==================== design 1
**Design 1: signal wires on met1**

Supply wires on this layer in grey. Cells faint in the background.
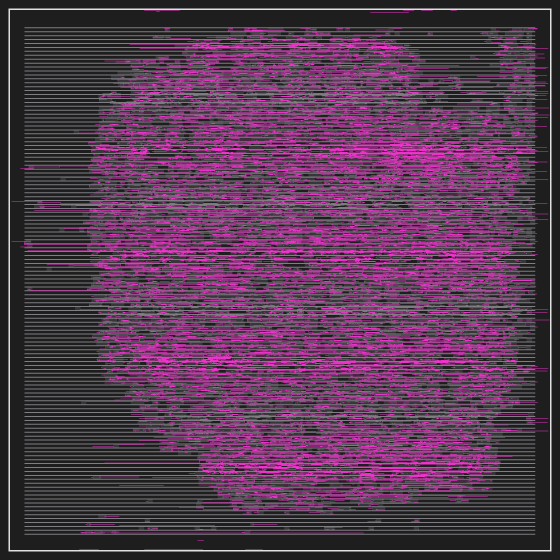

`config.mk`:
```
export PLATFORM = sky130hd
export DESIGN_NAME = decode_stage
export DESIGN_NICKNAME = d
export VERILOG_FILES = /design/src/rtl/decode_stage_pkg.sv /design/src/rtl/decode_stage_regfile32.sv /design/src/rtl/decode_stage.sv
export SDC_FILE = /design/constraint.sdc
export NUM_CORES = 2
export LEC_CHECK = 0
export CORE_MARGIN = 10
export CORE_UTILIZATION = 46
export DETAILED_ROUTE_END_ITERATION = 10
export PLACE_DENSITY = 0.73
export REMOVE_ABC_BUFFERS = 1
export SYNTH_ARGS = -nofsm -noshare
export SYNTH_HDL_FRONTEND = slang
export SYNTH_SLANG_ARGS = --single-unit
```
`constraint.sdc`:
```
create_clock -name clk -period 60.1 [get_ports clk]
set_input_delay 6.01 -clock clk [delete_from_list [all_inputs] [get_ports clk]]
set_output_delay 6.01 -clock clk [all_outputs]
set_load 0.01 [all_outputs]
```
`src/rtl/decode_stage_pkg.sv`:
```
// Shared MIPS decode constants: the canonical bubble instruction, opcodes and field slicers.
package decode_stage_pkg;

  localparam logic [31:0] no_op = 32'h0000_0020;  // add $0,$0,$0

  localparam logic [5:0] ALUop = 6'h00;
  localparam logic [5:0] J     = 6'h02;
  localparam logic [5:0] BEQ   = 6'h04;
  localparam logic [5:0] BNE   = 6'h05;
  localparam logic [5:0] ADDI  = 6'h08;
  localparam logic [5:0] LW    = 6'h23;
  localparam logic [5:0] SW    = 6'h2B;

  function automatic logic [5:0] op_of(input logic [31:0] ir);
    return ir[31:26];
  endfunction

  function automatic logic [4:0] rs_of(input logic [31:0] ir);
    return ir[25:21];
  endfunction

  function automatic logic [4:0] rt_of(input logic [31:0] ir);
    return ir[20:16];
  endfunction

  function automatic logic [31:0] sext_imm(input logic [31:0] ir);
    return {{16{ir[15]}}, ir[15:0]};
  endfunction

endpackage

```
`src/rtl/decode_stage_regfile32.sv`:
```
// 32x32 register file: two async read ports with write-first bypass, one sync write port, $0 hardwired.
module regfile32 (
  input  logic        clk,
  input  logic        reset,
  input  logic [4:0]  ra_addr,
  output logic [31:0] ra_data,
  input  logic [4:0]  rb_addr,
  output logic [31:0] rb_data,
  input  logic        we,
  input  logic [4:0]  wa,
  input  logic [31:0] wd
);

  logic [31:0] regs_q [32];
  logic [31:0] regs_d [32];
  logic        wr_live;

  assign wr_live = we && (wa != '0);

  always_comb begin
    regs_d = regs_q;
    if (wr_live) regs_d[wa] = wd;
  end

  always_ff @(posedge clk or posedge reset) begin
    if (reset) begin
      for (int unsigned i = 0; i < 32; i++) regs_q[i] <= '0;
    end else begin
      regs_q <= regs_d;
    end
  end

  // A same-cycle write to the addressed register is forwarded so decode sees the new value.
  always_comb begin
    ra_data = '0;
    if (ra_addr != '0) ra_data = (wr_live && wa == ra_addr) ? wd : regs_q[ra_addr];
  end

  always_comb begin
    rb_data = '0;
    if (rb_addr != '0) rb_data = (wr_live && wa == rb_addr) ? wd : regs_q[rb_addr];
  end

endmodule

```
`src/rtl/decode_stage.sv`:
```
// MIPS ID stage: operand read, load-use stall detection, sign extension and the ID/EX latch.
module decode_stage
  import decode_stage_pkg::*;
(
  input  logic        clk,
  input  logic        reset,
  input  logic [31:0] IFIDIR,
  input  logic        ijmpMem,
  input  logic        wbEn,
  input  logic [4:0]  wbReg,
  input  logic [31:0] wbData,
  output logic        stall,
  output logic [31:0] IDEXIR,
  output logic [31:0] IDEXA,
  output logic [31:0] IDEXB,
  output logic [31:0] IDEXimm
);

  logic [31:0] ir_q, ir_d;
  logic [31:0] a_q, a_d;
  logic [31:0] b_q, b_d;
  logic [31:0] imm_q, imm_d;
  logic [31:0] rs_data, rt_data;
  logic [4:0]  rs_addr, rt_addr, ex_rt;
  logic [5:0]  id_op;
  logic        uses_rs, uses_rt, load_use;

  assign rs_addr = rs_of(IFIDIR);
  assign rt_addr = rt_of(IFIDIR);

  regfile32 u_regfile (
    .clk     (clk),
    .reset   (reset),
    .ra_addr (rs_addr),
    .ra_data (rs_data),
    .rb_addr (rt_addr),
    .rb_data (rt_data),
    .we      (wbEn),
    .wa      (wbReg),
    .wd      (wbData)
  );

  always_comb begin
    id_op    = op_of(IFIDIR);
    ex_rt    = rt_of(ir_q);
    uses_rs  = (id_op != J);
    uses_rt  = id_op inside {ALUop, BEQ, BNE, SW};
    load_use = (op_of(ir_q) == LW) && (ex_rt != '0) &&
               ((uses_rs && rs_addr == ex_rt) || (uses_rt && rt_addr == ex_rt));
  end

  // A flush from MEM discards the dependent instruction anyway, so it masks the stall.
  assign stall = load_use & ~ijmpMem;

  always_comb begin
    ir_d  = IFIDIR;
    a_d   = rs_data;
    b_d   = rt_data;
    imm_d = sext_imm(IFIDIR);
    if (ijmpMem || stall) begin
      ir_d  = no_op;
      a_d   = '0;
      b_d   = '0;
      imm_d = '0;
    end
  end

  always_ff @(posedge clk or posedge reset) begin
    if (reset) begin
      ir_q  <= no_op;
      a_q   <= '0;
      b_q   <= '0;
      imm_q <= '0;
    end else begin
      ir_q  <= ir_d;
      a_q   <= a_d;
      b_q   <= b_d;
      imm_q <= imm_d;
    end
  end

  assign IDEXIR  = ir_q;
  assign IDEXA   = a_q;
  assign IDEXB   = b_q;
  assign IDEXimm = imm_q;

endmodule

```
==================== design 2
[config.mk]
export PLATFORM = sky130hd
export DESIGN_NAME = rotary_encoder_mc
export DESIGN_NICKNAME = d
export VERILOG_FILES = /design/src/rtl/rotary_encoder_pkg.sv /design/src/rtl/rotary_encoder_ch.sv /design/src/rtl/rotary_encoder_mc.sv
export SDC_FILE = /design/constraint.sdc
export NUM_CORES = 1
export LEC_CHECK = 0
export ABC_CLOCK_PERIOD_IN_PS = 2550
export CAP_MARGIN = 5
export CORE_MARGIN = 2
export CORE_UTILIZATION = 52
export CTS_CLUSTER_SIZE = 30
export DETAILED_ROUTE_END_ITERATION = 8
export HOLD_SLACK_MARGIN = 0.15
export PLACE_DENSITY = 0.76
export SYNTH_ARGS = -nofsm -noshare
export SYNTH_HDL_FRONTEND = slang
export SYNTH_HIERARCHICAL = 1
export SYNTH_SLANG_ARGS = --single-unit
[constraint.sdc]
create_clock -name clk -period 2.55 [get_ports clk]
set_clock_uncertainty 0.1 [all_clocks]
set_input_delay 0.255 -clock clk [delete_from_list [all_inputs] [get_ports clk]]
set_output_delay 0.255 -clock clk [all_outputs]
set_load 0.1 [all_outputs]
[src/rtl/rotary_encoder_pkg.sv]
// Shared types and helpers for the multi-channel quadrature encoder decoder.
// Holds the detent FSM state encoding, the rest code and the position adder.
package rotary_encoder_pkg;

    typedef enum logic [2:0] {
        IDLE   = 3'd0,
        CW1    = 3'd1,
        CW2    = 3'd2,
        CW3    = 3'd3,
        CCW1   = 3'd4,
        CCW2   = 3'd5,
        CCW3   = 3'd6,
        RESYNC = 3'd7
    } enc_state_t;

    localparam logic [1:0] REST_AB = 2'b11;

    // Result is exact in 64 bits; the caller keeps the low width bits, which
    // gives modular wrap when sat is clear.
    function automatic logic signed [63:0] pos_add(
        input logic signed [63:0] cur,
        input logic signed [63:0] delta,
        input int                 width,
        input logic               sat
    );
        logic signed [63:0] sum;
        logic signed [63:0] hi;
        logic signed [63:0] lo;
        sum = cur + delta;
        hi  = (64'sd1 <<< (width - 1)) - 64'sd1;
        lo  = -(64'sd1 <<< (width - 1));
        if (sat && (sum > hi)) begin
            sum = hi;
        end else if (sat && (sum < lo)) begin
            sum = lo;
        end
        return sum;
    endfunction

endpackage

[src/rtl/rotary_encoder_ch.sv]
// One encoder channel: synchroniser, tick-sampled debouncer, detent FSM and
// position counter. ROTARY_ENCODER_MC_ACCEL_EN adds same-direction acceleration.
//
// state  | meaning
// IDLE   | resting at detent (AB=11)
// CW1    | CW step 1 seen (AB=01)
// CW2    | CW step 2 seen (AB=00)
// CW3    | CW step 3 seen (AB=10)
// CCW1   | CCW step 1 seen (AB=10)
// CCW2   | CCW step 2 seen (AB=00)
// CCW3   | CCW step 3 seen (AB=01)
// RESYNC | illegal jump seen, waiting for AB=11
import rotary_encoder_pkg::*;

module rotary_encoder_ch #(
    parameter int DEBOUNCE   = 3,
    parameter int CNT_W      = 16,
    parameter int SAT        = 0,
    parameter int ACCEL_WIN  = 40,
    parameter int ACCEL_STEP = 4
) (
    input  logic             clk,
    input  logic             rst,
    input  logic             tick,
    input  logic             a,
    input  logic             b,
    input  logic             pos_clr,
    output logic             pul_inc,
    output logic             pul_dec,
    output logic             err,
    output logic [CNT_W-1:0] pos
);

    localparam int DB_W = $clog2(DEBOUNCE + 1);

    logic [1:0]              sync1;
    logic [1:0]              sync2;
    logic [1:0]              ab_deb;
    logic [DB_W-1:0]         stab_cnt;
    logic                    deb_chg;
    logic                    deb_flip;
    enc_state_t              state;
    logic signed [CNT_W-1:0] pos_q;
    logic signed [CNT_W-1:0] pos_nxt;
    logic signed [63:0]      step;
    logic signed [63:0]      delta;

    always_ff @(posedge clk or negedge rst) begin
        if (!rst) begin
            sync1 <= 2'b11;
            sync2 <= 2'b11;
        end else begin
            sync1 <= {a, b};
            sync2 <= sync1;
        end
    end

    always_ff @(posedge clk or negedge rst) begin
        if (!rst) begin
            ab_deb   <= REST_AB;
            stab_cnt <= '0;
            deb_chg  <= 1'b0;
            deb_flip <= 1'b0;
        end else begin
            deb_chg  <= 1'b0;
            deb_flip <= 1'b0;
            if (tick) begin
                if (sync2 != ab_deb) begin
                    if (stab_cnt == DB_W'(DEBOUNCE - 1)) begin
                        ab_deb   <= sync2;
                        stab_cnt <= '0;
                        deb_chg  <= 1'b1;
                        deb_flip <= ((sync2 ^ ab_deb) == 2'b11);
                    end else begin
                        stab_cnt <= stab_cnt + 1'b1;
                    end
                end else begin
                    stab_cnt <= '0;
                end
            end
        end
    end

    // Acts on the cycle after a debounced change; ab_deb already holds the new code.
    always_ff @(posedge clk or negedge rst) begin
        if (!rst) begin
            state   <= IDLE;
            pul_inc <= 1'b0;
            pul_dec <= 1'b0;
            err     <= 1'b0;
        end else begin
            pul_inc <= 1'b0;
            pul_dec <= 1'b0;
            err     <= deb_chg & deb_flip;
            if (deb_chg) begin
                if (state == RESYNC) begin
                    if (ab_deb == REST_AB) state <= IDLE;
                end else if (deb_flip) begin
                    state <= RESYNC;
                end else begin
                    case (state)
                        IDLE: state <= (ab_deb == 2'b01) ? CW1 : CCW1;
                        CW1:  state <= (ab_deb == 2'b00) ? CW2 : IDLE;
                        CW2:  state <= (ab_deb == 2'b10) ? CW3 : CW1;
                        CW3: begin
                            if (ab_deb == REST_AB) begin
                                state   <= IDLE;
                                pul_inc <= 1'b1;
                            end else begin
                                state <= CW2;
                            end
                        end
                        CCW1: state <= (ab_deb == 2'b00) ? CCW2 : IDLE;
                        CCW2: state <= (ab_deb == 2'b01) ? CCW3 : CCW1;
                        CCW3: begin
                            if (ab_deb == REST_AB) begin
                                state   <= IDLE;
                                pul_dec <= 1'b1;
                            end else begin
                                state <= CCW2;
                            end
                        end
                        default: state <= RESYNC;
                    endcase
                end
            end
        end
    end

`ifdef ROTARY_ENCODER_MC_ACCEL_EN
    localparam int GAP_W = $clog2(ACCEL_WIN + 1);

    logic [GAP_W-1:0] gap;
    logic             last_inc;
    logic             have_prev;

    always_ff @(posedge clk or negedge rst) begin
        if (!rst) begin
            gap       <= '0;
            last_inc  <= 1'b0;
            have_prev <= 1'b0;
        end else if (pul_inc | pul_dec) begin
            gap       <= '0;
            last_inc  <= pul_inc;
            have_prev <= 1'b1;
        end else if (tick && (gap != GAP_W'(ACCEL_WIN))) begin
            gap <= gap + 1'b1;
        end
    end

    assign step = (have_prev && (last_inc == pul_inc) && (gap < GAP_W'(ACCEL_WIN)))
                  ? 64'(ACCEL_STEP) : 64'sd1;
`else
    // Without acceleration the step is always one; the window/step values are inert.
    localparam int FIXED_STEP = (ACCEL_WIN >= 0 && ACCEL_STEP >= 0) ? 1 : 1;

    assign step = 64'(FIXED_STEP);
`endif

    always_comb begin
        delta   = pul_inc ? step : -step;
        pos_nxt = CNT_W'(pos_add(64'(pos_q), delta, CNT_W, SAT != 0));
    end

    // Position follows the registered pulse by one cycle so a clear in the pulse cycle wins.
    always_ff @(posedge clk or negedge rst) begin
        if (!rst) begin
            pos_q <= '0;
        end else if (pos_clr) begin
            pos_q <= '0;
        end else if (pul_inc | pul_dec) begin
            pos_q <= pos_nxt;
        end
    end

    assign pos = pos_q;

endmodule

[src/rtl/rotary_encoder_mc.sv]
// Multi-channel quadrature encoder decoder: shared sample-tick prescaler plus
// NCH independent channels. Optional acceleration via ROTARY_ENCODER_MC_ACCEL_EN.
module rotary_encoder_mc #(
    parameter int NCH        = 2,
    parameter int CLK_DIV    = 125000,
    parameter int DEBOUNCE   = 3,
    parameter int CNT_W      = 16,
    parameter int SAT        = 0,
    parameter int ACCEL_WIN  = 40,
    parameter int ACCEL_STEP = 4
) (
    input  logic                 clk,
    input  logic                 rst,
    input  logic [NCH-1:0]       data_a,
    input  logic [NCH-1:0]       data_b,
    input  logic [NCH-1:0]       pos_clr,
    output logic [NCH-1:0]       pul_inc,
    output logic [NCH-1:0]       pul_dec,
    output logic [NCH-1:0]       err,
    output logic [NCH*CNT_W-1:0] pos,
    output logic                 tick_1k
);

    localparam int PS_W = $clog2(CLK_DIV);

    logic [PS_W-1:0] ps_cnt;

    always_ff @(posedge clk or negedge rst) begin
        if (!rst) begin
            ps_cnt <= '0;
        end else if (tick_1k) begin
            ps_cnt <= '0;
        end else begin
            ps_cnt <= ps_cnt + 1'b1;
        end
    end

    assign tick_1k = (ps_cnt == PS_W'(CLK_DIV - 1));

    for (genvar i = 0; i < NCH; i++) begin : g_ch
        rotary_encoder_ch #(
            .DEBOUNCE   (DEBOUNCE),
            .CNT_W      (CNT_W),
            .SAT        (SAT),
            .ACCEL_WIN  (ACCEL_WIN),
            .ACCEL_STEP (ACCEL_STEP)
        ) u_ch (
            .clk     (clk),
            .rst     (rst),
            .tick    (tick_1k),
            .a       (data_a[i]),
            .b       (data_b[i]),
            .pos_clr (pos_clr[i]),
            .pul_inc (pul_inc[i]),
            .pul_dec (pul_dec[i]),
            .err     (err[i]),
            .pos     (pos[i*CNT_W +: CNT_W])
        );
    end

endmodule
**Design 1: nets reached from selected ports**

Scale bar: 100 um.
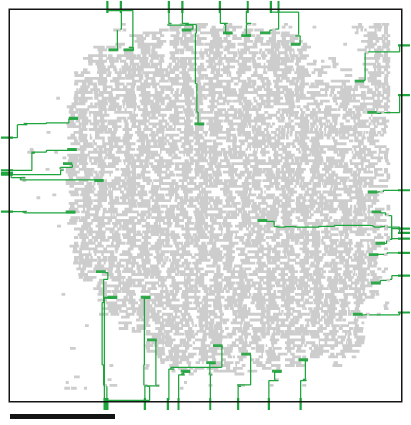
Key: green = `IDEXA` [direction output, edge 10 bottom, 9 right, 8 top, 5 left, end cells 32, buffers 32, wire 2,060 um]
IO Pins: 202
I/O Buffers: 201

About 'signal wires on met1' of design 1:
The longest straight run is 173 um. The wires run mostly horizontal. The layer holds 39% of the routed length.

==> impl_metrics.py, design 1 <==
# Auto-generated metrics
metrics = {
    "cts": {
        "clkTransAtPathRegs_ns": 0.06,
    },
    "logic_synthesis": {
        "xor_share": 0.003037,
        "async_reset_ff_frac": 1.000,
    },
    "placed_design": {
        "gp_congestion": 0.7975,
    },
    "run": {
        "tool_warnings": 32,
    },
    "cells_and_area": {
        "comb_share": 0.4289,
        "lay_top_count": "dfrtp_1",
        "fin_nets": 3799,
        "drive_gt1_frac": 0.4857,
    },
    "critical_path": {
        "endpoint_kind": "output port",
        "r2r_cells": 6,
        "crit_slowest_cell": "clkdlybuf4s50_1",
    },
    "route": {
        "vias_per_cell": 6.619,
        "wl_per_cell_um": 31.73,
        "wl_met1_um": 68160,
    },
    "pwr": {
        "p_clk_uw": 760,
        "p_leak_nw": 27.50,
    },
    "timing": {
        "setup_viol": 0,
    },
    "grt": {
        "track_usage": 0.2441,
        "grt_pass1_wl_um": 257900,
    },
    "status": {
        "outcome": "finished, final reports clean",
    },
}
**Design 2: signal wires on met1**

Supply wires on this layer in grey. Cells faint in the background.
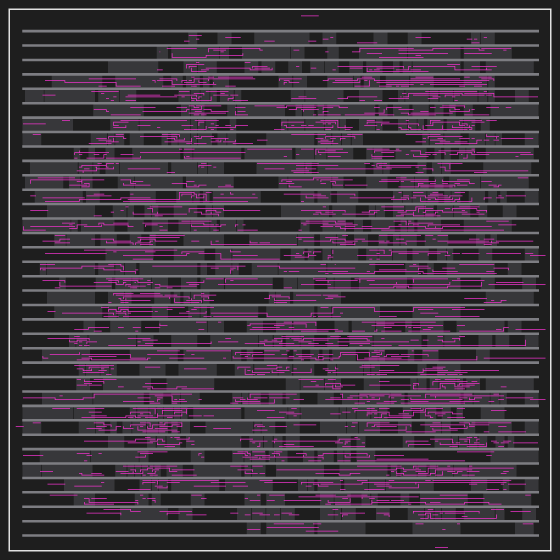
568 nets have wire on it. The layer holds 47% of the routed length. The wires run mostly horizontal. The longest straight run is 27.1 um.

==> impl_metrics.py, design 2 <==
# Auto-generated metrics
metrics = {
    "route": {
        "wl_per_cell_um": 14.53,
        "route.met3.wl_um": 294,
    },
    "timing": {
        "max_clock_freq_ghz": 0.4138,
        "finalSetupTns_ns": 0,
    },
    "cells_and_area": {
        "fillerInstances": 787,
        "seq_share": 0.3460,
        "final_core_util": 0.6380,
        "clock_area_frac": 0.03464,
        "largest_cell_class": "combinational gates",
        "n_all_buffers": 60,
    },
    "floorplanning": {
        "taps": 129,
    },
    "placed_design": {
        "gp_congestion": 0.8960,
        "dp_slack_ns": 0.1420,
    },
    "logic_synthesis": {
        "mux_share": 0.01305,
        "ys_warn_count": 6,
    },
    "status": {
        "outcome": "finished, final reports clean",
    },
}

## Gallery

Where the registers sit.
Other sequential cells in the stronger grey, the rest of the logic in the fainter grey.
image #1
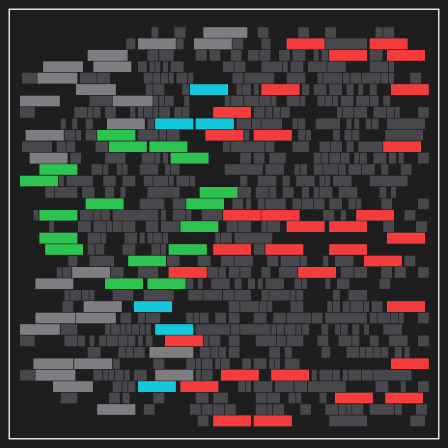
image #2
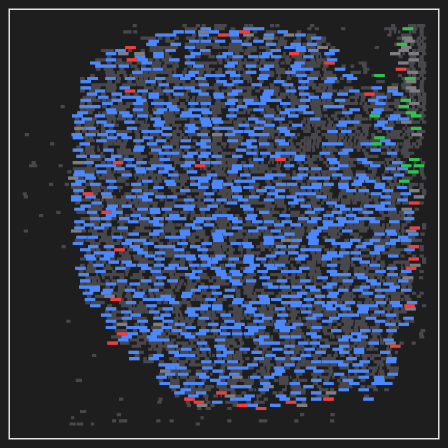
| from | picture |
|---|---|
| design 2 | image #1 |
| design 1 | image #2 |
Of these, most sequential cells: image #2
Of these, most cells: image #2

Key to image #1:
Key: red = `g_ch.u_ch/pos` [placed flops 32]; green = `ps_cnt` [placed flops 17]; cyan = `g_ch.u_ch/state` [placed flops 6]
Another 26 sequential cells are not coloured.


==================== design 3
**Design 3: met2 routing**

Cells faint in the background.
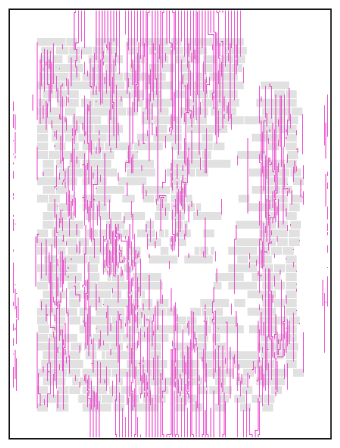

[src/rtl/alu_dispatch_if.sv]
// alu_dispatch_if: request/response handshake bundle between the execute-stage
// sequencer (master) and the ALU dispatcher (slave).
// Signals: req_valid/req_ready/req_aluop/req_funct/req_a/req_b, resp_valid/resp_ready/resp_result/resp_zero/resp_err.
interface alu_dispatch_if #(
  parameter int WIDTH = 32
);
  logic             req_valid;
  logic             req_ready;
  logic [1:0]       req_aluop;
  logic [5:0]       req_funct;
  logic [WIDTH-1:0] req_a;
  logic [WIDTH-1:0] req_b;
  logic             resp_valid;
  logic             resp_ready;
  logic [WIDTH-1:0] resp_result;
  logic             resp_zero;
  logic             resp_err;

  modport master (
    output req_valid, req_aluop, req_funct, req_a, req_b, resp_ready,
    input  req_ready, resp_valid, resp_result, resp_zero, resp_err
  );

  modport slave (
    input  req_valid, req_aluop, req_funct, req_a, req_b, resp_ready,
    output req_ready, resp_valid, resp_result, resp_zero, resp_err
  );
endinterface

[src/rtl/alu_dispatch.sv]
// alu_dispatch: decodes aluop/funct into the 4-bit ALU ctl code, issues one op to an
// external registered-output ALU and returns result/zero/err. Legal op: response 2 edges
// after acceptance; illegal funct or divide-by-zero: response right after acceptance.
// One op in flight; req_ready low until the response is taken (resp_ready).
// Ports: clk, rst_n (async active-low), bus (alu_dispatch_if.slave), alu_ctl/alu_a/alu_b
// to the ALU, alu_out/alu_zero back from it.
// Optional macro ALU_DISPATCH_OVF_TRAP_EN: signed add/sub (funct 0x20/0x22) overflow
// returns an error response instead of the wrapped result.
module alu_dispatch #(
  parameter int               WIDTH      = 32,
  parameter logic [WIDTH-1:0] ERR_RESULT = '0
) (
  input  logic             clk,
  input  logic             rst_n,
  alu_dispatch_if.slave    bus,
  output logic [3:0]       alu_ctl,
  output logic [WIDTH-1:0] alu_a,
  output logic [WIDTH-1:0] alu_b,
  input  logic [WIDTH-1:0] alu_out,
  input  logic             alu_zero
);

  typedef enum logic [1:0] {
    IDLE = 2'd0,
    EXEC = 2'd1,
    CAPT = 2'd2,
    RESP = 2'd3
  } state_t;

  state_t state;

  logic [3:0] dec_ctl;
  logic       dec_legal;
  logic       dec_div;
  logic       dec_err;

  // aluop/funct -> ALU ctl code
  always_comb begin
    dec_ctl   = 4'd0;
    dec_legal = 1'b1;
    dec_div   = 1'b0;
    case (bus.req_aluop)
      2'b00: dec_ctl = 4'd2;
      2'b01: dec_ctl = 4'd6;
      2'b11: dec_ctl = 4'd1;
      default: begin
        case (bus.req_funct)
          6'h20, 6'h21: dec_ctl = 4'd2;
          6'h22, 6'h23: dec_ctl = 4'd6;
          6'h24:        dec_ctl = 4'd0;
          6'h25:        dec_ctl = 4'd1;
          6'h26:        dec_ctl = 4'd13;
          6'h27:        dec_ctl = 4'd12;
          6'h2A:        dec_ctl = 4'd7;
          6'h18:        dec_ctl = 4'd10;
          6'h1A: begin
            dec_ctl = 4'd11;
            dec_div = 1'b1;
          end
          default:      dec_legal = 1'b0;
        endcase
      end
    endcase
  end

  // Errors known at acceptance bypass the ALU entirely.
  assign dec_err = !dec_legal || (dec_div && (bus.req_b == '0));

`ifdef ALU_DISPATCH_OVF_TRAP_EN
  logic             ovf_d;
  logic             ovf_q;
  logic [WIDTH-1:0] sum;
  logic [WIDTH-1:0] diff;

  assign sum  = bus.req_a + bus.req_b;
  assign diff = bus.req_a - bus.req_b;

  // Only the trapping signed forms; addu/subu and aluop 00/01 never trap.
  always_comb begin
    ovf_d = 1'b0;
    if (bus.req_aluop == 2'b10) begin
      if (bus.req_funct == 6'h20)
        ovf_d = (bus.req_a[WIDTH-1] == bus.req_b[WIDTH-1]) && (sum[WIDTH-1] != bus.req_a[WIDTH-1]);
      else if (bus.req_funct == 6'h22)
        ovf_d = (bus.req_a[WIDTH-1] != bus.req_b[WIDTH-1]) && (diff[WIDTH-1] != bus.req_a[WIDTH-1]);
    end
  end
`endif

  always_ff @(posedge clk or negedge rst_n) begin
    if (!rst_n) begin
      state           <= IDLE;
      bus.req_ready   <= 1'b1;
      bus.resp_valid  <= 1'b0;
      bus.resp_result <= '0;
      bus.resp_zero   <= 1'b0;
      bus.resp_err    <= 1'b0;
      alu_ctl         <= 4'd0;
      alu_a           <= '0;
      alu_b           <= '0;
`ifdef ALU_DISPATCH_OVF_TRAP_EN
      ovf_q           <= 1'b0;
`endif
    end else begin
      case (state)
        IDLE: begin
          if (bus.req_valid) begin
            bus.req_ready <= 1'b0;
            if (dec_err) begin
              bus.resp_result <= ERR_RESULT;
              bus.resp_zero   <= (ERR_RESULT == '0);
              bus.resp_err    <= 1'b1;
              bus.resp_valid  <= 1'b1;
              state           <= RESP;
            end else begin
              alu_ctl <= dec_ctl;
              alu_a   <= bus.req_a;
              alu_b   <= bus.req_b;
`ifdef ALU_DISPATCH_OVF_TRAP_EN
              ovf_q   <= ovf_d;
`endif
              state   <= EXEC;
            end
          end
        end
        // ALU registers its output at this edge; operands stay held.
        EXEC: state <= CAPT;
        CAPT: begin
`ifdef ALU_DISPATCH_OVF_TRAP_EN
          if (ovf_q) begin
            bus.resp_result <= ERR_RESULT;
            bus.resp_zero   <= (ERR_RESULT == '0);
            bus.resp_err    <= 1'b1;
          end else begin
            bus.resp_result <= alu_out;
            bus.resp_zero   <= alu_zero;
            bus.resp_err    <= 1'b0;
          end
`else
          bus.resp_result <= alu_out;
          bus.resp_zero   <= alu_zero;
          bus.resp_err    <= 1'b0;
`endif
          bus.resp_valid <= 1'b1;
          state          <= RESP;
        end
        RESP: begin
          if (bus.resp_ready) begin
            bus.resp_valid <= 1'b0;
            bus.req_ready  <= 1'b1;
            state          <= IDLE;
          end
        end
        default: state <= IDLE;
      endcase
    end
  end

endmodule

[src/flat_wrapper.sv]
// flat-port wrapper written by rule: the top's interface ports become plain ports
module alu_dispatch_flat 
#(
  parameter int               WIDTH      = 32,
  parameter logic [WIDTH-1:0] ERR_RESULT = '0
)
  (clk, rst_n, alu_ctl, alu_a, alu_b, alu_out, alu_zero, bus_req_valid, bus_req_aluop, bus_req_funct, bus_req_a, bus_req_b, bus_resp_ready, bus_req_ready, bus_resp_valid, bus_resp_result, bus_resp_zero, bus_resp_err);
  alu_dispatch_if #(.WIDTH(WIDTH)) bus_i ();
  input  logic clk;
  input  logic rst_n;
  output logic [3:0] alu_ctl;
  output logic [WIDTH-1:0] alu_a;
  output logic [WIDTH-1:0] alu_b;
  input  logic [WIDTH-1:0] alu_out;
  input  logic alu_zero;
  input wire logic [$bits(bus_i.req_valid)-1:0] bus_req_valid;
  input wire logic [$bits(bus_i.req_aluop)-1:0] bus_req_aluop;
  input wire logic [$bits(bus_i.req_funct)-1:0] bus_req_funct;
  input wire logic [$bits(bus_i.req_a)-1:0] bus_req_a;
  input wire logic [$bits(bus_i.req_b)-1:0] bus_req_b;
  input wire logic [$bits(bus_i.resp_ready)-1:0] bus_resp_ready;
  output wire logic [$bits(bus_i.req_ready)-1:0] bus_req_ready;
  output wire logic [$bits(bus_i.resp_valid)-1:0] bus_resp_valid;
  output wire logic [$bits(bus_i.resp_result)-1:0] bus_resp_result;
  output wire logic [$bits(bus_i.resp_zero)-1:0] bus_resp_zero;
  output wire logic [$bits(bus_i.resp_err)-1:0] bus_resp_err;
  assign bus_i.req_valid = bus_req_valid;
  assign bus_i.req_aluop = bus_req_aluop;
  assign bus_i.req_funct = bus_req_funct;
  assign bus_i.req_a = bus_req_a;
  assign bus_i.req_b = bus_req_b;
  assign bus_i.resp_ready = bus_resp_ready;
  assign bus_req_ready = bus_i.req_ready;
  assign bus_resp_valid = bus_i.resp_valid;
  assign bus_resp_result = bus_i.resp_result;
  assign bus_resp_zero = bus_i.resp_zero;
  assign bus_resp_err = bus_i.resp_err;
  alu_dispatch #(.WIDTH(WIDTH), .ERR_RESULT(ERR_RESULT)) u_core (.clk(clk), .rst_n(rst_n), .bus(bus_i), .alu_ctl(alu_ctl), .alu_a(alu_a), .alu_b(alu_b), .alu_out(alu_out), .alu_zero(alu_zero));
endmodule
[config.mk]
export PLATFORM = sky130hd
export DESIGN_NAME = alu_dispatch_flat
export DESIGN_NICKNAME = d
export VERILOG_FILES = /design/src/rtl/alu_dispatch_if.sv /design/src/rtl/alu_dispatch.sv /design/src/flat_wrapper.sv
export SDC_FILE = /design/constraint.sdc
export NUM_CORES = 1
export LEC_CHECK = 0
export CAP_MARGIN = 10
export CORE_ASPECT_RATIO = 1.4
export CORE_MARGIN = 8
export CORE_UTILIZATION = 44
export CTS_CLUSTER_SIZE = 30
export DETAILED_ROUTE_END_ITERATION = 16
export PLACE_DENSITY = 0.86
export SYNTH_ARGS = -nofsm -noshare
export SYNTH_HDL_FRONTEND = slang
export SYNTH_SLANG_ARGS = --single-unit
[constraint.sdc]
create_clock -name clk -period 5.65 [get_ports clk]
set_input_delay 1.13 -clock clk [delete_from_list [all_inputs] [get_ports clk]]
set_output_delay 1.13 -clock clk [all_outputs]
set_load 0.02 [all_outputs]
==================== design 4
## config.mk

```make
export PLATFORM = sky130hd
export DESIGN_NAME = reset_seq_bridge
export DESIGN_NICKNAME = d
export VERILOG_FILES = /design/src/rtl/reset_seq_bridge.sv
export SDC_FILE = /design/constraint.sdc
export NUM_CORES = 1
export LEC_CHECK = 0
export CORE_MARGIN = 2
export CORE_UTILIZATION = 56
export CTS_CLUSTER_DIAMETER = 50
export CTS_CLUSTER_SIZE = 14
export DETAILED_ROUTE_END_ITERATION = 10
export PLACE_DENSITY_LB_ADDON = 0.1
export SYNTH_ARGS = -nofsm -noshare
export SYNTH_HDL_FRONTEND = slang
export SYNTH_SLANG_ARGS = --single-unit
```

## constraint.sdc

```tcl
create_clock -name clk_i -period 3.1 [get_ports clk_i]
set_input_delay 0.465 -clock clk_i [delete_from_list [all_inputs] [get_ports clk_i]]
set_output_delay 0.465 -clock clk_i [all_outputs]
set_load 0.01 [all_outputs]
```

## src/rtl/reset_seq_bridge.sv

```systemverilog
// rtl/reset_seq_bridge.sv - synchronised, staggered multi-channel reset release
module reset_seq_bridge #(
  parameter int    SYNC_STAGES = 2,
  parameter int    N_CH        = 4,
  parameter int    STEP_CYCLES = 16,
  parameter string OUT_RES_POL = "ACTIVE_HIGH",
  parameter string CLK_EDGE    = "POS_EDGE"
) (
  input  logic            clk_i,
  input  logic            rst_i,
  input  logic            sw_rst_i,
  output logic [N_CH-1:0] rst_o,
  output logic            done_o
);

  // Reject illegal configurations at elaboration time.
  if (SYNC_STAGES < 2 || SYNC_STAGES > 8) begin : g_bad_sync
    $error("reset_seq_bridge: SYNC_STAGES must be 2..8");
  end
  if (N_CH < 1 || N_CH > 16) begin : g_bad_nch
    $error("reset_seq_bridge: N_CH must be 1..16");
  end
  if (STEP_CYCLES < 1 || STEP_CYCLES > 65535) begin : g_bad_step
    $error("reset_seq_bridge: STEP_CYCLES must be 1..65535");
  end
  if (OUT_RES_POL != "ACTIVE_HIGH" && OUT_RES_POL != "ACTIVE_LOW") begin : g_bad_pol
    $error("reset_seq_bridge: OUT_RES_POL must be ACTIVE_HIGH or ACTIVE_LOW");
  end
  if (CLK_EDGE != "POS_EDGE" && CLK_EDGE != "NEG_EDGE") begin : g_bad_edge
    $error("reset_seq_bridge: CLK_EDGE must be POS_EDGE or NEG_EDGE");
  end

  localparam int CW = $clog2(STEP_CYCLES + 1);
  localparam int IW = $clog2(N_CH + 1);
  localparam logic            ASSERT_LVL = (OUT_RES_POL == "ACTIVE_HIGH") ? 1'b1 : 1'b0;
  localparam logic [N_CH-1:0] RST_ON     = {N_CH{ASSERT_LVL}};
  localparam logic [CW-1:0]   STEP_V     = CW'(STEP_CYCLES);
  localparam logic [IW-1:0]   LAST_CH    = IW'(N_CH - 1);

  typedef enum logic [1:0] {
    S_HOLD    = 2'd0,
    S_RELEASE = 2'd1,
    S_SW_HOLD = 2'd2,
    S_DONE    = 2'd3
  } state_t;

  // Every flop runs off the selected edge; a negedge build sees an inverted clock.
  logic clk_act;
  if (CLK_EDGE == "NEG_EDGE") begin : g_neg
    assign clk_act = ~clk_i;
  end else begin : g_pos
    assign clk_act = clk_i;
  end

  state_t                 state_q, state_nxt;
  logic [SYNC_STAGES-1:0] sync_q;
  logic [CW-1:0]          cnt_q, cnt_nxt, cnt_inc;
  logic [IW-1:0]          idx_q, idx_nxt;
  logic [N_CH-1:0]        rst_nxt;
  logic                   done_nxt;
  logic                   sync_out, step_hit, last_ch, sw_exit, counting, sw_take;

  assign sync_out = sync_q[SYNC_STAGES-1];

  // Deassertion synchroniser: ones ripple in after rst_i rises, cleared asynchronously.
  always_ff @(posedge clk_act or negedge rst_i) begin
    if (!rst_i) sync_q <= '0;
    else        sync_q <= {sync_q[SYNC_STAGES-2:0], 1'b1};
  end

  // Shared qualifiers for the sequencer; the first counting edge is the one that leaves HOLD.
  always_comb begin
    cnt_inc  = cnt_q + CW'(1);
    step_hit = (cnt_inc == STEP_V);
    last_ch  = (idx_q == LAST_CH);
    sw_exit  = (step_hit || (cnt_q == STEP_V)) && !sw_rst_i;
    counting = (state_q == S_RELEASE) || ((state_q == S_HOLD) && sync_out);
    sw_take  = sw_rst_i && ((state_q == S_RELEASE) || (state_q == S_DONE));
  end

  // State register.
  always_ff @(posedge clk_act or negedge rst_i) begin
    if (!rst_i) state_q <= S_HOLD;
    else        state_q <= state_nxt;
  end

  // Next-state logic; software requests are ignored in HOLD and win over a release.
  always_comb begin
    state_nxt = state_q;
    case (state_q)
      S_HOLD: begin
        if (sync_out) state_nxt = (step_hit && last_ch) ? S_DONE : S_RELEASE;
      end
      S_RELEASE: begin
        if (sw_rst_i)                 state_nxt = S_SW_HOLD;
        else if (step_hit && last_ch) state_nxt = S_DONE;
      end
      S_SW_HOLD: begin
        if (sw_exit) state_nxt = S_RELEASE;
      end
      S_DONE: begin
        if (sw_rst_i) state_nxt = S_SW_HOLD;
      end
      default: state_nxt = S_HOLD;
    endcase
  end

  // Output and counter next values; registered below so outputs come straight from flops.
  always_comb begin
    rst_nxt = rst_o;
    cnt_nxt = cnt_q;
    idx_nxt = idx_q;
    if ((state_q == S_HOLD) && !sync_out) begin
      rst_nxt = RST_ON;
      cnt_nxt = '0;
      idx_nxt = '0;
    end else if (sw_take) begin
      rst_nxt = RST_ON;
      cnt_nxt = '0;
      idx_nxt = '0;
    end else if (counting) begin
      if (step_hit) begin
        for (int k = 0; k < N_CH; k++) begin
          if (idx_q == IW'(k)) rst_nxt[k] = ~ASSERT_LVL;
        end
        cnt_nxt = '0;
        if (!last_ch) idx_nxt = idx_q + IW'(1);
      end else begin
        cnt_nxt = cnt_inc;
      end
    end else if (state_q == S_SW_HOLD) begin
      rst_nxt = RST_ON;
      idx_nxt = '0;
      if (sw_exit)               cnt_nxt = '0;
      else if (cnt_q != STEP_V)  cnt_nxt = cnt_inc;
    end
    done_nxt = (state_nxt == S_DONE);
  end

  // Datapath and output registers.
  always_ff @(posedge clk_act or negedge rst_i) begin
    if (!rst_i) begin
      cnt_q  <= '0;
      idx_q  <= '0;
      rst_o  <= RST_ON;
      done_o <= 1'b0;
    end else begin
      cnt_q  <= cnt_nxt;
      idx_q  <= idx_nxt;
      rst_o  <= rst_nxt;
      done_o <= done_nxt;
    end
  end

endmodule

```

==================== design 5
**src/rtl/disparity_search_ctrl.sv**
```systemverilog
// Purpose: sequences one pixel's disparity search (candidate issue, in-order SAD
//          collection, running minimum) and hands back the best disparity.
// Latency: first candidate on the cycle after start acceptance; at most one issue
//          per cycle; best_valid rises the cycle after the final SAD is accepted.
// Backpressure: cand_ready stalls issue with cand_disp held; best_ready holds the
//          result in DONE; start_ready is low for the whole search; sad_valid has
//          no backpressure.
//
// Ports:
//   clk, rst                 - clock, asynchronous active-high reset
//   start_valid/start_ready  - new centre pixel handshake
//   disp_limit               - last disparity to test (inclusive), latched at start
//   cand_valid/cand_ready    - candidate handshake towards window fetch / SAD path
//   cand_disp                - candidate disparity index
//   sad_valid, sad_in        - SAD for the oldest outstanding candidate
//   best_valid/best_ready    - result handshake
//   best_disp, best_sad      - disparity with minimum SAD (lowest index on ties)
//   busy                     - high whenever a search or result hand-off is active

module disparity_search_ctrl #(
  parameter int DISP_SIZE = 6,
  parameter int SAD_SIZE  = 16
) (
  input  logic                 clk,
  input  logic                 rst,
  input  logic                 start_valid,
  output logic                 start_ready,
  input  logic [DISP_SIZE-1:0] disp_limit,
  output logic                 cand_valid,
  input  logic                 cand_ready,
  output logic [DISP_SIZE-1:0] cand_disp,
  input  logic                 sad_valid,
  input  logic [SAD_SIZE-1:0]  sad_in,
  output logic                 best_valid,
  input  logic                 best_ready,
  output logic [DISP_SIZE-1:0] best_disp,
  output logic [SAD_SIZE-1:0]  best_sad,
  output logic                 busy
);

  // One extra bit so a full 2^DISP_SIZE sweep terminates without wrapping.
  localparam int CNT_W = DISP_SIZE + 1;

  typedef enum logic [1:0] {
    IDLE   = 2'd0,
    SEARCH = 2'd1,
    DONE   = 2'd2
  } state_t;

  state_t               state;
  logic [DISP_SIZE-1:0] limit_q;
  logic [CNT_W-1:0]     issue_cnt;
  logic [CNT_W-1:0]     result_cnt;

  logic [CNT_W-1:0]     limit_ext;
  logic                 issue_fire;
  logic                 issue_more;
  logic                 result_open;
  logic                 result_fire;
  logic                 result_last;
  logic                 sad_better;

  assign limit_ext   = {1'b0, limit_q};
  assign issue_fire  = cand_valid && cand_ready;
  // After this issue, is there still a candidate at or below the limit?
  assign issue_more  = issue_cnt < limit_ext;
  // Results beyond the limit (or outside SEARCH) are dropped on the floor.
  assign result_open = (state == SEARCH) && (result_cnt <= limit_ext);
  assign result_fire = result_open && sad_valid;
  assign result_last = (result_cnt == limit_ext);
  // Strict compare keeps the earliest (lowest) disparity on ties.
  assign sad_better  = sad_in < best_sad;

  // The issue counter is the candidate index; its low bits are the offered disparity.
  assign cand_disp = issue_cnt[DISP_SIZE-1:0];

  always_ff @(posedge clk or posedge rst) begin
    if (rst) begin
      state       <= IDLE;
      limit_q     <= '0;
      issue_cnt   <= '0;
      result_cnt  <= '0;
      start_ready <= 1'b1;
      cand_valid  <= 1'b0;
      best_valid  <= 1'b0;
      best_disp   <= '0;
      best_sad    <= '1;
      busy        <= 1'b0;
    end else begin
      case (state)
        IDLE: begin
          if (start_valid) begin
            state       <= SEARCH;
            limit_q     <= disp_limit;
            issue_cnt   <= '0;
            result_cnt  <= '0;
            best_sad    <= '1;
            best_disp   <= '0;
            start_ready <= 1'b0;
            busy        <= 1'b1;
            // Disparity 0 is always within any limit.
            cand_valid  <= 1'b1;
          end
        end

        SEARCH: begin
          // Issue side: advance only on an accepted handshake.
          if (issue_fire) begin
            issue_cnt  <= issue_cnt + 1'b1;
            cand_valid <= issue_more;
          end

          // Result side: independent of issue, in-order matching by result_cnt.
          if (result_fire) begin
            result_cnt <= result_cnt + 1'b1;
            if (sad_better) begin
              best_sad  <= sad_in;
              best_disp <= result_cnt[DISP_SIZE-1:0];
            end
            if (result_last) begin
              state      <= DONE;
              best_valid <= 1'b1;
              cand_valid <= 1'b0;
            end
          end
        end

        DONE: begin
          if (best_ready) begin
            state       <= IDLE;
            best_valid  <= 1'b0;
            start_ready <= 1'b1;
            busy        <= 1'b0;
          end
        end

        default: begin
          state       <= IDLE;
          cand_valid  <= 1'b0;
          best_valid  <= 1'b0;
          start_ready <= 1'b1;
          busy        <= 1'b0;
        end
      endcase
    end
  end

endmodule

```
**config.mk**
```make
export PLATFORM = sky130hd
export DESIGN_NAME = disparity_search_ctrl
export DESIGN_NICKNAME = d
export VERILOG_FILES = /design/src/rtl/disparity_search_ctrl.sv
export SDC_FILE = /design/constraint.sdc
export NUM_CORES = 1
export LEC_CHECK = 0
export ABC_AREA = 1
export CAP_MARGIN = 5
export CORE_MARGIN = 8
export CORE_UTILIZATION = 50
export CTS_BUF_LIST = sky130_fd_sc_hd__clkbuf_16
export CTS_CLUSTER_DIAMETER = 100
export DETAILED_ROUTE_END_ITERATION = 16
export GPL_TIMING_DRIVEN = 1
export PLACE_DENSITY = 0.82
export SLEW_MARGIN = 20
export SYNTH_ARGS = -nofsm -noshare
export SYNTH_HDL_FRONTEND = slang
export SYNTH_SLANG_ARGS = --single-unit
```
**constraint.sdc**
```tcl
create_clock -name clk -period 3.6 [get_ports clk]
set_input_delay 1.08 -clock clk [delete_from_list [all_inputs] [get_ports clk]]
set_output_delay 1.08 -clock clk [all_outputs]
set_load 0.01 [all_outputs]
```
**Design 5: nets reached from selected ports**

Scale bar: 20 um.
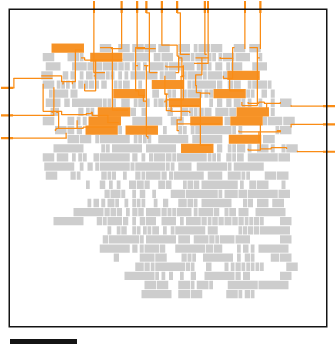
Key: orange = `best_sad` [direction output, edge 10 top, 3 right, 3 left, end cells 16, buffers 16, wire 679 um]

**Design 5: where the registers sit**

Other sequential cells in the stronger grey, the rest of the logic in the fainter grey.
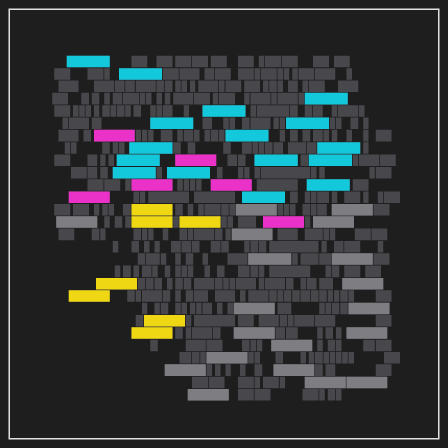
Key: magenta = `best_disp` [placed flops 6]; yellow = `result_cnt` [placed flops 7]; cyan = `best_sad` [placed flops 16]
power in sequential cells: 1.08 mW
Seq/total area: 0.3174

==> impl_metrics.py, design 5 <==
# Auto-generated metrics
metrics = {
    "status": {
        "outcome": "finished, final reports clean",
    },
    "pwr": {
        "power-per-cell-area_nw_per_um2": 947.8,
        "p_seq_frac": 0.296,
        "p_leak_nw": 1.942,
        "p_clk_uw": 611,
    },
    "grt": {
        "met2_usage": 0.3204,
        "antenna_found_initial": 0,
        "grt_pass1_vias": 2877,
        "gr-usage-met3": 0.04127,
    },
    "floorplanning": {
        "core_um2": 5921,
        "taps": 75,
        "row_count": 28,
        "die_h_um": 94.33,
    },
    "cells_and_area": {
        "comb_share": 0.3964,
        "layout.cells.non_filler": 519,
        "final_core_util": 0.6505,
        "largest_reg_flops": 16,
    },
    "logic_synthesis": {
        "synthCells": 391,
        "numSynthFlops": 48,
    },
    "cts": {
        "cts_max_level": 2,
        "cts_resized": 0,
        "clkTransAtPathRegs_ns": 0.07,
    },
    "critical_path": {
        "crit_slowest_cell": "clkdlybuf4s50_1",
        "cp_num_cells": 12,
        "endpoint_kind": "flop",
    },
    "route": {
        "num_vias": 2822,
        "met2_length_um": 4124,
        "wl_met1_um": 3234,
        "wl_per_cell_um": 15.59,
    },
    "timing": {
        "finalSetupTns_ns": 0,
    },
    "placed_design": {
        "place_hpwl_um": 5864,
        "dp_slack_ns": 0.2747,
    },
}
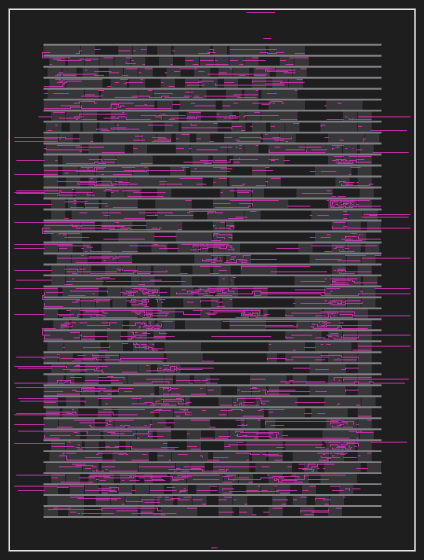
**Above:** design 3 (signal wires on met1).
Supply wires on this layer in grey. Cells faint in the background.
The layer holds 36% of the routed length. The layer carries 4,420 um of wire. The longest straight run is 25.8 um. 528 nets have wire on it.

## Picture notes: 'met2 routing' of design 3
The wires run mostly vertical. The layer holds 52% of the routed length. 569 nets have wire on it. The layer carries 6,310 um of wire. The longest straight run is 59.2 um.
via count: 3,289
Routed WL: 12,240 um
M2 GR Usage: 0.3187

==> impl_metrics.py, design 3 <==
# Auto-generated metrics
metrics = {
    "placed_design": {
        "portBuffers": 212,
        "place_hpwl_um": 9478,
    },
    "logic_synthesis": {
        "ys_warn_count": 0,
        "top_area_frac": 0.6033,
        "yosysUniqueCellTypes": 46,
        "xor_share": 0.002011,
        "mux_share": 0.1681,
        "common_cells": "dfrtp_1, mux2_2, a32o_1, o21ai_0, inv_1",
    },
    "timing": {
        "setup_viol": 0,
        "hold_slack_ns": 0.4902,
        "maxSlewHeadroom": 0.4199,
        "fin_crit_ns": 3.495,
    },
    "floorplanning": {
        "row_count": 43,
    },
    "critical_path": {
        "cp_num_cells": 8,
        "endpoint_kind": "flop",
        "r2r_setup_slack_ns": 3.12,
        "r2r_start": "u_core.state[0]",
        "arrival_ns": 3.72,
    },
    "pwr": {
        "p_leak_nw": 2.771,
        "maxPowerGroup": "combinational cells",
        "comb_cell_power_mw": 2.04,
    },
    "grt": {
        "track_usage": 0.1864,
        "grt_pass1_vias": 3702,
    },
    "cts": {
        "hold_buffers": 0,
        "cts_buffers": 9,
    },
    "status": {
        "outcome": "finished, final reports clean",
    },
    "cells_and_area": {
        "seq_share": 0.3891,
        "n_all_buffers": 215,
        "comb_area_um2": 1530,
        "bufAreaShareNonClock": 0.3141,
    },
    "run": {
        "tool_warnings": 29,
    },
}
**Design 4: met2 routing**

Cells faint in the background.
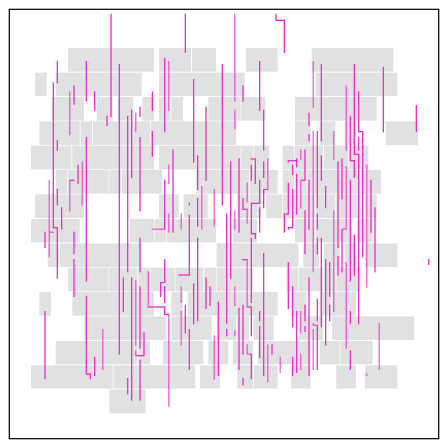
The layer holds 46% of the routed length. 103 nets have wire on it. The longest straight run is 32.3 um. The layer carries 894 um of wire. The wires run mostly vertical.
via count: 774
Routed WL: 1954 um
M2 GR Usage: 0.3173

==> impl_metrics.py, design 4 <==
# Auto-generated metrics
metrics = {
    "status": {
        "outcome": "finished, final reports clean",
    },
    "floorplanning": {
        "taps": 25,
        "core_um2": 1764,
    },
    "critical_path": {
        "critPathLaunch": "sw_rst_i",
        "worstSetupPathType": "primary input to flop",
        "critPathMaxStageDelay_ns": 0.52,
        "cp_max_fo": 8,
        "crit_family": "simple AND/OR/NAND/NOR gates",
        "endpoint_kind": "flop",
        "r2r_cells": 5,
    },
    "grt": {
        "grt_pass1_wl_um": 3277,
        "antenna_found_initial": 0,
        "grt_pass1_vias": 715,
    },
    "logic_synthesis": {
        "yosys.area.top_type": "dfrtp_1",
        "yosys_most_used_dff": "dfrtp_1",
        "syn_area_um2": 1071,
        "ys_top_cells_by_area": "dfrtp_1, dfstp_2, ha_1",
        "simple_gate_share": 0.1857,
    },
    "cts": {
        "cts_tree": "built",
        "cts_max_level": 1,
    },
    "pwr": {
        "comb_cell_power_uw": 368,
        "ir_drop_uv": 440.7,
        "switching_share": 0.4168,
        "pwr-share-comb": 0.435,
        "p_clk_uw": 116,
        "power-per-cell-area_nw_per_um2": 714.9,
    },
    "cells_and_area": {
        "comb_area_um2": 598.1,
        "drive_gt1_frac": 0.1947,
        "clock_area_frac": 0.02222,
        "seq_share": 0.3640,
        "inverters": 7,
        "layout-area-overhead-vs-synth_pct": 10.40,
    },
    "timing": {
        "worst_pin_slew_ns": 0.7458,
        "fin_ws_ns": 1.212,
    },
    "placed_design": {
        "portBuffers": 7,
        "place_hpwl_um": 1480,
        "post_dp_cell_area_um2": 1156,
    },
    "route": {
        "postRouteAntennaNets": 0,
        "dr.pass1.iters": 4,
    },
}

==================== design 6
**Design 6: where the registers sit**

Other sequential cells in the stronger grey, the rest of the logic in the fainter grey.
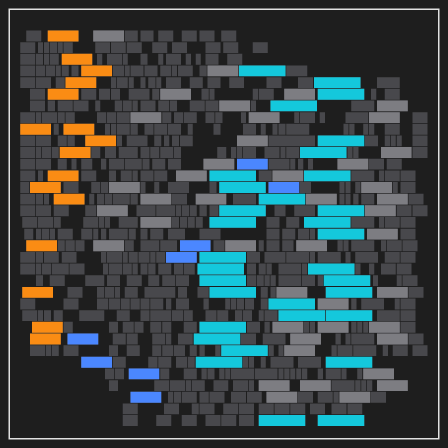

===== src/rtl/cpu_pkg.sv =====
// Shared decoder definitions: sequencer states, default uop field positions
// and the opcode-forming function used to address the jump ROM.
package cpu_pkg;

  typedef enum logic [1:0] {
    FETCH = 2'd0,
    JUMP  = 2'd1,
    ULOAD = 2'd2,
    ISSUE = 2'd3
  } dec_state_t;

  localparam int EOL_BIT_DFLT = 4;
  localparam int BR_BIT_DFLT  = 5;
  localparam int BR_LSB_DFLT  = 8;

  // top = {b0, b1}, the two most significant bytes of the instruction
  function automatic logic [7:0] opcode_of(input logic [15:0] top);
    if (top[15:12] == 4'hC)
      return {top[15:12], top[7:4]};
    else if (top[15:12] >= 4'hD)
      return {top[15:10], top[7:6]};
    else
      return {top[15:12], top[9:8], top[1:0]};
  endfunction

endpackage


===== src/rtl/decoder_pfbuf.sv =====
// One-entry prefetch buffer plus the instruction request towards the queue.
// A word accepted in FETCH with the buffer empty bypasses the buffer.
module decoder_pfbuf #(
  parameter int INSTR_W = 32
) (
  input  logic               clk,
  input  logic               rst,
  input  logic               flush,
  input  logic               in_fetch,
  input  logic               aki_n,
  input  logic [INSTR_W-1:0] cmd_n,
  input  logic               drain,
  output logic               rqi_p,
  output logic               direct,
  output logic               buf_vld,
  output logic [INSTR_W-1:0] buf_data
);

  logic fill;

  assign rqi_p  = !rst && (in_fetch || !buf_vld);
  assign direct = rqi_p && aki_n && !flush && in_fetch && !buf_vld;
  assign fill   = rqi_p && aki_n && !flush && !(in_fetch && !buf_vld);

  // A simultaneous fill and drain keeps the buffer full with the new word
  always_ff @(posedge clk) begin
    if (rst || flush)
      buf_vld <= 1'b0;
    else if (fill)
      buf_vld <= 1'b1;
    else if (drain)
      buf_vld <= 1'b0;
  end

  always_ff @(posedge clk) begin
    if (fill)
      buf_data <= cmd_n;
  end

endmodule


===== src/rtl/decoder_seq.sv =====
// Instruction decoder sequencer: fetches instructions, looks up their entry
// point in the jump ROM and walks the microcode ROM, issuing one uop at a time.
module decoder_seq
  import cpu_pkg::*;
#(
  parameter int INSTR_W = 32,
  parameter int UADR_W  = 8,
  parameter int UOP_W   = 16,
  parameter int EOL_BIT = EOL_BIT_DFLT,
  parameter int BR_BIT  = BR_BIT_DFLT,
  parameter int BR_LSB  = BR_LSB_DFLT
) (
  input  logic               clk,
  input  logic               rst,
  output logic               rqi_p,
  input  logic               aki_n,
  input  logic [INSTR_W-1:0] cmd_n,
  output logic [7:0]         jadr_p,
  input  logic [UADR_W-1:0]  jdat_n,
  output logic [UADR_W-1:0]  uadr_p,
  input  logic [UOP_W-1:0]   udat_n,
  output logic               uop_vld,
  output logic [UOP_W-1:0]   uop,
  output logic [INSTR_W-1:0] instr,
  input  logic               exe_rdy,
  input  logic               flush
);

  dec_state_t         state, state_nxt;
  logic [7:0]         jadr_q, jadr_nxt;
  logic [UADR_W-1:0]  uadr_q, uadr_nxt;
  logic [INSTR_W-1:0] instr_nxt;
  logic [INSTR_W-1:0] buf_data;
  logic               buf_vld, direct, drain, load_instr, load_uop;

  decoder_pfbuf #(.INSTR_W(INSTR_W)) u_pfbuf (
    .clk      (clk),
    .rst      (rst),
    .flush    (flush),
    .in_fetch (state == FETCH),
    .aki_n    (aki_n),
    .cmd_n    (cmd_n),
    .drain    (drain),
    .rqi_p    (rqi_p),
    .direct   (direct),
    .buf_vld  (buf_vld),
    .buf_data (buf_data)
  );

  // ROM addresses are presented as next-state values so the registered ROMs
  // return their data in the following cycle.
  assign jadr_p  = jadr_nxt;
  assign uadr_p  = uadr_nxt;
  assign uop_vld = (state == ISSUE);

  always_comb begin
    state_nxt  = state;
    jadr_nxt   = jadr_q;
    uadr_nxt   = uadr_q;
    instr_nxt  = buf_data;
    drain      = 1'b0;
    load_instr = 1'b0;
    load_uop   = 1'b0;
    if (rst) begin
      state_nxt = FETCH;
      jadr_nxt  = '0;
      uadr_nxt  = '0;
    end else if (flush) begin
      state_nxt = FETCH;
    end else begin
      case (state)
        FETCH: begin
          if (buf_vld) begin
            drain      = 1'b1;
            load_instr = 1'b1;
            jadr_nxt   = opcode_of(buf_data[INSTR_W-1 -: 16]);
            state_nxt  = JUMP;
          end else if (direct) begin
            load_instr = 1'b1;
            instr_nxt  = cmd_n;
            jadr_nxt   = opcode_of(cmd_n[INSTR_W-1 -: 16]);
            state_nxt  = JUMP;
          end
        end
        JUMP: begin
          uadr_nxt  = jdat_n;
          state_nxt = ULOAD;
        end
        ULOAD: begin
          load_uop  = 1'b1;
          state_nxt = ISSUE;
        end
        ISSUE: begin
          if (exe_rdy) begin
            if (uop[EOL_BIT]) begin
              if (buf_vld) begin
                drain      = 1'b1;
                load_instr = 1'b1;
                jadr_nxt   = opcode_of(buf_data[INSTR_W-1 -: 16]);
                state_nxt  = JUMP;
              end else begin
                state_nxt = FETCH;
              end
            end else begin
              uadr_nxt  = uop[BR_BIT] ? uop[BR_LSB +: UADR_W] : UADR_W'(uadr_q + 1'b1);
              state_nxt = ULOAD;
            end
          end
        end
        default: state_nxt = FETCH;
      endcase
    end
  end

  always_ff @(posedge clk) begin
    if (rst) begin
      state  <= FETCH;
      jadr_q <= '0;
      uadr_q <= '0;
      instr  <= '0;
      uop    <= '0;
    end else begin
      state  <= state_nxt;
      jadr_q <= jadr_nxt;
      uadr_q <= uadr_nxt;
      if (load_instr)
        instr <= instr_nxt;
      if (load_uop)
        uop <= udat_n;
    end
  end

endmodule


===== config.mk =====
export PLATFORM = sky130hd
export DESIGN_NAME = decoder_seq
export DESIGN_NICKNAME = d
export VERILOG_FILES = /design/src/rtl/cpu_pkg.sv /design/src/rtl/decoder_pfbuf.sv /design/src/rtl/decoder_seq.sv
export SDC_FILE = /design/constraint.sdc
export NUM_CORES = 1
export LEC_CHECK = 0
export CAP_MARGIN = 10
export CORE_MARGIN = 2
export CORE_UTILIZATION = 53
export CTS_BUF_LIST = sky130_fd_sc_hd__clkbuf_4 sky130_fd_sc_hd__clkbuf_8 sky130_fd_sc_hd__clkbuf_16
export DETAILED_ROUTE_END_ITERATION = 12
export PLACE_DENSITY = 0.94
export SETUP_SLACK_MARGIN = 0.02
export SLEW_MARGIN = 40
export SYNTH_ARGS = -nofsm -noshare
export SYNTH_HDL_FRONTEND = slang
export SYNTH_SLANG_ARGS = --single-unit

===== constraint.sdc =====
create_clock -name clk -period 8.15 [get_ports clk]
set_clock_uncertainty 0.1 [all_clocks]
set_input_delay 1.2225 -clock clk [delete_from_list [all_inputs] [get_ports clk]]
set_output_delay 1.2225 -clock clk [all_outputs]
set_load 0.02 [all_outputs]

==================== design 7
`config.mk`:
```
export PLATFORM = sky130hd
export DESIGN_NAME = ex_forward_ctrl
export DESIGN_NICKNAME = d
export VERILOG_FILES = /design/src/rtl/cpu_pkg.sv /design/src/rtl/fwd_match.sv /design/src/rtl/ex_forward_ctrl.sv
export SDC_FILE = /design/constraint.sdc
export NUM_CORES = 1
export LEC_CHECK = 0
export CORE_MARGIN = 2
export CORE_UTILIZATION = 49
export CTS_CLUSTER_DIAMETER = 30
export DETAILED_ROUTE_END_ITERATION = 12
export PLACE_DENSITY = 0.76
export SLEW_MARGIN = 20
export SYNTH_ARGS = -nofsm -noshare
export SYNTH_HDL_FRONTEND = slang
export SYNTH_HIERARCHICAL = 1
export SYNTH_SLANG_ARGS = --single-unit
```
`constraint.sdc`:
```
create_clock -name clk -period 2.6 [get_ports clk]
set_clock_uncertainty 0.15 [all_clocks]
set_input_delay 0.52 -clock clk [delete_from_list [all_inputs] [get_ports clk]]
set_output_delay 0.52 -clock clk [all_outputs]
set_load 0.02 [all_outputs]
```
`src/rtl/cpu_pkg.sv`:
```
// Shared definitions for the Execute-stage forwarding controller.
//   DW          datapath width
//   RW          register-address width (8 GPRs)
//   slot_meta_t destination metadata carried by a pipeline slot
package cpu_pkg;

    localparam int DW = 16;
    localparam int RW = 3;

    typedef struct packed {
        logic [RW-1:0] rd;
        logic          we;
        logic          ld;
        logic          v;
    } slot_meta_t;

endpackage

```
`src/rtl/fwd_match.sv`:
```
// Producer/consumer match for one pipeline slot and one source register.
// Ports:
//   v, we, rd  in   destination metadata of the producing slot
//   src        in   source register of the consuming instruction
//   hit        out  the slot holds a valid write to src
module fwd_match
    import cpu_pkg::*;
(
    input  logic          v,
    input  logic          we,
    input  logic [RW-1:0] rd,
    input  logic [RW-1:0] src,
    output logic          hit
);

    // r0 is an ordinary register here, so no zero-register suppression.
    assign hit = v & we & (rd == src);

endmodule

```
`src/rtl/ex_forward_ctrl.sv`:
```
// Execute-stage forwarding controller. Tracks destination metadata for the
// instructions in EX, MEM and WB, selects forwarded operands for the ALU,
// detects load-use hazards and freezes all tracking while the divider runs.
// Ports:
//   clk, rst                 clock and asynchronous active-high reset
//   IdValid, IdRs, IdRt,     decoding instruction entering EX on the next edge
//   IdRd, IdRegWrite, IdMemRead
//   Flush                    instruction entering EX becomes a bubble
//   DivStall                 freeze every slot
//   ALUOut                   result of the instruction in EX
//   MemData                  load data of the instruction in MEM
//   ForwardRs, ForwardRt     select forwarded operand for ALU A / B
//   RsForwarding, RtForwarding  forwarded operand values
//   LoadStall                hold PC/IF/ID one cycle, bubble into EX
module ex_forward_ctrl
    import cpu_pkg::*;
(
    input  logic          clk,
    input  logic          rst,
    input  logic          IdValid,
    input  logic [RW-1:0] IdRs,
    input  logic [RW-1:0] IdRt,
    input  logic [RW-1:0] IdRd,
    input  logic          IdRegWrite,
    input  logic          IdMemRead,
    input  logic          Flush,
    input  logic          DivStall,
    input  logic [DW-1:0] ALUOut,
    input  logic [DW-1:0] MemData,
    output logic          ForwardRs,
    output logic          ForwardRt,
    output logic [DW-1:0] RsForwarding,
    output logic [DW-1:0] RtForwarding,
    output logic          LoadStall
);

    slot_meta_t    ex_meta;
    logic [RW-1:0] ex_rs;
    logic [RW-1:0] ex_rt;

    slot_meta_t    mem_meta;
    logic [DW-1:0] mem_alu;

    // WB never needs the load flag: its value is already resolved.
    logic [RW-1:0] wb_rd;
    logic          wb_we;
    logic          wb_v;
    logic [DW-1:0] wb_val;

    logic          ex_v_next;
    logic          hit_m_rs;
    logic          hit_w_rs;
    logic          hit_m_rt;
    logic          hit_w_rt;
    logic [DW-1:0] mem_fwd_val;

    // Load in EX feeding the decoding instruction: its data only exists
    // once the load reaches MEM, so the consumer waits one cycle.
    assign LoadStall = IdValid & ex_meta.v & ex_meta.ld & ex_meta.we &
                       ((ex_meta.rd == IdRs) | (ex_meta.rd == IdRt)) & ~DivStall;

    assign ex_v_next = IdValid & ~Flush & ~LoadStall;

    always_ff @(posedge clk or posedge rst) begin
        if (rst) begin
            ex_meta  <= '0;
            ex_rs    <= '0;
            ex_rt    <= '0;
            mem_meta <= '0;
            mem_alu  <= '0;
            wb_rd    <= '0;
            wb_we    <= 1'b0;
            wb_v     <= 1'b0;
            wb_val   <= '0;
        end else if (!DivStall) begin
            wb_rd    <= mem_meta.rd;
            wb_we    <= mem_meta.we;
            wb_v     <= mem_meta.v;
            wb_val   <= mem_meta.ld ? MemData : mem_alu;

            mem_meta <= ex_meta;
            mem_alu  <= ALUOut;

            // A bubble must never look like a producer, so we/ld follow v.
            ex_meta.rd <= IdRd;
            ex_meta.we <= IdRegWrite & ex_v_next;
            ex_meta.ld <= IdMemRead & ex_v_next;
            ex_meta.v  <= ex_v_next;
            ex_rs      <= IdRs;
            ex_rt      <= IdRt;
        end
    end

    fwd_match u_match_mem_rs (
        .v   (mem_meta.v),
        .we  (mem_meta.we),
        .rd  (mem_meta.rd),
        .src (ex_rs),
        .hit (hit_m_rs)
    );

    fwd_match u_match_wb_rs (
        .v   (wb_v),
        .we  (wb_we),
        .rd  (wb_rd),
        .src (ex_rs),
        .hit (hit_w_rs)
    );

    fwd_match u_match_mem_rt (
        .v   (mem_meta.v),
        .we  (mem_meta.we),
        .rd  (mem_meta.rd),
        .src (ex_rt),
        .hit (hit_m_rt)
    );

    fwd_match u_match_wb_rt (
        .v   (wb_v),
        .we  (wb_we),
        .rd  (wb_rd),
        .src (ex_rt),
        .hit (hit_w_rt)
    );

    // A load sitting in MEM forwards the live memory read data.
    assign mem_fwd_val = mem_meta.ld ? MemData : mem_alu;

    // MEM is checked first: the younger producer holds the current value.
    always_comb begin
        ForwardRs    = 1'b0;
        RsForwarding = '0;
        ForwardRt    = 1'b0;
        RtForwarding = '0;
        if (ex_meta.v) begin
            if (hit_m_rs) begin
                ForwardRs    = 1'b1;
                RsForwarding = mem_fwd_val;
            end else if (hit_w_rs) begin
                ForwardRs    = 1'b1;
                RsForwarding = wb_val;
            end
            if (hit_m_rt) begin
                ForwardRt    = 1'b1;
                RtForwarding = mem_fwd_val;
            end else if (hit_w_rt) begin
                ForwardRt    = 1'b1;
                RtForwarding = wb_val;
            end
        end
    end

endmodule

```
==================== design 8
$ cat src/rtl/seq_barrel_shifter.sv
// Sequential barrel shifter: one binary-weighted stage (1, 2, 4, ... WIDTH/2) per clock.
// Logical or arithmetic shifts, left or right, by 0..WIDTH-1. The latency is always SHW+1
// cycles from start to done, whatever the shift amount.
// Optional feature: define SEQ_SHIFTER_ROTATE_EN to add a 'rotate' input that turns every stage
// into a circular rotate.
module seq_barrel_shifter #(
  parameter int WIDTH = 32,
  parameter int SHW   = $clog2(WIDTH)
) (
  input  logic             clk,
  input  logic             reset,
  input  logic             start,
  input  logic [WIDTH-1:0] operand,
  input  logic [SHW-1:0]   shamt,
  input  logic             direction,
  input  logic             aritmetic_logic,
`ifdef SEQ_SHIFTER_ROTATE_EN
  input  logic             rotate,
`endif
  output logic [WIDTH-1:0] result,
  output logic             busy,
  output logic             done,
  output logic             zero
);

  typedef enum logic [1:0] {StIdle, StShift, StDone} state_e;

  localparam logic [SHW-1:0] LastStage = SHW'(SHW - 1);

  state_e state_q, state_d;

  logic [WIDTH-1:0] work_q;
  logic [SHW-1:0]   shamt_q;
  logic [SHW-1:0]   k_q;
  logic             dir_q;      // 1 = left
  logic             logical_q;  // 1 = zero fill on right shifts
  logic             sign_q;     // operand MSB, constant for the whole operation
  logic [WIDTH-1:0] result_q;
  logic             zero_q;
  logic             rot_en;

  logic             accept;
  logic             last_stage;
  logic [SHW-1:0]   step;
  logic [SHW:0]     back;
  logic [WIDTH-1:0] fill_mask;
  logic [WIDTH-1:0] shl;
  logic [WIDTH-1:0] shr;
  logic [WIDTH-1:0] stage_out;

  // A start is taken in IDLE and also in DONE, which gives back-to-back operation
  assign accept     = start && (state_q != StShift);
  assign last_stage = (state_q == StShift) && (k_q == LastStage);

`ifdef SEQ_SHIFTER_ROTATE_EN
  logic rot_q;

  // Rotate mode is captured with the other controls
  always_ff @(posedge clk or posedge reset) begin
    if (reset) begin
      rot_q <= 1'b0;
    end else if (accept) begin
      rot_q <= rotate;
    end
  end

  assign rot_en = rot_q;
`else
  assign rot_en = 1'b0;
`endif

  // State register
  always_ff @(posedge clk or posedge reset) begin
    if (reset) begin
      state_q <= StIdle;
    end else begin
      state_q <= state_d;
    end
  end

  // Next-state logic
  always_comb begin
    state_d = state_q;
    unique case (state_q)
      StIdle:  if (accept) state_d = StShift;
      StShift: if (last_stage) state_d = StDone;
      StDone:  state_d = accept ? StShift : StIdle;
      default: state_d = StIdle;
    endcase
  end

  // FSM outputs
  always_comb begin
    busy = 1'b0;
    done = 1'b0;
    unique case (state_q)
      StIdle:  ;
      StShift: busy = 1'b1;
      StDone:  done = 1'b1;
      default: ;
    endcase
  end

  // One shift stage: move by 2^k when shamt bit k is set, otherwise pass through
  always_comb begin
    step      = SHW'(1) << k_q;
    // Complementary distance that brings the shifted-out bits back in for rotates
    back      = (SHW + 1)'(WIDTH) - {1'b0, step};
    fill_mask = ~({WIDTH{1'b1}} >> step);
    shl       = work_q << step;
    shr       = work_q >> step;
    stage_out = work_q;
    if (shamt_q[k_q]) begin
      if (dir_q) begin
        stage_out = rot_en ? (shl | (work_q >> back)) : shl;
      end else if (rot_en) begin
        stage_out = shr | (work_q << back);
      end else if (logical_q) begin
        stage_out = shr;
      end else begin
        stage_out = shr | (sign_q ? fill_mask : '0);
      end
    end
  end

  // Capture on accept, then run one stage per edge; the last stage also writes the result
  always_ff @(posedge clk or posedge reset) begin
    if (reset) begin
      work_q    <= '0;
      shamt_q   <= '0;
      k_q       <= '0;
      dir_q     <= 1'b0;
      logical_q <= 1'b0;
      sign_q    <= 1'b0;
      result_q  <= '0;
      zero_q    <= 1'b1;
    end else if (accept) begin
      work_q    <= operand;
      shamt_q   <= shamt;
      k_q       <= '0;
      dir_q     <= direction;
      logical_q <= aritmetic_logic;
      sign_q    <= operand[WIDTH-1];
    end else if (state_q == StShift) begin
      work_q <= stage_out;
      k_q    <= k_q + SHW'(1);
      if (last_stage) begin
        result_q <= stage_out;
        zero_q   <= ~|stage_out;
      end
    end
  end

  assign result = result_q;
  assign zero   = zero_q;

endmodule

$ cat config.mk
export PLATFORM = sky130hd
export DESIGN_NAME = seq_barrel_shifter
export DESIGN_NICKNAME = d
export VERILOG_FILES = /design/src/rtl/seq_barrel_shifter.sv
export SDC_FILE = /design/constraint.sdc
export NUM_CORES = 1
export LEC_CHECK = 0
export CAP_MARGIN = 15
export CORE_MARGIN = 2
export CORE_UTILIZATION = 50
export CTS_CLUSTER_DIAMETER = 60
export CTS_CLUSTER_SIZE = 10
export DETAILED_ROUTE_END_ITERATION = 6
export PLACE_DENSITY = 0.78
export SKIP_LAST_GASP = 1
export SLEW_MARGIN = 40
export SYNTH_ARGS = -nofsm -noshare
export SYNTH_HDL_FRONTEND = slang
export SYNTH_SLANG_ARGS = --single-unit
$ cat constraint.sdc
create_clock -name clk -period 3.2 [get_ports clk]
set_input_delay 0.64 -clock clk [delete_from_list [all_inputs] [get_ports clk]]
set_output_delay 0.64 -clock clk [all_outputs]
set_load 0.01 [all_outputs]
==================== design 9
===== config.mk =====
export PLATFORM = sky130hd
export DESIGN_NAME = reg_xfer_bank
export DESIGN_NICKNAME = d
export VERILOG_FILES = /design/src/rtl/reg_xfer_bank.sv
export SDC_FILE = /design/constraint.sdc
export NUM_CORES = 1
export LEC_CHECK = 0
export CAP_MARGIN = 20
export CORE_AREA = 2 2 91 93
export CTS_CLUSTER_DIAMETER = 30
export CTS_CLUSTER_SIZE = 12
export DETAILED_ROUTE_END_ITERATION = 6
export DIE_AREA = 0 0 93 95
export MAX_ROUTING_LAYER = met4
export PLACE_DENSITY = 0.88
export SYNTH_ARGS = -nofsm -noshare
export SYNTH_HDL_FRONTEND = slang
export SYNTH_SLANG_ARGS = --single-unit
export TNS_END_PERCENT = 50

===== constraint.sdc =====
create_clock -name CLOCK_50 -period 5.1 [get_ports CLOCK_50]
set_input_delay 1.275 -clock CLOCK_50 [delete_from_list [all_inputs] [get_ports CLOCK_50]]
set_output_delay 1.275 -clock CLOCK_50 [all_outputs]
set_load 0.005 [all_outputs]

===== src/rtl/reg_xfer_bank.sv =====
// reg_xfer_bank: pushbutton-driven register bank (clear/load/shift/push) with hex display.
// Define REG_XFER_BANK_DEBOUNCE_EN to add per-key debounce of DEBOUNCE_CYCLES stable samples.
module reg_xfer_bank #(
  parameter int WIDTH           = 16,
  parameter int DEPTH           = 4,
  parameter int DEBOUNCE_CYCLES = 16
) (
  input  logic                       CLOCK_50,
  input  logic                       reset,
  input  logic [WIDTH-1:0]           din,
  input  logic [2:0]                 KEY,
  input  logic [$clog2(DEPTH)-1:0]   sel,
  output logic [WIDTH-1:0]           q,
  output logic [7*WIDTH/4-1:0]       HEX,
  output logic                       busy,
  output logic [7:0]                 op_count
);
  localparam int ND = WIDTH / 4;
  typedef enum logic {IDLE, HOLD} state_t;
  state_t           r_state;
  logic [2:0]       r_s1, r_s2, w_k, w_p;
  logic [WIDTH-1:0] r_reg [DEPTH];
`ifdef REG_XFER_BANK_DEBOUNCE_EN
  localparam int CW = $clog2(DEBOUNCE_CYCLES + 1);
  logic [2:0]    r_db, w_done;
  logic [CW-1:0] r_cnt [3];
  // The sample that completes the stable run is accepted the same edge it is counted.
  always_comb begin
    for (int i = 0; i < 3; i++)
      w_done[i] = (r_s2[i] != r_db[i]) && (r_cnt[i] == CW'(DEBOUNCE_CYCLES - 1));
    w_k = (r_db & ~w_done) | (r_s2 & w_done);
  end
  always_ff @(posedge CLOCK_50 or posedge reset) begin
    if (reset) begin
      r_db <= '1;
      for (int i = 0; i < 3; i++) r_cnt[i] <= '0;
    end else begin
      for (int i = 0; i < 3; i++) begin
        if (r_s2[i] == r_db[i]) r_cnt[i] <= '0;
        else if (w_done[i]) begin
          r_db[i]  <= r_s2[i];
          r_cnt[i] <= '0;
        end else r_cnt[i] <= r_cnt[i] + 1'b1;
      end
    end
  end
`else
  assign w_k = r_s2;
`endif
  assign w_p  = ~w_k;
  assign busy = (r_state == HOLD);
  always_ff @(posedge CLOCK_50 or posedge reset) begin
    if (reset) begin
      r_s1     <= '1;
      r_s2     <= '1;
      r_state  <= IDLE;
      op_count <= '0;
      for (int i = 0; i < DEPTH; i++) r_reg[i] <= '0;
    end else begin
      r_s1 <= KEY;
      r_s2 <= r_s1;
      if (r_state == IDLE && |w_p) begin
        r_state <= HOLD;
        if (w_p[0]) begin
          op_count <= '0;
          for (int i = 0; i < DEPTH; i++) r_reg[i] <= '0;
        end else begin
          if (w_p[2]) for (int i = 1; i < DEPTH; i++) r_reg[i] <= r_reg[i-1];
          r_reg[0] <= w_p[1] ? din : '0;
          op_count <= op_count + 1'b1;
        end
      end else if (r_state == HOLD && &w_k) r_state <= IDLE;
    end
  end
  assign q = (32'(sel) < DEPTH) ? r_reg[sel] : '0;
  function automatic logic [6:0] seg(input logic [3:0] v);
    case (v)
      4'h0: seg = 7'b0000001;
      4'h1: seg = 7'b1001111;
      4'h2: seg = 7'b0010010;
      4'h3: seg = 7'b0000110;
      4'h4: seg = 7'b1001100;
      4'h5: seg = 7'b0100100;
      4'h6: seg = 7'b0100000;
      4'h7: seg = 7'b0001111;
      4'h8: seg = 7'b0000000;
      4'h9: seg = 7'b0000100;
      4'hA: seg = 7'b0001000;
      4'hB: seg = 7'b1100000;
      4'hC: seg = 7'b0110001;
      4'hD: seg = 7'b1000010;
      4'hE: seg = 7'b0110000;
      default: seg = 7'b0111000;
    endcase
  endfunction
  for (genvar g = 0; g < ND; g++) begin : g_hex
    assign HEX[7*g +: 7] = seg(q[4*g +: 4]);
  end
endmodule


**Design 7: where the registers sit**

Other sequential cells in the stronger grey, the rest of the logic in the fainter grey.
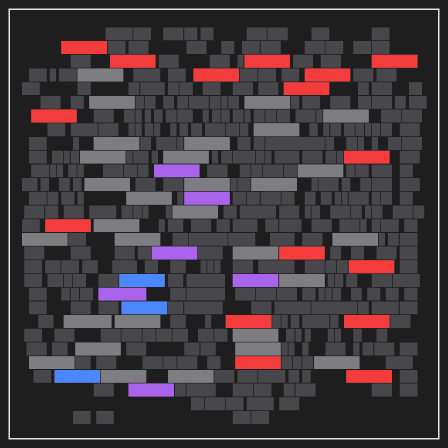
Key: purple = `mem_meta` [placed flops 6]; blue = `ex_rs` [placed flops 3]; red = `mem_alu` [placed flops 16, where all over the die]
Another 30 sequential cells are not coloured.

==> impl_metrics.py, design 7 <==
# Auto-generated metrics
metrics = {
    "status": {
        "outcome": "complete, but fails checks",
        "violations": "setup timing",
    },
    "cts": {
        "cts_buffers": 5,
        "ctsRootBufferMaster": "clkbuf_8",
        "clkTransAtPathRegs_ns": 0.09,
        "cts_resized": 163,
    },
    "cells_and_area": {
        "layout-area-overhead-vs-synth_pct": 42.56,
        "final_core_util": 0.7214,
        "final_area_um2": 4581,
        "bufAreaShareNonClock": 0.2620,
        "largestRegisters": "mem_alu (16), wb_val (16)",
        "largest_cell_class": "combinational gates",
        "n_all_buffers": 119,
    },
    "floorplanning": {
        "io_pins": 83,
        "row_count": 29,
    },
    "timing": {
        "hold_slack_ns": 0.3653,
        "setup_viol": 32,
        "finalSetupTns_ns": -2.521,
        "fin_ws_ns": -0.1726,
        "hold_viol_final": 0,
        "worst_pin_slew_ns": 0.7080,
    },
    "route": {
        "routed_wl_um": 7783,
        "met2_length_um": 4032,
    },
    "grt": {
        "busiest_layer": "met2",
        "met2_usage": 0.3622,
        "grtUsageMet1": 0.2720,
        "antenna_found_initial": 0,
        "grt_pass1_wl_um": 12120,
    },
    "worst_hold_path": {
        "min_to": "mem_alu[2]",
    },
    "logic_synthesis": {
        "common_cells": "nand2_1, mux2_2, dfrtp_1, and2_1, o21ai_1",
        "numSynthFlops": 55,
        "mux_share": 0.2488,
        "yosys.area.top_type": "dfrtp_1",
        "synth.avg_cell_area_um2": 10.30,
        "ys_top_cells_by_area": "dfrtp_1, mux2_2, nand2_1",
    },
    "placed_design": {
        "dp.cells": 472,
    },
    "critical_path": {
        "cp_common_cell": "buf_4",
        "r2r_start": "mem_meta[1]",
        "worst_setup_path_start_kind": "flop",
        "arrival_ns": 2.10,
        "required_ns": 1.93,
    },
    "run": {
        "cap_violations": 0,
    },
}
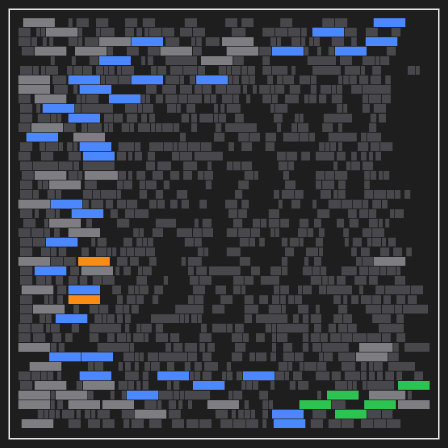
**Above:** design 8 (where the registers sit).
Other sequential cells in the stronger grey, the rest of the logic in the fainter grey.
Key: orange = `state_q` [placed flops 2]; green = `shamt_q` [placed flops 5, where bottom right]; blue = `work_q` [placed flops 32, where all over the die]
Another 41 sequential cells are not coloured.
Post-Route Utilization: 0.6183
Seq. cell area: 2008 um2
Seq/total area: 0.2367

==> impl_metrics.py, design 8 <==
# Auto-generated metrics
metrics = {
    "status": {
        "outcome": "complete, but fails checks",
        "violations": "DRC",
    },
    "cells_and_area": {
        "layout.cells.non_filler": 1104,
        "comb_share": 0.5212,
        "comb_cells": 650,
        "comb_area_um2": 4422,
        "layout-area-overhead-vs-synth_pct": 22.07,
        "num_antenna_cells": 0,
    },
    "logic_synthesis": {
        "yosys.area_share.aoi": 0.3135,
        "yosysUniqueCellTypes": 85,
        "syn_area_um2": 6949,
    },
    "cts": {
        "cts_resized": 0,
    },
    "route": {
        "routed_wl_um": 30830,
        "route.detailed.drc": 8,
        "dr.max_layer_used": "met4",
        "postRouteAntennaNets": 0,
    },
    "critical_path": {
        "r2r_start": "k_q[2]",
        "reg2reg_to": "zero",
    },
    "timing": {
        "hold_viol_final": 0,
    },
    "worst_hold_path": {
        "min_path_cells": 2,
    },
}
**Design 9: nets reached from selected ports**

Scale bar: 20 um.
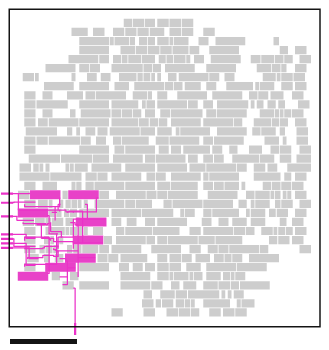
Key: magenta = `op_count` [direction output, edge 7 left, 1 bottom, end cells 8, buffers 8, wire 337 um]

==> impl_metrics.py, design 9 <==
# Auto-generated metrics
metrics = {
    "floorplanning": {
        "row_count": 33,
        "taps": 105,
        "fp_util": 0.5497,
        "io_pins": 76,
    },
    "critical_path": {
        "critPathMaxStageDelay_ns": 0.56,
        "cp_num_cells": 9,
        "critPathBufInv": 5,
        "endpoint_kind": "output port",
        "path_cells": "dlymetal6s2s_1 > buf_12 > mux4_2 > inv_1 > buf_4 > ha_1 > mux2i_1 > o22ai_1 > clkdlybuf4s50_1",
        "worstSetupPathType": "primary input to output port",
    },
    "grt": {
        "gr-total-overflow": 0,
        "grt_pass1_vias": 3255,
        "track_usage": 0.2361,
    },
    "logic_synthesis": {
        "syn_area_um2": 4358,
        "syn_nets": 401,
        "synth_seq_share": 0.4554,
        "synthCells": 352,
        "yosys.area.top_type": "dfrtp_1",
        "yosys_most_used_dff": "dfrtp_1",
        "synth-adder-area-share": 0.07465,
        "yosys.area_share.aoi": 0.1869,
    },
    "placed_design": {
        "dp_slack_ns": -0.06439,
    },
    "timing": {
        "period_used_share": 0.9340,
    },
    "cells_and_area": {
        "inverters": 29,
        "final_area_um2": 5560,
        "num_antenna_cells": 0,
        "largest_reg_flops": 64,
    },
    "worst_hold_path": {
        "min_from": "r_s1[0]",
    },
    "cts": {
        "clkSinkCount": 79,
    },
    "route": {
        "num_vias": 3337,
    },
    "status": {
        "outcome": "finished, final reports clean",
    },
}
**Design 6: met2 routing**

Cells faint in the background.
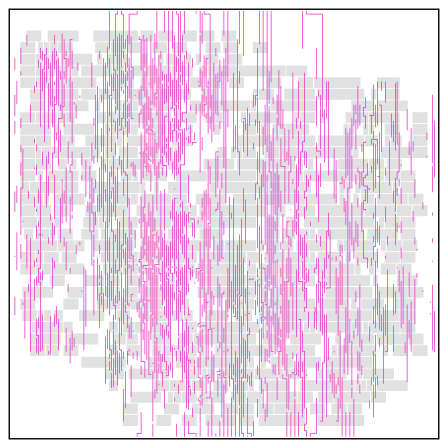
The longest straight run is 45.9 um. The layer carries 6,650 um of wire. The wires run mostly vertical. The layer holds 50% of the routed length. 607 nets have wire on it.

## Picture notes: 'where the registers sit' of design 6
Key: orange = `uop` [placed flops 16]; cyan = `u_pfbuf.buf_data` [placed flops 32]; blue = `jadr_q` [placed flops 8]
Another 43 sequential cells are not coloured.
Post-Route Utilization: 0.7180
Seq. cell area: 2302 um2

==> impl_metrics.py, design 6 <==
# Auto-generated metrics
metrics = {
    "cells_and_area": {
        "layout_top_cells": "clkdlybuf4s50_1, nand2_1, dfxtp_1, nor2_1, o21ai_0",
        "final_area_um2": 6322,
        "n_all_buffers": 130,
        "inverters": 12,
        "comb_cells": 364,
        "num_antenna_cells": 0,
        "comb_area_um2": 2342,
        "fin_nets": 683,
        "largest_cell_class": "combinational gates",
        "comb_share": 0.3705,
        "largestRegisters": "instr (32), u_pfbuf.buf_data (32), uop (16)",
    },
    "grt": {
        "gr-usage-met3": 0.05084,
        "grt_pass1_wl_um": 21120,
        "track_usage": 0.2662,
    },
    "worst_hold_path": {
        "min_to": "uop[1]",
    },
    "cts": {
        "hold_buffers": 0,
    },
    "placed_design": {
        "dp_slack_ns": 2.972,
    },
    "status": {
        "outcome": "finished, final reports clean",
    },
    "logic_synthesis": {
        "async_reset_ff_frac": 0,
        "ys_top_cells_by_area": "dfxtp_1, edfxtp_1, a311oi_2",
        "synthCells": 511,
        "synth-adder-area-share": 0.01540,
    },
    "run": {
        "tool_warnings": 30,
    },
    "critical_path": {
        "cp_common_cell": "clkdlybuf4s50_1",
        "worstSetupPathType": "primary input to output port",
        "r2r_cells": 6,
    },
    "timing": {
        "finalSetupTns_ns": 0,
        "setup_viol": 0,
    },
    "floorplanning": {
        "core_um2": 8806,
    },
}

==================== design 10
File: src/rtl/card_shoe.sv
// Card source for the blackjack game: deals one card per request from a shoe of
// NUM_DECKS decks without repetition, reshuffling on command or when empty.
module card_shoe #(
   parameter int          NUM_DECKS    = 1,
   parameter int          RESHUFFLE_AT = 15,
   parameter logic [15:0] LFSR_SEED    = 16'hACE1
) (
   input  logic       clk,
   input  logic       reset,
   input  logic       card_req,
   input  logic       shuffle,
   input  logic       test_mode,
   output logic       card_valid,
   output logic [3:0] card_rank,
   output logic [3:0] card_value,
   output logic [1:0] card_suit,
   output logic [8:0] cards_left,
   output logic       need_shuffle,
   output logic       busy
);

   localparam int            TOTAL   = 52 * NUM_DECKS;
   localparam int            CW      = (NUM_DECKS < 2) ? 1 : $clog2(NUM_DECKS + 1);
   localparam logic [CW-1:0] DECKS_C = CW'(NUM_DECKS);
   localparam logic [8:0]    TOTAL_C = 9'(TOTAL);

   typedef enum logic [1:0] {IDLE, SEARCH, DELIVER, SHUFFLE} state_t;

   state_t        state_reg, state_next;
   logic [5:0]    idx_reg, idx_next;
   logic [5:0]    seq_reg;
   logic          pend_reg, pend_next;
   logic          tm_reg, tm_next;
   logic [15:0]   lfsr_reg;
   logic [8:0]    left_reg;
   logic [3:0]    rank_reg, value_reg;
   logic [1:0]    suit_reg;
   logic [CW-1:0] slot_cnt [52];
   logic          hit, shuf_done, avail;
   logic [5:0]    rnd_idx, idx_inc;
   logic [1:0]    dec_suit;
   logic [3:0]    dec_rank;

   assign rnd_idx = (lfsr_reg[5:0] >= 6'd52) ? lfsr_reg[5:0] - 6'd52 : lfsr_reg[5:0];
   assign idx_inc = (idx_reg == 6'd51) ? 6'd0 : idx_reg + 6'd1;
   assign avail   = slot_cnt[idx_reg] < DECKS_C;

   // Slot index = 13*suit + (rank-1)
   always_comb begin
      if (idx_reg < 6'd13) begin
         dec_suit = 2'd0;
         dec_rank = 4'(idx_reg + 6'd1);
      end else if (idx_reg < 6'd26) begin
         dec_suit = 2'd1;
         dec_rank = 4'(idx_reg - 6'd12);
      end else if (idx_reg < 6'd39) begin
         dec_suit = 2'd2;
         dec_rank = 4'(idx_reg - 6'd25);
      end else begin
         dec_suit = 2'd3;
         dec_rank = 4'(idx_reg - 6'd38);
      end
   end

   always_comb begin
      state_next = state_reg;
      idx_next   = idx_reg;
      pend_next  = pend_reg;
      tm_next    = tm_reg;
      hit        = 1'b0;
      shuf_done  = 1'b0;
      case (state_reg)
         IDLE: begin
            if (shuffle) begin
               state_next = SHUFFLE;
               idx_next   = 6'd0;
               pend_next  = 1'b0;
            end else if (card_req && left_reg == 9'd0) begin
               state_next = SHUFFLE;
               idx_next   = 6'd0;
               pend_next  = 1'b1;
            end else if (card_req) begin
               state_next = SEARCH;
               idx_next   = test_mode ? seq_reg : rnd_idx;
               tm_next    = test_mode;
            end
         end
         SEARCH: begin
            if (avail) begin
               hit        = 1'b1;
               state_next = DELIVER;
            end else begin
               idx_next = idx_inc;
            end
         end
         DELIVER: state_next = IDLE;
         SHUFFLE: begin
            if (idx_reg == 6'd51) begin
               shuf_done = 1'b1;
               if (pend_reg) begin
                  // Sequential pointer is being cleared on this same edge
                  state_next = SEARCH;
                  idx_next   = test_mode ? 6'd0 : rnd_idx;
                  tm_next    = test_mode;
                  pend_next  = 1'b0;
               end else begin
                  state_next = IDLE;
               end
            end else begin
               idx_next = idx_reg + 6'd1;
            end
         end
         default: state_next = IDLE;
      endcase
   end

   always_ff @(posedge clk or negedge reset) begin
      if (!reset) begin
         state_reg <= IDLE;
         idx_reg   <= 6'd0;
         pend_reg  <= 1'b0;
         tm_reg    <= 1'b0;
      end else begin
         state_reg <= state_next;
         idx_reg   <= idx_next;
         pend_reg  <= pend_next;
         tm_reg    <= tm_next;
      end
   end

   always_ff @(posedge clk or negedge reset) begin
      if (!reset) begin
         lfsr_reg <= LFSR_SEED;
      end else begin
         lfsr_reg <= {1'b0, lfsr_reg[15:1]} ^ (lfsr_reg[0] ? 16'hB400 : 16'h0000);
      end
   end

   genvar gi;
   generate
      for (gi = 0; gi < 52; gi++) begin : g_slot
         always_ff @(posedge clk or negedge reset) begin
            if (!reset) begin
               slot_cnt[gi] <= '0;
            end else if (state_reg == SHUFFLE && idx_reg == 6'(gi)) begin
               slot_cnt[gi] <= '0;
            end else if (hit && idx_reg == 6'(gi)) begin
               slot_cnt[gi] <= slot_cnt[gi] + 1'b1;
            end
         end
      end
   endgenerate

   always_ff @(posedge clk or negedge reset) begin
      if (!reset) begin
         left_reg  <= TOTAL_C;
         seq_reg   <= 6'd0;
         rank_reg  <= 4'd0;
         value_reg <= 4'd0;
         suit_reg  <= 2'd0;
      end else begin
         if (shuf_done) begin
            left_reg <= TOTAL_C;
            seq_reg  <= 6'd0;
         end else if (hit) begin
            if (left_reg != 9'd0) left_reg <= left_reg - 9'd1;
            if (tm_reg) seq_reg <= idx_inc;
         end
         if (hit) begin
            rank_reg  <= dec_rank;
            value_reg <= (dec_rank > 4'd10) ? 4'd10 : dec_rank;
            suit_reg  <= dec_suit;
         end
      end
   end

   assign card_valid   = (state_reg == DELIVER);
   assign busy         = (state_reg != IDLE);
   assign card_rank    = rank_reg;
   assign card_value   = value_reg;
   assign card_suit    = suit_reg;
   assign cards_left   = left_reg;
   assign need_shuffle = (32'(left_reg) < RESHUFFLE_AT);

endmodule

File: config.mk
export PLATFORM = sky130hd
export DESIGN_NAME = card_shoe
export DESIGN_NICKNAME = d
export VERILOG_FILES = /design/src/rtl/card_shoe.sv
export SDC_FILE = /design/constraint.sdc
export NUM_CORES = 1
export LEC_CHECK = 0
export CAP_MARGIN = 20
export CORE_ASPECT_RATIO = 2
export CORE_UTILIZATION = 59
export CTS_CLUSTER_SIZE = 16
export DETAILED_ROUTE_END_ITERATION = 10
export PLACE_DENSITY = 0.75
export SLEW_MARGIN = 20
export SYNTH_ARGS = -nofsm -noshare
export SYNTH_HDL_FRONTEND = slang
export SYNTH_SLANG_ARGS = --single-unit
File: constraint.sdc
create_clock -name clk -period 5.8 [get_ports clk]
set_clock_uncertainty 0.15 [all_clocks]
set_input_delay 1.45 -clock clk [delete_from_list [all_inputs] [get_ports clk]]
set_output_delay 1.45 -clock clk [all_outputs]
set_load 0.03 [all_outputs]
==================== design 11
==> src/rtl/cv32e40p_tmr_recovery_ctrl.sv <==
// Recovery controller for the TMR instruction aligner: stalls fetch, resyncs a faulty replica,
// tracks error statistics. Optional replica retirement via CV32E40P_TMR_REPLICA_RETIRE_EN.
module cv32e40p_tmr_recovery_ctrl #(
   parameter int unsigned ERR_CNT_W     = 8,
   parameter int unsigned PERSIST_THR   = 3,
   parameter int unsigned RESYNC_CYCLES = 2
) (
   input  logic                   clk,
   input  logic                   rst,
   input  logic                   check_en_i,
   input  logic [2:0]             mismatch_i,
   input  logic                   clear_cnt_i,
   output logic                   stall_o,
   output logic [2:0]             resync_o,
   output logic [2:0]             disable_o,
   output logic                   err_detected_o,
   output logic                   err_corrected_o,
   output logic                   fatal_o,
   output logic [3*ERR_CNT_W-1:0] err_cnt_o
);

   localparam int unsigned PW = $clog2(PERSIST_THR + 1);
   localparam int unsigned RW = (RESYNC_CYCLES > 1) ? $clog2(RESYNC_CYCLES) : 1;
   localparam logic [PW-1:0] PERSIST_LIM = PW'(PERSIST_THR);
   localparam logic [RW-1:0] RESYNC_LOAD = RW'(RESYNC_CYCLES - 1);

   typedef enum logic [2:0] {
      S_IDLE,
      S_STALL,
      S_RESYNC,
      S_CHECK,
      S_FATAL
   } state_e;

   state_e                 state_q, state_d;
   logic [1:0]             f_q, f_d;
   logic [RW-1:0]          rs_cnt_q, rs_cnt_d;
   logic [PW-1:0]          persist_q [3];
   logic [PW-1:0]          persist_d [3];
   logic [PW-1:0]          persist_inc;
   logic                   det_q, det_d;
   logic                   corr_q, corr_d;
   logic                   inc_en;
   logic [ERR_CNT_W-1:0]   err_cnt_q [3];
   logic [2:0]             disable_q;
   logic [2:0]             m;
   logic [2:0]             f_mask;
   logic [1:0]             m_idx;
   logic                   correctable;

   function automatic logic [1:0] onehot_idx(input logic [2:0] v);
      if (v[2])      return 2'd2;
      else if (v[1]) return 2'd1;
      else           return 2'd0;
   endfunction

   assign m           = mismatch_i & ~disable_q;
   assign m_idx       = onehot_idx(m);
   assign f_mask      = 3'b001 << f_q;
   // A single disagreeing replica is only fixable while all three still vote.
   assign correctable = $onehot(m) && (disable_q == 3'b000);
   assign persist_inc = persist_q[f_q] + 1'b1;

`ifdef CV32E40P_TMR_REPLICA_RETIRE_EN
   logic [2:0] disable_d;

   always_ff @(posedge clk) begin
      if (rst) disable_q <= '0;
      else     disable_q <= disable_d;
   end
`else
   assign disable_q = '0;
`endif

   always_comb begin
      // NOTE: every signal gets a default before the case so no path can infer a latch.
      state_d   = state_q;
      f_d       = f_q;
      rs_cnt_d  = rs_cnt_q;
      persist_d = persist_q;
      det_d     = 1'b0;
      corr_d    = 1'b0;
      inc_en    = 1'b0;
`ifdef CV32E40P_TMR_REPLICA_RETIRE_EN
      disable_d = disable_q;
`endif
      case (state_q)
         S_IDLE: begin
            if (check_en_i && (m != 3'b000)) begin
               det_d = 1'b1;
               if (correctable) begin
                  f_d     = m_idx;
                  inc_en  = 1'b1;
                  state_d = S_STALL;
               end else begin
                  state_d = S_FATAL;
               end
            end
         end
         S_STALL: begin
            rs_cnt_d = RESYNC_LOAD;
            state_d  = S_RESYNC;
         end
         S_RESYNC: begin
            if (rs_cnt_q == '0) state_d = S_CHECK;
            else                rs_cnt_d = rs_cnt_q - 1'b1;
         end
         S_CHECK: begin
            if (m == 3'b000) begin
               corr_d         = 1'b1;
               persist_d[f_q] = '0;
               state_d        = S_IDLE;
            end else if (m == f_mask) begin
               if (persist_inc >= PERSIST_LIM) begin
`ifdef CV32E40P_TMR_REPLICA_RETIRE_EN
                  disable_d[f_q] = 1'b1;
                  persist_d[f_q] = '0;
                  corr_d         = 1'b1;
                  state_d        = S_IDLE;
`else
                  persist_d[f_q] = persist_inc;
                  state_d        = S_FATAL;
`endif
               end else begin
                  persist_d[f_q] = persist_inc;
                  rs_cnt_d       = RESYNC_LOAD;
                  state_d        = S_RESYNC;
               end
            end else begin
               state_d = S_FATAL;
            end
         end
         S_FATAL: state_d = S_FATAL;
         default: state_d = S_IDLE;
      endcase
   end

   always_ff @(posedge clk) begin
      // NOTE: sequential state uses non-blocking assignments so all registers update together.
      if (rst) begin
         state_q  <= S_IDLE;
         f_q      <= '0;
         rs_cnt_q <= '0;
         det_q    <= 1'b0;
         corr_q   <= 1'b0;
         // NOTE: these arrays are three small registers, not a RAM, so resetting them is cheap and required.
         for (int i = 0; i < 3; i++) persist_q[i] <= '0;
      end else begin
         state_q   <= state_d;
         f_q       <= f_d;
         rs_cnt_q  <= rs_cnt_d;
         det_q     <= det_d;
         corr_q    <= corr_d;
         persist_q <= persist_d;
      end
   end

   // Clear takes priority over a same-cycle increment; saturate at all ones.
   always_ff @(posedge clk) begin
      if (rst || clear_cnt_i) begin
         for (int i = 0; i < 3; i++) err_cnt_q[i] <= '0;
      end else if (inc_en && (err_cnt_q[m_idx] != '1)) begin
         err_cnt_q[m_idx] <= err_cnt_q[m_idx] + 1'b1;
      end
   end

   always_comb begin
      err_cnt_o = '0;
      for (int i = 0; i < 3; i++) err_cnt_o[i*ERR_CNT_W +: ERR_CNT_W] = err_cnt_q[i];
   end

   assign stall_o         = (state_q != S_IDLE);
   assign resync_o        = (state_q == S_RESYNC) ? f_mask : 3'b000;
   assign fatal_o         = (state_q == S_FATAL);
   assign disable_o       = disable_q;
   assign err_detected_o  = det_q;
   assign err_corrected_o = corr_q;

endmodule

==> config.mk <==
export PLATFORM = sky130hd
export DESIGN_NAME = cv32e40p_tmr_recovery_ctrl
export DESIGN_NICKNAME = d
export VERILOG_FILES = /design/src/rtl/cv32e40p_tmr_recovery_ctrl.sv
export SDC_FILE = /design/constraint.sdc
export NUM_CORES = 1
export LEC_CHECK = 0
export ABC_CLOCK_PERIOD_IN_PS = 7000
export CAP_MARGIN = 20
export CORE_MARGIN = 1
export CORE_UTILIZATION = 35
export DETAILED_ROUTE_END_ITERATION = 10
export GPL_TIMING_DRIVEN = 0
export MAX_ROUTING_LAYER = met4
export PLACE_DENSITY_LB_ADDON = 0.1
export SLEW_MARGIN = 5
export SYNTH_ARGS = -nofsm -noshare
export SYNTH_HDL_FRONTEND = slang
export SYNTH_SLANG_ARGS = --single-unit
==> constraint.sdc <==
create_clock -name clk -period 7 [get_ports clk]
set_input_delay 1.4 -clock clk [delete_from_list [all_inputs] [get_ports clk]]
set_output_delay 1.4 -clock clk [all_outputs]
set_load 0.02 [all_outputs]

==> gallery <==
Where the registers sit.
Other sequential cells in the stronger grey, the rest of the logic in the fainter grey.
panel A
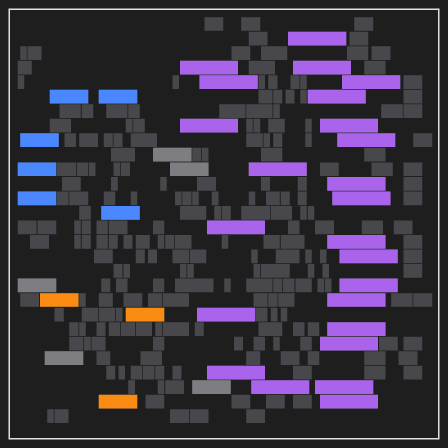
panel B
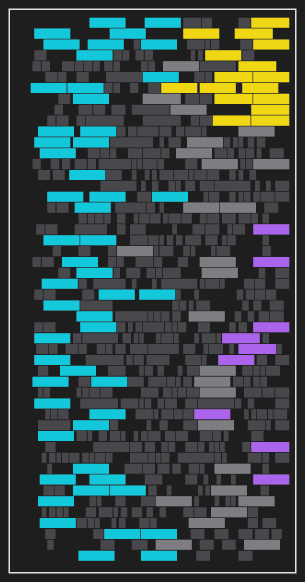
The one with the most sequential cells is panel B.
Design 11 is panel A.
Design 10 is panel B.

**Design 10: nets reached from selected ports**

Scale bar: 20 um.
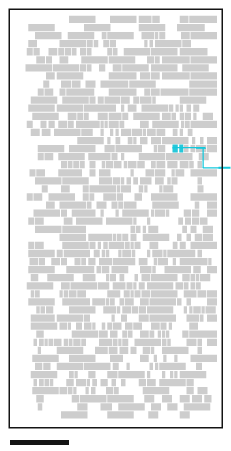
Key: cyan = `test_mode` [direction input, edge right, end cells 2, buffers 1, wire 26.9 um]

==> impl_metrics.py, design 10 <==
# Auto-generated metrics
metrics = {
    "logic_synthesis": {
        "synth-adder-area-share": 0.03535,
        "most_common_cell": "dfrtp_1",
        "yosys.area_share.aoi": 0.2397,
        "yosys-stat-area_um2": 5663,
        "mux_share": 0.07954,
    },
    "cells_and_area": {
        "layout.cells.non_filler": 661,
        "largest_cell_class": "combinational gates",
        "layout_top_cells": "dfrtp_1, nand2_1, a31oi_1, a21oi_1, o21ai_0",
        "comb_area_um2": 2794,
        "largest_reg_flops": 52,
    },
    "run": {
        "cap_violations": 0,
    },
    "cts": {
        "clkSinkCount": 103,
        "hold_buffers": 0,
    },
    "critical_path": {
        "endpoint": "need_shuffle",
        "critPathLaunch": "cards_left[5]",
        "critPathMaxStageDelay_ns": 0.66,
        "arrival_ns": 2.31,
        "critPathBufInv": 1,
        "worstSetupPathType": "flop to output port",
    },
    "worst_hold_path": {
        "min_from": "lfsr_reg[6]",
        "min_to": "lfsr_reg[5]",
    },
    "grt": {
        "grt_start_max_net_pins": 69,
        "met2_usage": 0.5133,
        "grt_pass1_wl_um": 23390,
        "grtUsageMet1": 0.3615,
    },
    "status": {
        "violations": "DRC",
        "outcome": "complete, but fails checks",
    },
    "floorplanning": {
        "die_area_um2": 10020,
        "core_um2": 9321,
        "taps": 104,
        "die_h_um": 140.6,
    },
    "timing": {
        "fin_ws_ns": 1.890,
        "hold_viol_final": 0,
    },
    "route": {
        "route.detailed.drc": 6,
    },
}
**Design 11: congestion heat map**

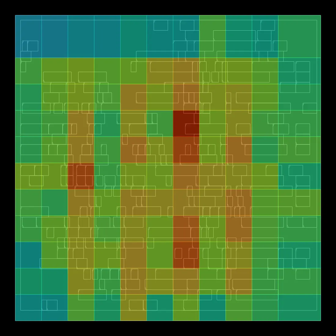
busiest grt layer: met2
GRT Util Overall: 0.1517
Post-Route Utilization: 0.4541

**Design 11: nets reached from selected ports**

Scale bar: 20 um.
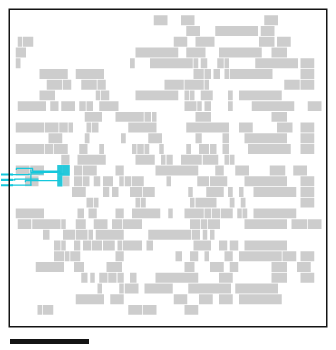
Key: cyan = `resync_o` [direction output, edge left, end cells 3, buffers 3, wire 52.6 um]
IO Pins: 41
I/O Buffers: 36

==> impl_metrics.py, design 11 <==
# Auto-generated metrics
metrics = {
    "logic_synthesis": {
        "synthCells": 208,
        "synthTopLogicFamily": "simple AND/OR/NAND/NOR gates",
        "numSynthFlops": 38,
        "yosys-stat-area_um2": 2137,
    },
    "cells_and_area": {
        "largestRegisters": "err_cnt_q (24), persist_q (6), state_q (3)",
        "layout_top_cells": "clkdlybuf4s50_1, nor2_1, edfxtp_1, a21oi_1, dfxtp_1",
        "regMostFlops": "err_cnt_q",
        "seq_share": 0.3723,
        "final_area_um2": 2689,
    },
    "timing": {
        "fin_skew_ns": 0.006134,
        "max_clock_freq_ghz": 0.2235,
        "drv_slew": 0,
        "fin_ws_ns": 2.525,
    },
    "critical_path": {
        "endpoint": "err_cnt_q[1][5]",
        "worst_setup_path_start_kind": "primary input",
        "r2r_start": "err_cnt_q[1][0]",
        "crit_family": "simple AND/OR/NAND/NOR gates",
        "r2r_setup_slack_ns": 4.40,
    },
    "floorplanning": {
        "dieWidth_um": 80.14,
        "core_um2": 5921,
    },
    "pwr": {
        "switching_share": 0.2586,
        "switchingPower_uw": 126.5,
        "maxPowerGroup": "sequential cells",
        "p_clk_frac": 0.317,
        "comb_cell_power_uw": 84.7,
        "power-per-cell-area_nw_per_um2": 181.9,
    },
    "route": {
        "num_vias": 1598,
    },
    "grt": {
        "grtUsageMet1": 0.1856,
        "antenna_found_initial": 0,
    },
    "worst_hold_path": {
        "min_from": "persist_q[4]",
    },
    "status": {
        "outcome": "finished, final reports clean",
    },
    "cts": {
        "clkTransAtPathRegs_ns": 0.07,
    },
}

==================== design 12
==> src/rtl/code_to_num_if.sv <==
// Segment-code beat stream in, decoded 3-digit frame out; bin_out exists only with BIN_OUT_EN.
// slave = decoder side, master = producer/consumer side.
interface code_to_num_if;
  logic [7:0]  seg_code;
  logic        seg_valid;
  logic        seg_sof;
  logic        seg_ready;
  logic [11:0] num_bcd;
  logic        num_valid;
  logic        code_err;
`ifdef BIN_OUT_EN
  logic [9:0]  bin_out;
`endif

  modport slave (
    input  seg_code, seg_valid, seg_sof,
`ifdef BIN_OUT_EN
    output bin_out,
`endif
    output seg_ready, num_bcd, num_valid, code_err
  );

  modport master (
    output seg_code, seg_valid, seg_sof,
`ifdef BIN_OUT_EN
    input  bin_out,
`endif
    input  seg_ready, num_bcd, num_valid, code_err
  );
endinterface

==> src/rtl/code_to_num.sv <==
// 7-segment frame (hundreds, tens, units) to BCD; optional BIN_OUT_EN adds a CONV stage and bin_out.
// num_valid 1 cycle after the units beat (2 with BIN_OUT_EN); seg_ready drops only in OUT/CONV, output never stalls.
module code_to_num #(
  parameter int DP_IGNORE = 0
) (
  input logic           clk,
  input logic           rst,
  code_to_num_if.slave  bus
);

  typedef enum logic [2:0] {
    IDLE,
    DIG2,
    DIG1,
    DIG0,
    OUT
`ifdef BIN_OUT_EN
    , CONV
`endif
  } state_t;

  state_t     state;
  logic [3:0] d2;
  logic [3:0] d1;
  logic       err;
  logic [4:0] dec;
  logic [3:0] dec_nib;
  logic       dec_err;
  logic       accept;

  // Returns {illegal, nibble}; blank and illegal both map to nibble F.
  function automatic logic [4:0] decode(input logic [7:0] code);
    logic [7:0] c;
    c = code;
    if (DP_IGNORE != 0) c[0] = 1'b0;
    case (c)
      8'hfc:   decode = 5'h00;
      8'h60:   decode = 5'h01;
      8'hda:   decode = 5'h02;
      8'hf2:   decode = 5'h03;
      8'h66:   decode = 5'h04;
      8'hb6:   decode = 5'h05;
      8'hbe:   decode = 5'h06;
      8'he0:   decode = 5'h07;
      8'hfe:   decode = 5'h08;
      8'hf6:   decode = 5'h09;
      8'h00:   decode = 5'h0f;
      default: decode = 5'h1f;
    endcase
  endfunction

  assign dec     = decode(bus.seg_code);
  assign dec_nib = dec[3:0];
  assign dec_err = dec[4];
  assign accept  = bus.seg_valid && bus.seg_ready;

`ifdef BIN_OUT_EN
  logic [3:0] d0;

  function automatic logic [9:0] dig_val(input logic [3:0] d);
    dig_val = (d > 4'd9) ? 10'd0 : {6'd0, d};
  endfunction

  function automatic logic [9:0] to_bin(input logic [3:0] h, input logic [3:0] t, input logic [3:0] u);
    to_bin = dig_val(h) * 10'd100 + dig_val(t) * 10'd10 + dig_val(u);
  endfunction
`endif

  always_ff @(posedge clk) begin
    if (!rst) begin
      state         <= IDLE;
      bus.seg_ready <= 1'b0;
      bus.num_valid <= 1'b0;
      bus.num_bcd   <= 12'h000;
      bus.code_err  <= 1'b0;
      d2            <= 4'h0;
      d1            <= 4'h0;
      err           <= 1'b0;
`ifdef BIN_OUT_EN
      d0            <= 4'h0;
      bus.bin_out   <= 10'd0;
`endif
    end else begin
      bus.num_valid <= 1'b0;
      case (state)
        IDLE, DIG2: begin
          bus.seg_ready <= 1'b1;
          if (accept && bus.seg_sof) begin
            d2    <= dec_nib;
            err   <= dec_err;
            state <= DIG1;
          end
        end
        DIG1: begin
          if (accept) begin
            if (bus.seg_sof) begin
              d2  <= dec_nib;
              err <= dec_err;
            end else begin
              d1    <= dec_nib;
              err   <= err | dec_err;
              state <= DIG0;
            end
          end
        end
        DIG0: begin
          if (accept) begin
            if (bus.seg_sof) begin
              d2    <= dec_nib;
              err   <= dec_err;
              state <= DIG1;
            end else begin
              bus.seg_ready <= 1'b0;
`ifdef BIN_OUT_EN
              d0    <= dec_nib;
              err   <= err | dec_err;
              state <= CONV;
`else
              bus.num_bcd   <= {d2, d1, dec_nib};
              bus.code_err  <= err | dec_err;
              bus.num_valid <= 1'b1;
              state         <= OUT;
`endif
            end
          end
        end
`ifdef BIN_OUT_EN
        CONV: begin
          bus.num_bcd   <= {d2, d1, d0};
          bus.code_err  <= err;
          bus.bin_out   <= to_bin(d2, d1, d0);
          bus.num_valid <= 1'b1;
          state         <= OUT;
        end
`endif
        OUT: begin
          bus.seg_ready <= 1'b1;
          state         <= IDLE;
        end
        default: begin
          bus.seg_ready <= 1'b1;
          state         <= IDLE;
        end
      endcase
    end
  end

endmodule

==> src/flat_wrapper.sv <==
// flat-port wrapper written by rule: the top's interface ports become plain ports
module code_to_num_flat 
#(
  parameter int DP_IGNORE = 0
)
  (clk, rst, bus_seg_code, bus_seg_valid, bus_seg_sof, bus_seg_ready, bus_num_bcd, bus_num_valid, bus_code_err);
  code_to_num_if bus_i ();
  input logic clk;
  input logic rst;
  input wire logic [$bits(bus_i.seg_code)-1:0] bus_seg_code;
  input wire logic [$bits(bus_i.seg_valid)-1:0] bus_seg_valid;
  input wire logic [$bits(bus_i.seg_sof)-1:0] bus_seg_sof;
  output wire logic [$bits(bus_i.seg_ready)-1:0] bus_seg_ready;
  output wire logic [$bits(bus_i.num_bcd)-1:0] bus_num_bcd;
  output wire logic [$bits(bus_i.num_valid)-1:0] bus_num_valid;
  output wire logic [$bits(bus_i.code_err)-1:0] bus_code_err;
  assign bus_i.seg_code = bus_seg_code;
  assign bus_i.seg_valid = bus_seg_valid;
  assign bus_i.seg_sof = bus_seg_sof;
  assign bus_seg_ready = bus_i.seg_ready;
  assign bus_num_bcd = bus_i.num_bcd;
  assign bus_num_valid = bus_i.num_valid;
  assign bus_code_err = bus_i.code_err;
  code_to_num #(.DP_IGNORE(DP_IGNORE)) u_core (.clk(clk), .rst(rst), .bus(bus_i));
endmodule
==> config.mk <==
export PLATFORM = sky130hd
export DESIGN_NAME = code_to_num_flat
export DESIGN_NICKNAME = d
export VERILOG_FILES = /design/src/rtl/code_to_num_if.sv /design/src/rtl/code_to_num.sv /design/src/flat_wrapper.sv
export SDC_FILE = /design/constraint.sdc
export NUM_CORES = 1
export LEC_CHECK = 0
export ABC_AREA = 1
export CORE_MARGIN = 2
export CORE_UTILIZATION = 30
export CTS_BUF_LIST = sky130_fd_sc_hd__clkbuf_8
export CTS_CLUSTER_DIAMETER = 120
export DETAILED_ROUTE_END_ITERATION = 6
export PLACE_DENSITY = 0.63
export SYNTH_ARGS = -nofsm -noshare
export SYNTH_HDL_FRONTEND = slang
export SYNTH_SLANG_ARGS = --single-unit
export TNS_END_PERCENT = 20
==> constraint.sdc <==
create_clock -name clk -period 1.1 [get_ports clk]
set_input_delay 0.165 -clock clk [delete_from_list [all_inputs] [get_ports clk]]
set_output_delay 0.165 -clock clk [all_outputs]
set_load 0.05 [all_outputs]
==================== design 13
`config.mk`:
```
export PLATFORM = sky130hd
export DESIGN_NAME = time_set_controller
export DESIGN_NICKNAME = d
export VERILOG_FILES = /design/src/rtl/time_set_controller.sv
export SDC_FILE = /design/constraint.sdc
export NUM_CORES = 1
export LEC_CHECK = 0
export CORE_MARGIN = 2
export CORE_UTILIZATION = 39
export CTS_BUF_LIST = sky130_fd_sc_hd__clkbuf_4 sky130_fd_sc_hd__clkbuf_8
export DETAILED_ROUTE_END_ITERATION = 10
export GPL_TIMING_DRIVEN = 0
export PLACE_DENSITY = 0.77
export SYNTH_ARGS = -nofsm -noshare
export SYNTH_HDL_FRONTEND = slang
export SYNTH_SLANG_ARGS = --single-unit
```
`constraint.sdc`:
```
create_clock -name sys_clk -period 1.84 [get_ports sys_clk]
set_clock_uncertainty 0.2 [all_clocks]
set_input_delay 0.276 -clock sys_clk [delete_from_list [all_inputs] [get_ports sys_clk]]
set_output_delay 0.276 -clock sys_clk [all_outputs]
set_load 0.005 [all_outputs]
```
`src/rtl/time_set_controller.sv`:
```
// ---------------------------------------------------------------------------
// time_set_controller
//
// Mode/set sequencer for the hh:mm:ss time counter. Button pulses walk the
// controller through RUN -> SET_HR -> SET_MIN -> COMMIT -> RUN. While in a
// SET state the counter is frozen (run_en=0) and the user edits shadow
// hour/minute registers; COMMIT issues a one-cycle load strobe carrying the
// edited time (seconds forced to 0).
//
// Optional feature macro: AUTO_EXIT_EN
//   Defined   : an idle counter of clk_1hz_en pulses abandons an edit after
//               TIMEOUT_S button-free seconds (back to RUN, no load).
//   Undefined : SET states persist until btn_mode_p.
//
// Ports:
//   sys_clk       in   system clock
//   rst           in   synchronous reset, active-high
//   clk_1hz_en    in   one-cycle 1 Hz enable pulse
//   btn_mode_p    in   mode button pulse (wins over btn_inc_p)
//   btn_inc_p     in   increment button pulse
//   cur_minutes   in   live minutes from the counter (captured on edit entry)
//   cur_hours     in   live hours from the counter (captured on edit entry)
//   run_en        out  1 = counter may advance
//   load_en       out  one-cycle load strobe (COMMIT)
//   load_hours    out  shadow hours (valid when load_en=1)
//   load_minutes  out  shadow minutes (valid when load_en=1)
//   load_seconds  out  always 0
//   set_sel       out  00 none, 01 hours, 10 minutes
//   blink         out  blink phase for the selected field
//   dbg_state     out  current FSM state (RUN=0, SET_HR=1, SET_MIN=2, COMMIT=3)
// ---------------------------------------------------------------------------
module time_set_controller #(
   parameter int HOUR_MAX  = 23,
   parameter int MIN_MAX   = 59,
   parameter int TIMEOUT_S = 10
) (
   input  logic       sys_clk,
   input  logic       rst,
   input  logic       clk_1hz_en,
   input  logic       btn_mode_p,
   input  logic       btn_inc_p,
   input  logic [5:0] cur_minutes,
   input  logic [4:0] cur_hours,
   output logic       run_en,
   output logic       load_en,
   output logic [4:0] load_hours,
   output logic [5:0] load_minutes,
   output logic [5:0] load_seconds,
   output logic [1:0] set_sel,
   output logic       blink,
   output logic [1:0] dbg_state
);

   typedef enum logic [1:0] {
      RUN     = 2'd0,
      SET_HR  = 2'd1,
      SET_MIN = 2'd2,
      COMMIT  = 2'd3
   } state_t;

   localparam logic [4:0] HMAX = HOUR_MAX[4:0];
   localparam logic [5:0] MMAX = MIN_MAX[5:0];

   state_t     state_q, state_d;
   logic [4:0] hr_q, hr_d;
   logic [5:0] min_q, min_d;
   logic       blink_q, blink_d;

`ifdef AUTO_EXIT_EN
   localparam int                IDLE_W    = $clog2(TIMEOUT_S + 1);
   localparam logic [IDLE_W-1:0] IDLE_LAST = IDLE_W'(TIMEOUT_S - 1);
   logic [IDLE_W-1:0] idle_q, idle_d;
`endif

   always_ff @(posedge sys_clk) begin
      if (rst) begin
         state_q <= RUN;
         hr_q    <= '0;
         min_q   <= '0;
         blink_q <= 1'b0;
`ifdef AUTO_EXIT_EN
         idle_q  <= '0;
`endif
      end else begin
         state_q <= state_d;
         hr_q    <= hr_d;
         min_q   <= min_d;
         blink_q <= blink_d;
`ifdef AUTO_EXIT_EN
         idle_q  <= idle_d;
`endif
      end
   end

   always_comb begin
      state_d = state_q;
      hr_d    = hr_q;
      min_d   = min_q;
      blink_d = 1'b0;   // RUN and COMMIT force blink low
      unique case (state_q)
         RUN: begin
            // Inc is ignored here; mode captures the live time into the shadows.
            if (btn_mode_p) begin
               state_d = SET_HR;
               hr_d    = cur_hours;
               min_d   = cur_minutes;
               blink_d = 1'b1;
            end
         end
         SET_HR: begin
            blink_d = blink_q ^ clk_1hz_en;
            if (btn_mode_p) begin
               state_d = SET_MIN;
            end else if (btn_inc_p) begin
               // Equality compare: an out-of-range capture keeps counting at
               // field width until it wraps naturally.
               hr_d = (hr_q == HMAX) ? 5'd0 : hr_q + 5'd1;
            end
         end
         SET_MIN: begin
            if (btn_mode_p) begin
               state_d = COMMIT;
            end else begin
               blink_d = blink_q ^ clk_1hz_en;
               if (btn_inc_p) begin
                  min_d = (min_q == MMAX) ? 6'd0 : min_q + 6'd1;
               end
            end
         end
         COMMIT: begin
            // Single cycle; any button pulse landing here is dropped.
            state_d = RUN;
         end
         default: state_d = RUN;
      endcase

`ifdef AUTO_EXIT_EN
      idle_d = '0;
      if ((state_q == SET_HR) || (state_q == SET_MIN)) begin
         if (btn_mode_p || btn_inc_p) begin
            idle_d = '0;
         end else if (clk_1hz_en) begin
            // This pulse is the one that brings the count to TIMEOUT_S.
            if (idle_q == IDLE_LAST) begin
               state_d = RUN;
               blink_d = 1'b0;
               idle_d  = '0;
            end else begin
               idle_d = idle_q + 1'b1;
            end
         end else begin
            idle_d = idle_q;
         end
      end
`endif
   end

   assign run_en       = (state_q == RUN);
   assign load_en      = (state_q == COMMIT);
   assign load_hours   = hr_q;
   assign load_minutes = min_q;
   assign load_seconds = 6'd0;
   assign set_sel      = (state_q == SET_HR)  ? 2'b01 :
                         (state_q == SET_MIN) ? 2'b10 : 2'b00;
   assign blink        = blink_q;
   assign dbg_state    = state_q;

endmodule
```
**Design 12: met2 routing**

Cells faint in the background.
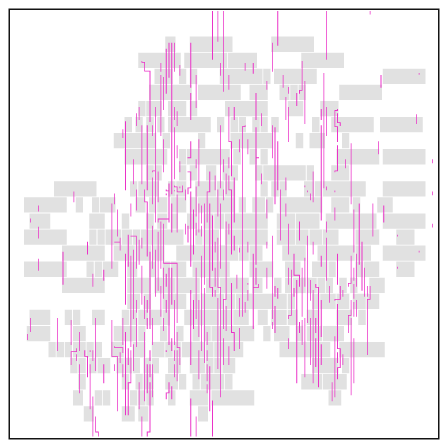
227 nets have wire on it. The longest straight run is 32.1 um. The layer carries 1,640 um of wire. The wires run mostly vertical.
via count: 1,517
M2 GR Usage: 0.2161
Routed WL: 3469 um

**Design 12: signal wires on met1**

Supply wires on this layer in grey. Cells faint in the background.
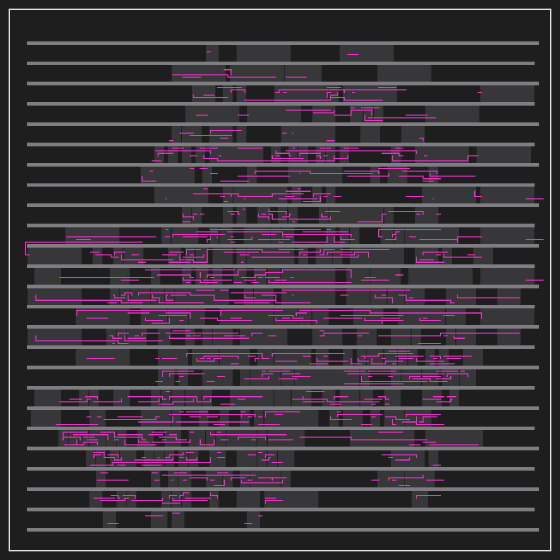
The layer carries 1,630 um of wire. The longest straight run is 27.6 um. The layer holds 47% of the routed length. The wires run mostly horizontal. 261 nets have wire on it.
GR Layer Usage met1: 0.1826

==> impl_metrics.py, design 12 <==
# Auto-generated metrics
metrics = {
    "status": {
        "violations": "setup timing",
        "outcome": "complete, but fails checks",
    },
    "pwr": {
        "p_leak_nw": 1.071,
        "p_seq_frac": 0.535,
    },
    "floorplanning": {
        "fp_util": 0.3162,
    },
    "grt": {
        "grt_start_max_net_pins": 17,
        "gr-usage-met3": 0.01389,
        "grt_pass1_vias": 1357,
        "antenna_found_initial": 0,
    },
    "logic_synthesis": {
        "yosys.area_share.aoi": 0.08459,
        "ys_warn_count": 0,
        "yosys.area.top_type": "dfxtp_1",
    },
    "critical_path": {
        "required_ns": 1.32,
        "crit_family": "simple AND/OR/NAND/NOR gates",
        "r2r_start": "u_core.state[2]",
    },
    "cells_and_area": {
        "regMostFlops": "u_core.bus.num_bcd",
    },
    "timing": {
        "setup_viol": 22,
        "fin_ws_ns": -0.06536,
    },
    "cts": {
        "cts_max_level": 1,
    },
}
**Design 13: where the registers sit**

Other sequential cells in the stronger grey, the rest of the logic in the fainter grey.
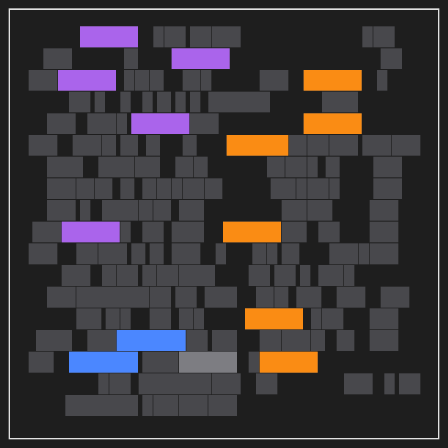
Key: purple = `load_hours` [placed flops 5, where top left]; orange = `load_minutes` [placed flops 6]; blue = `dbg_state` [placed flops 2]
Another 1 sequential cells are not coloured.
power in sequential cells: 514 uW
Seq. cell area: 289.0 um2
Seq/total area: 0.1953

==> impl_metrics.py, design 13 <==
# Auto-generated metrics
metrics = {
    "timing": {
        "hold_viol_final": 0,
        "period_used_share": 0.9932,
        "setup_viol": 0,
        "fin_ws_ns": 0.01258,
        "drv_slew": 0,
        "fin_crit_ns": 1.827,
        "finalSetupTns_ns": 0,
    },
    "logic_synthesis": {
        "yosys_most_used_dff": "dfxtp_1",
        "ys_warn_count": 0,
        "yosysUniqueCellTypes": 40,
        "ys_top_cells_by_area": "dfxtp_1, ha_1, a21oi_1",
        "most_common_cell": "dfxtp_1",
    },
    "floorplanning": {
        "die_h_um": 53.70,
        "die_area_um2": 2884,
    },
    "grt": {
        "grt_start_max_net_pins": 11,
    },
    "cts": {
        "post-cts-setup-buffer-count": 3,
        "ctsRootBufferMaster": "clkbuf_4",
        "cts_resized": 10,
    },
    "critical_path": {
        "cp_num_cells": 5,
        "required_ns": 1.85,
        "critPathBufInv": 1,
        "endpoint": "load_minutes[5]",
        "worstSetupPathType": "primary input to flop",
        "cp_max_fo": 7,
        "worst_setup_path_start_kind": "primary input",
    },
    "cells_and_area": {
        "bufAreaShareNonClock": 0.2925,
        "fillerInstances": 217,
        "comb_share": 0.4489,
        "comb_area_um2": 664.4,
        "lay_top_count": "clkdlybuf4s50_1",
        "drive_gt1_frac": 0.1963,
    },
    "route": {
        "dr.max_layer_used": "met3",
        "num_vias": 1044,
        "postRouteAntennaNets": 0,
    },
    "placed_design": {
        "portBuffers": 33,
        "gp_congestion": 0.8195,
    },
    "worst_hold_path": {
        "min_from": "dbg_state[1]",
    },
    "status": {
        "outcome": "finished, final reports clean",
    },
    "pwr": {
        "ir_drop_uv": 760.9,
        "p_leak_nw": 0.5762,
    },
}


==> gallery <==
Congestion heat map.
shot_01.png
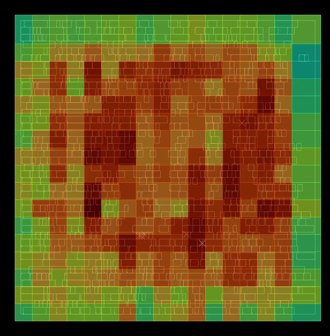
shot_02.png
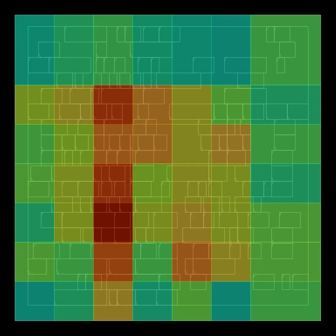
shot_03.png
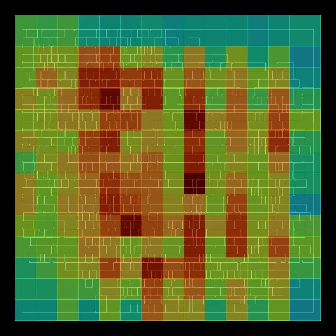
shot_04.png
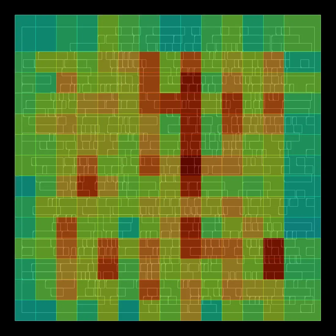
shot_05.png
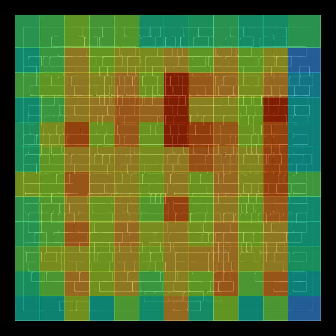
shot_06.png
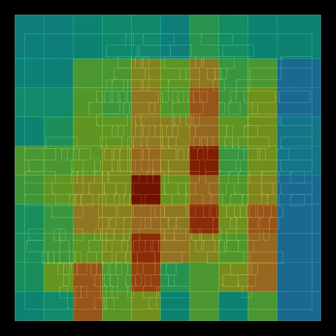
- lowest track usage: shot_06.png
shot_02.png: design 13
shot_05.png: design 7
shot_04.png: design 2
shot_03.png: design 6
shot_06.png: design 12
shot_01.png: design 8


## Gallery

Met2 routing.
Cells faint in the background.
Plate I
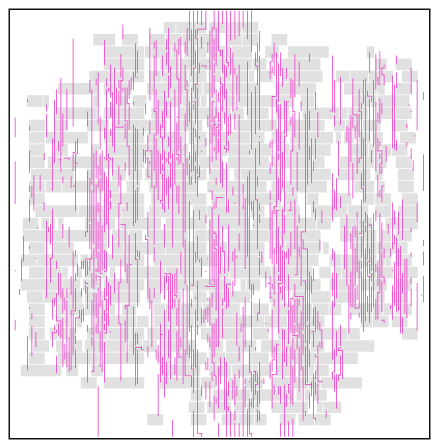
Plate II
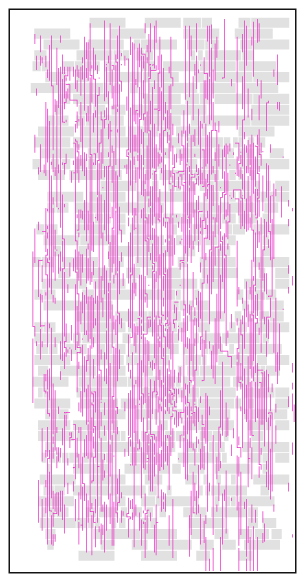
Plate III
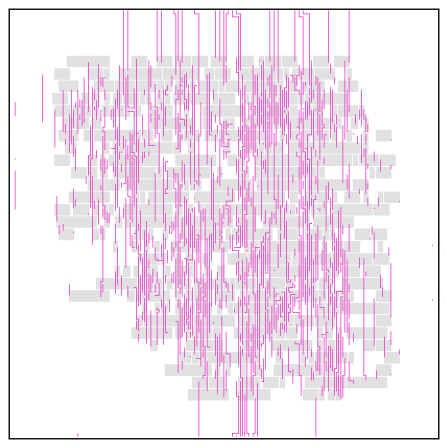
Plate IV
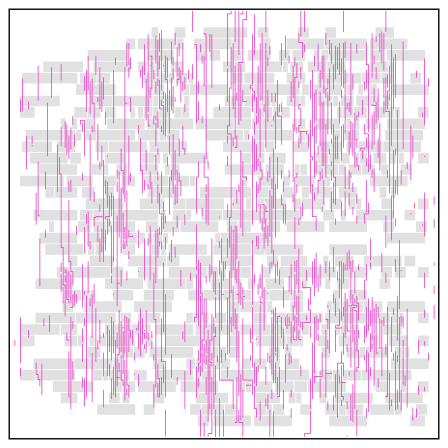
Plate V
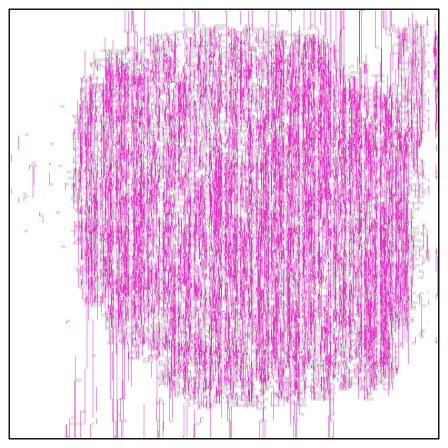
Plate VI
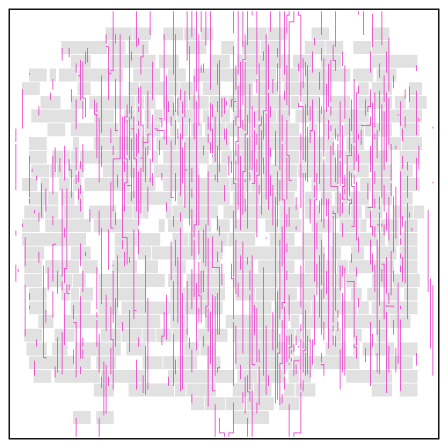
Plate V: design 1
Plate II: design 10
Plate VI: design 7
Plate III: design 5
Plate I: design 9
Plate IV: design 2

Power figures rest on the tool's default switching activity, not on a simulated workload.
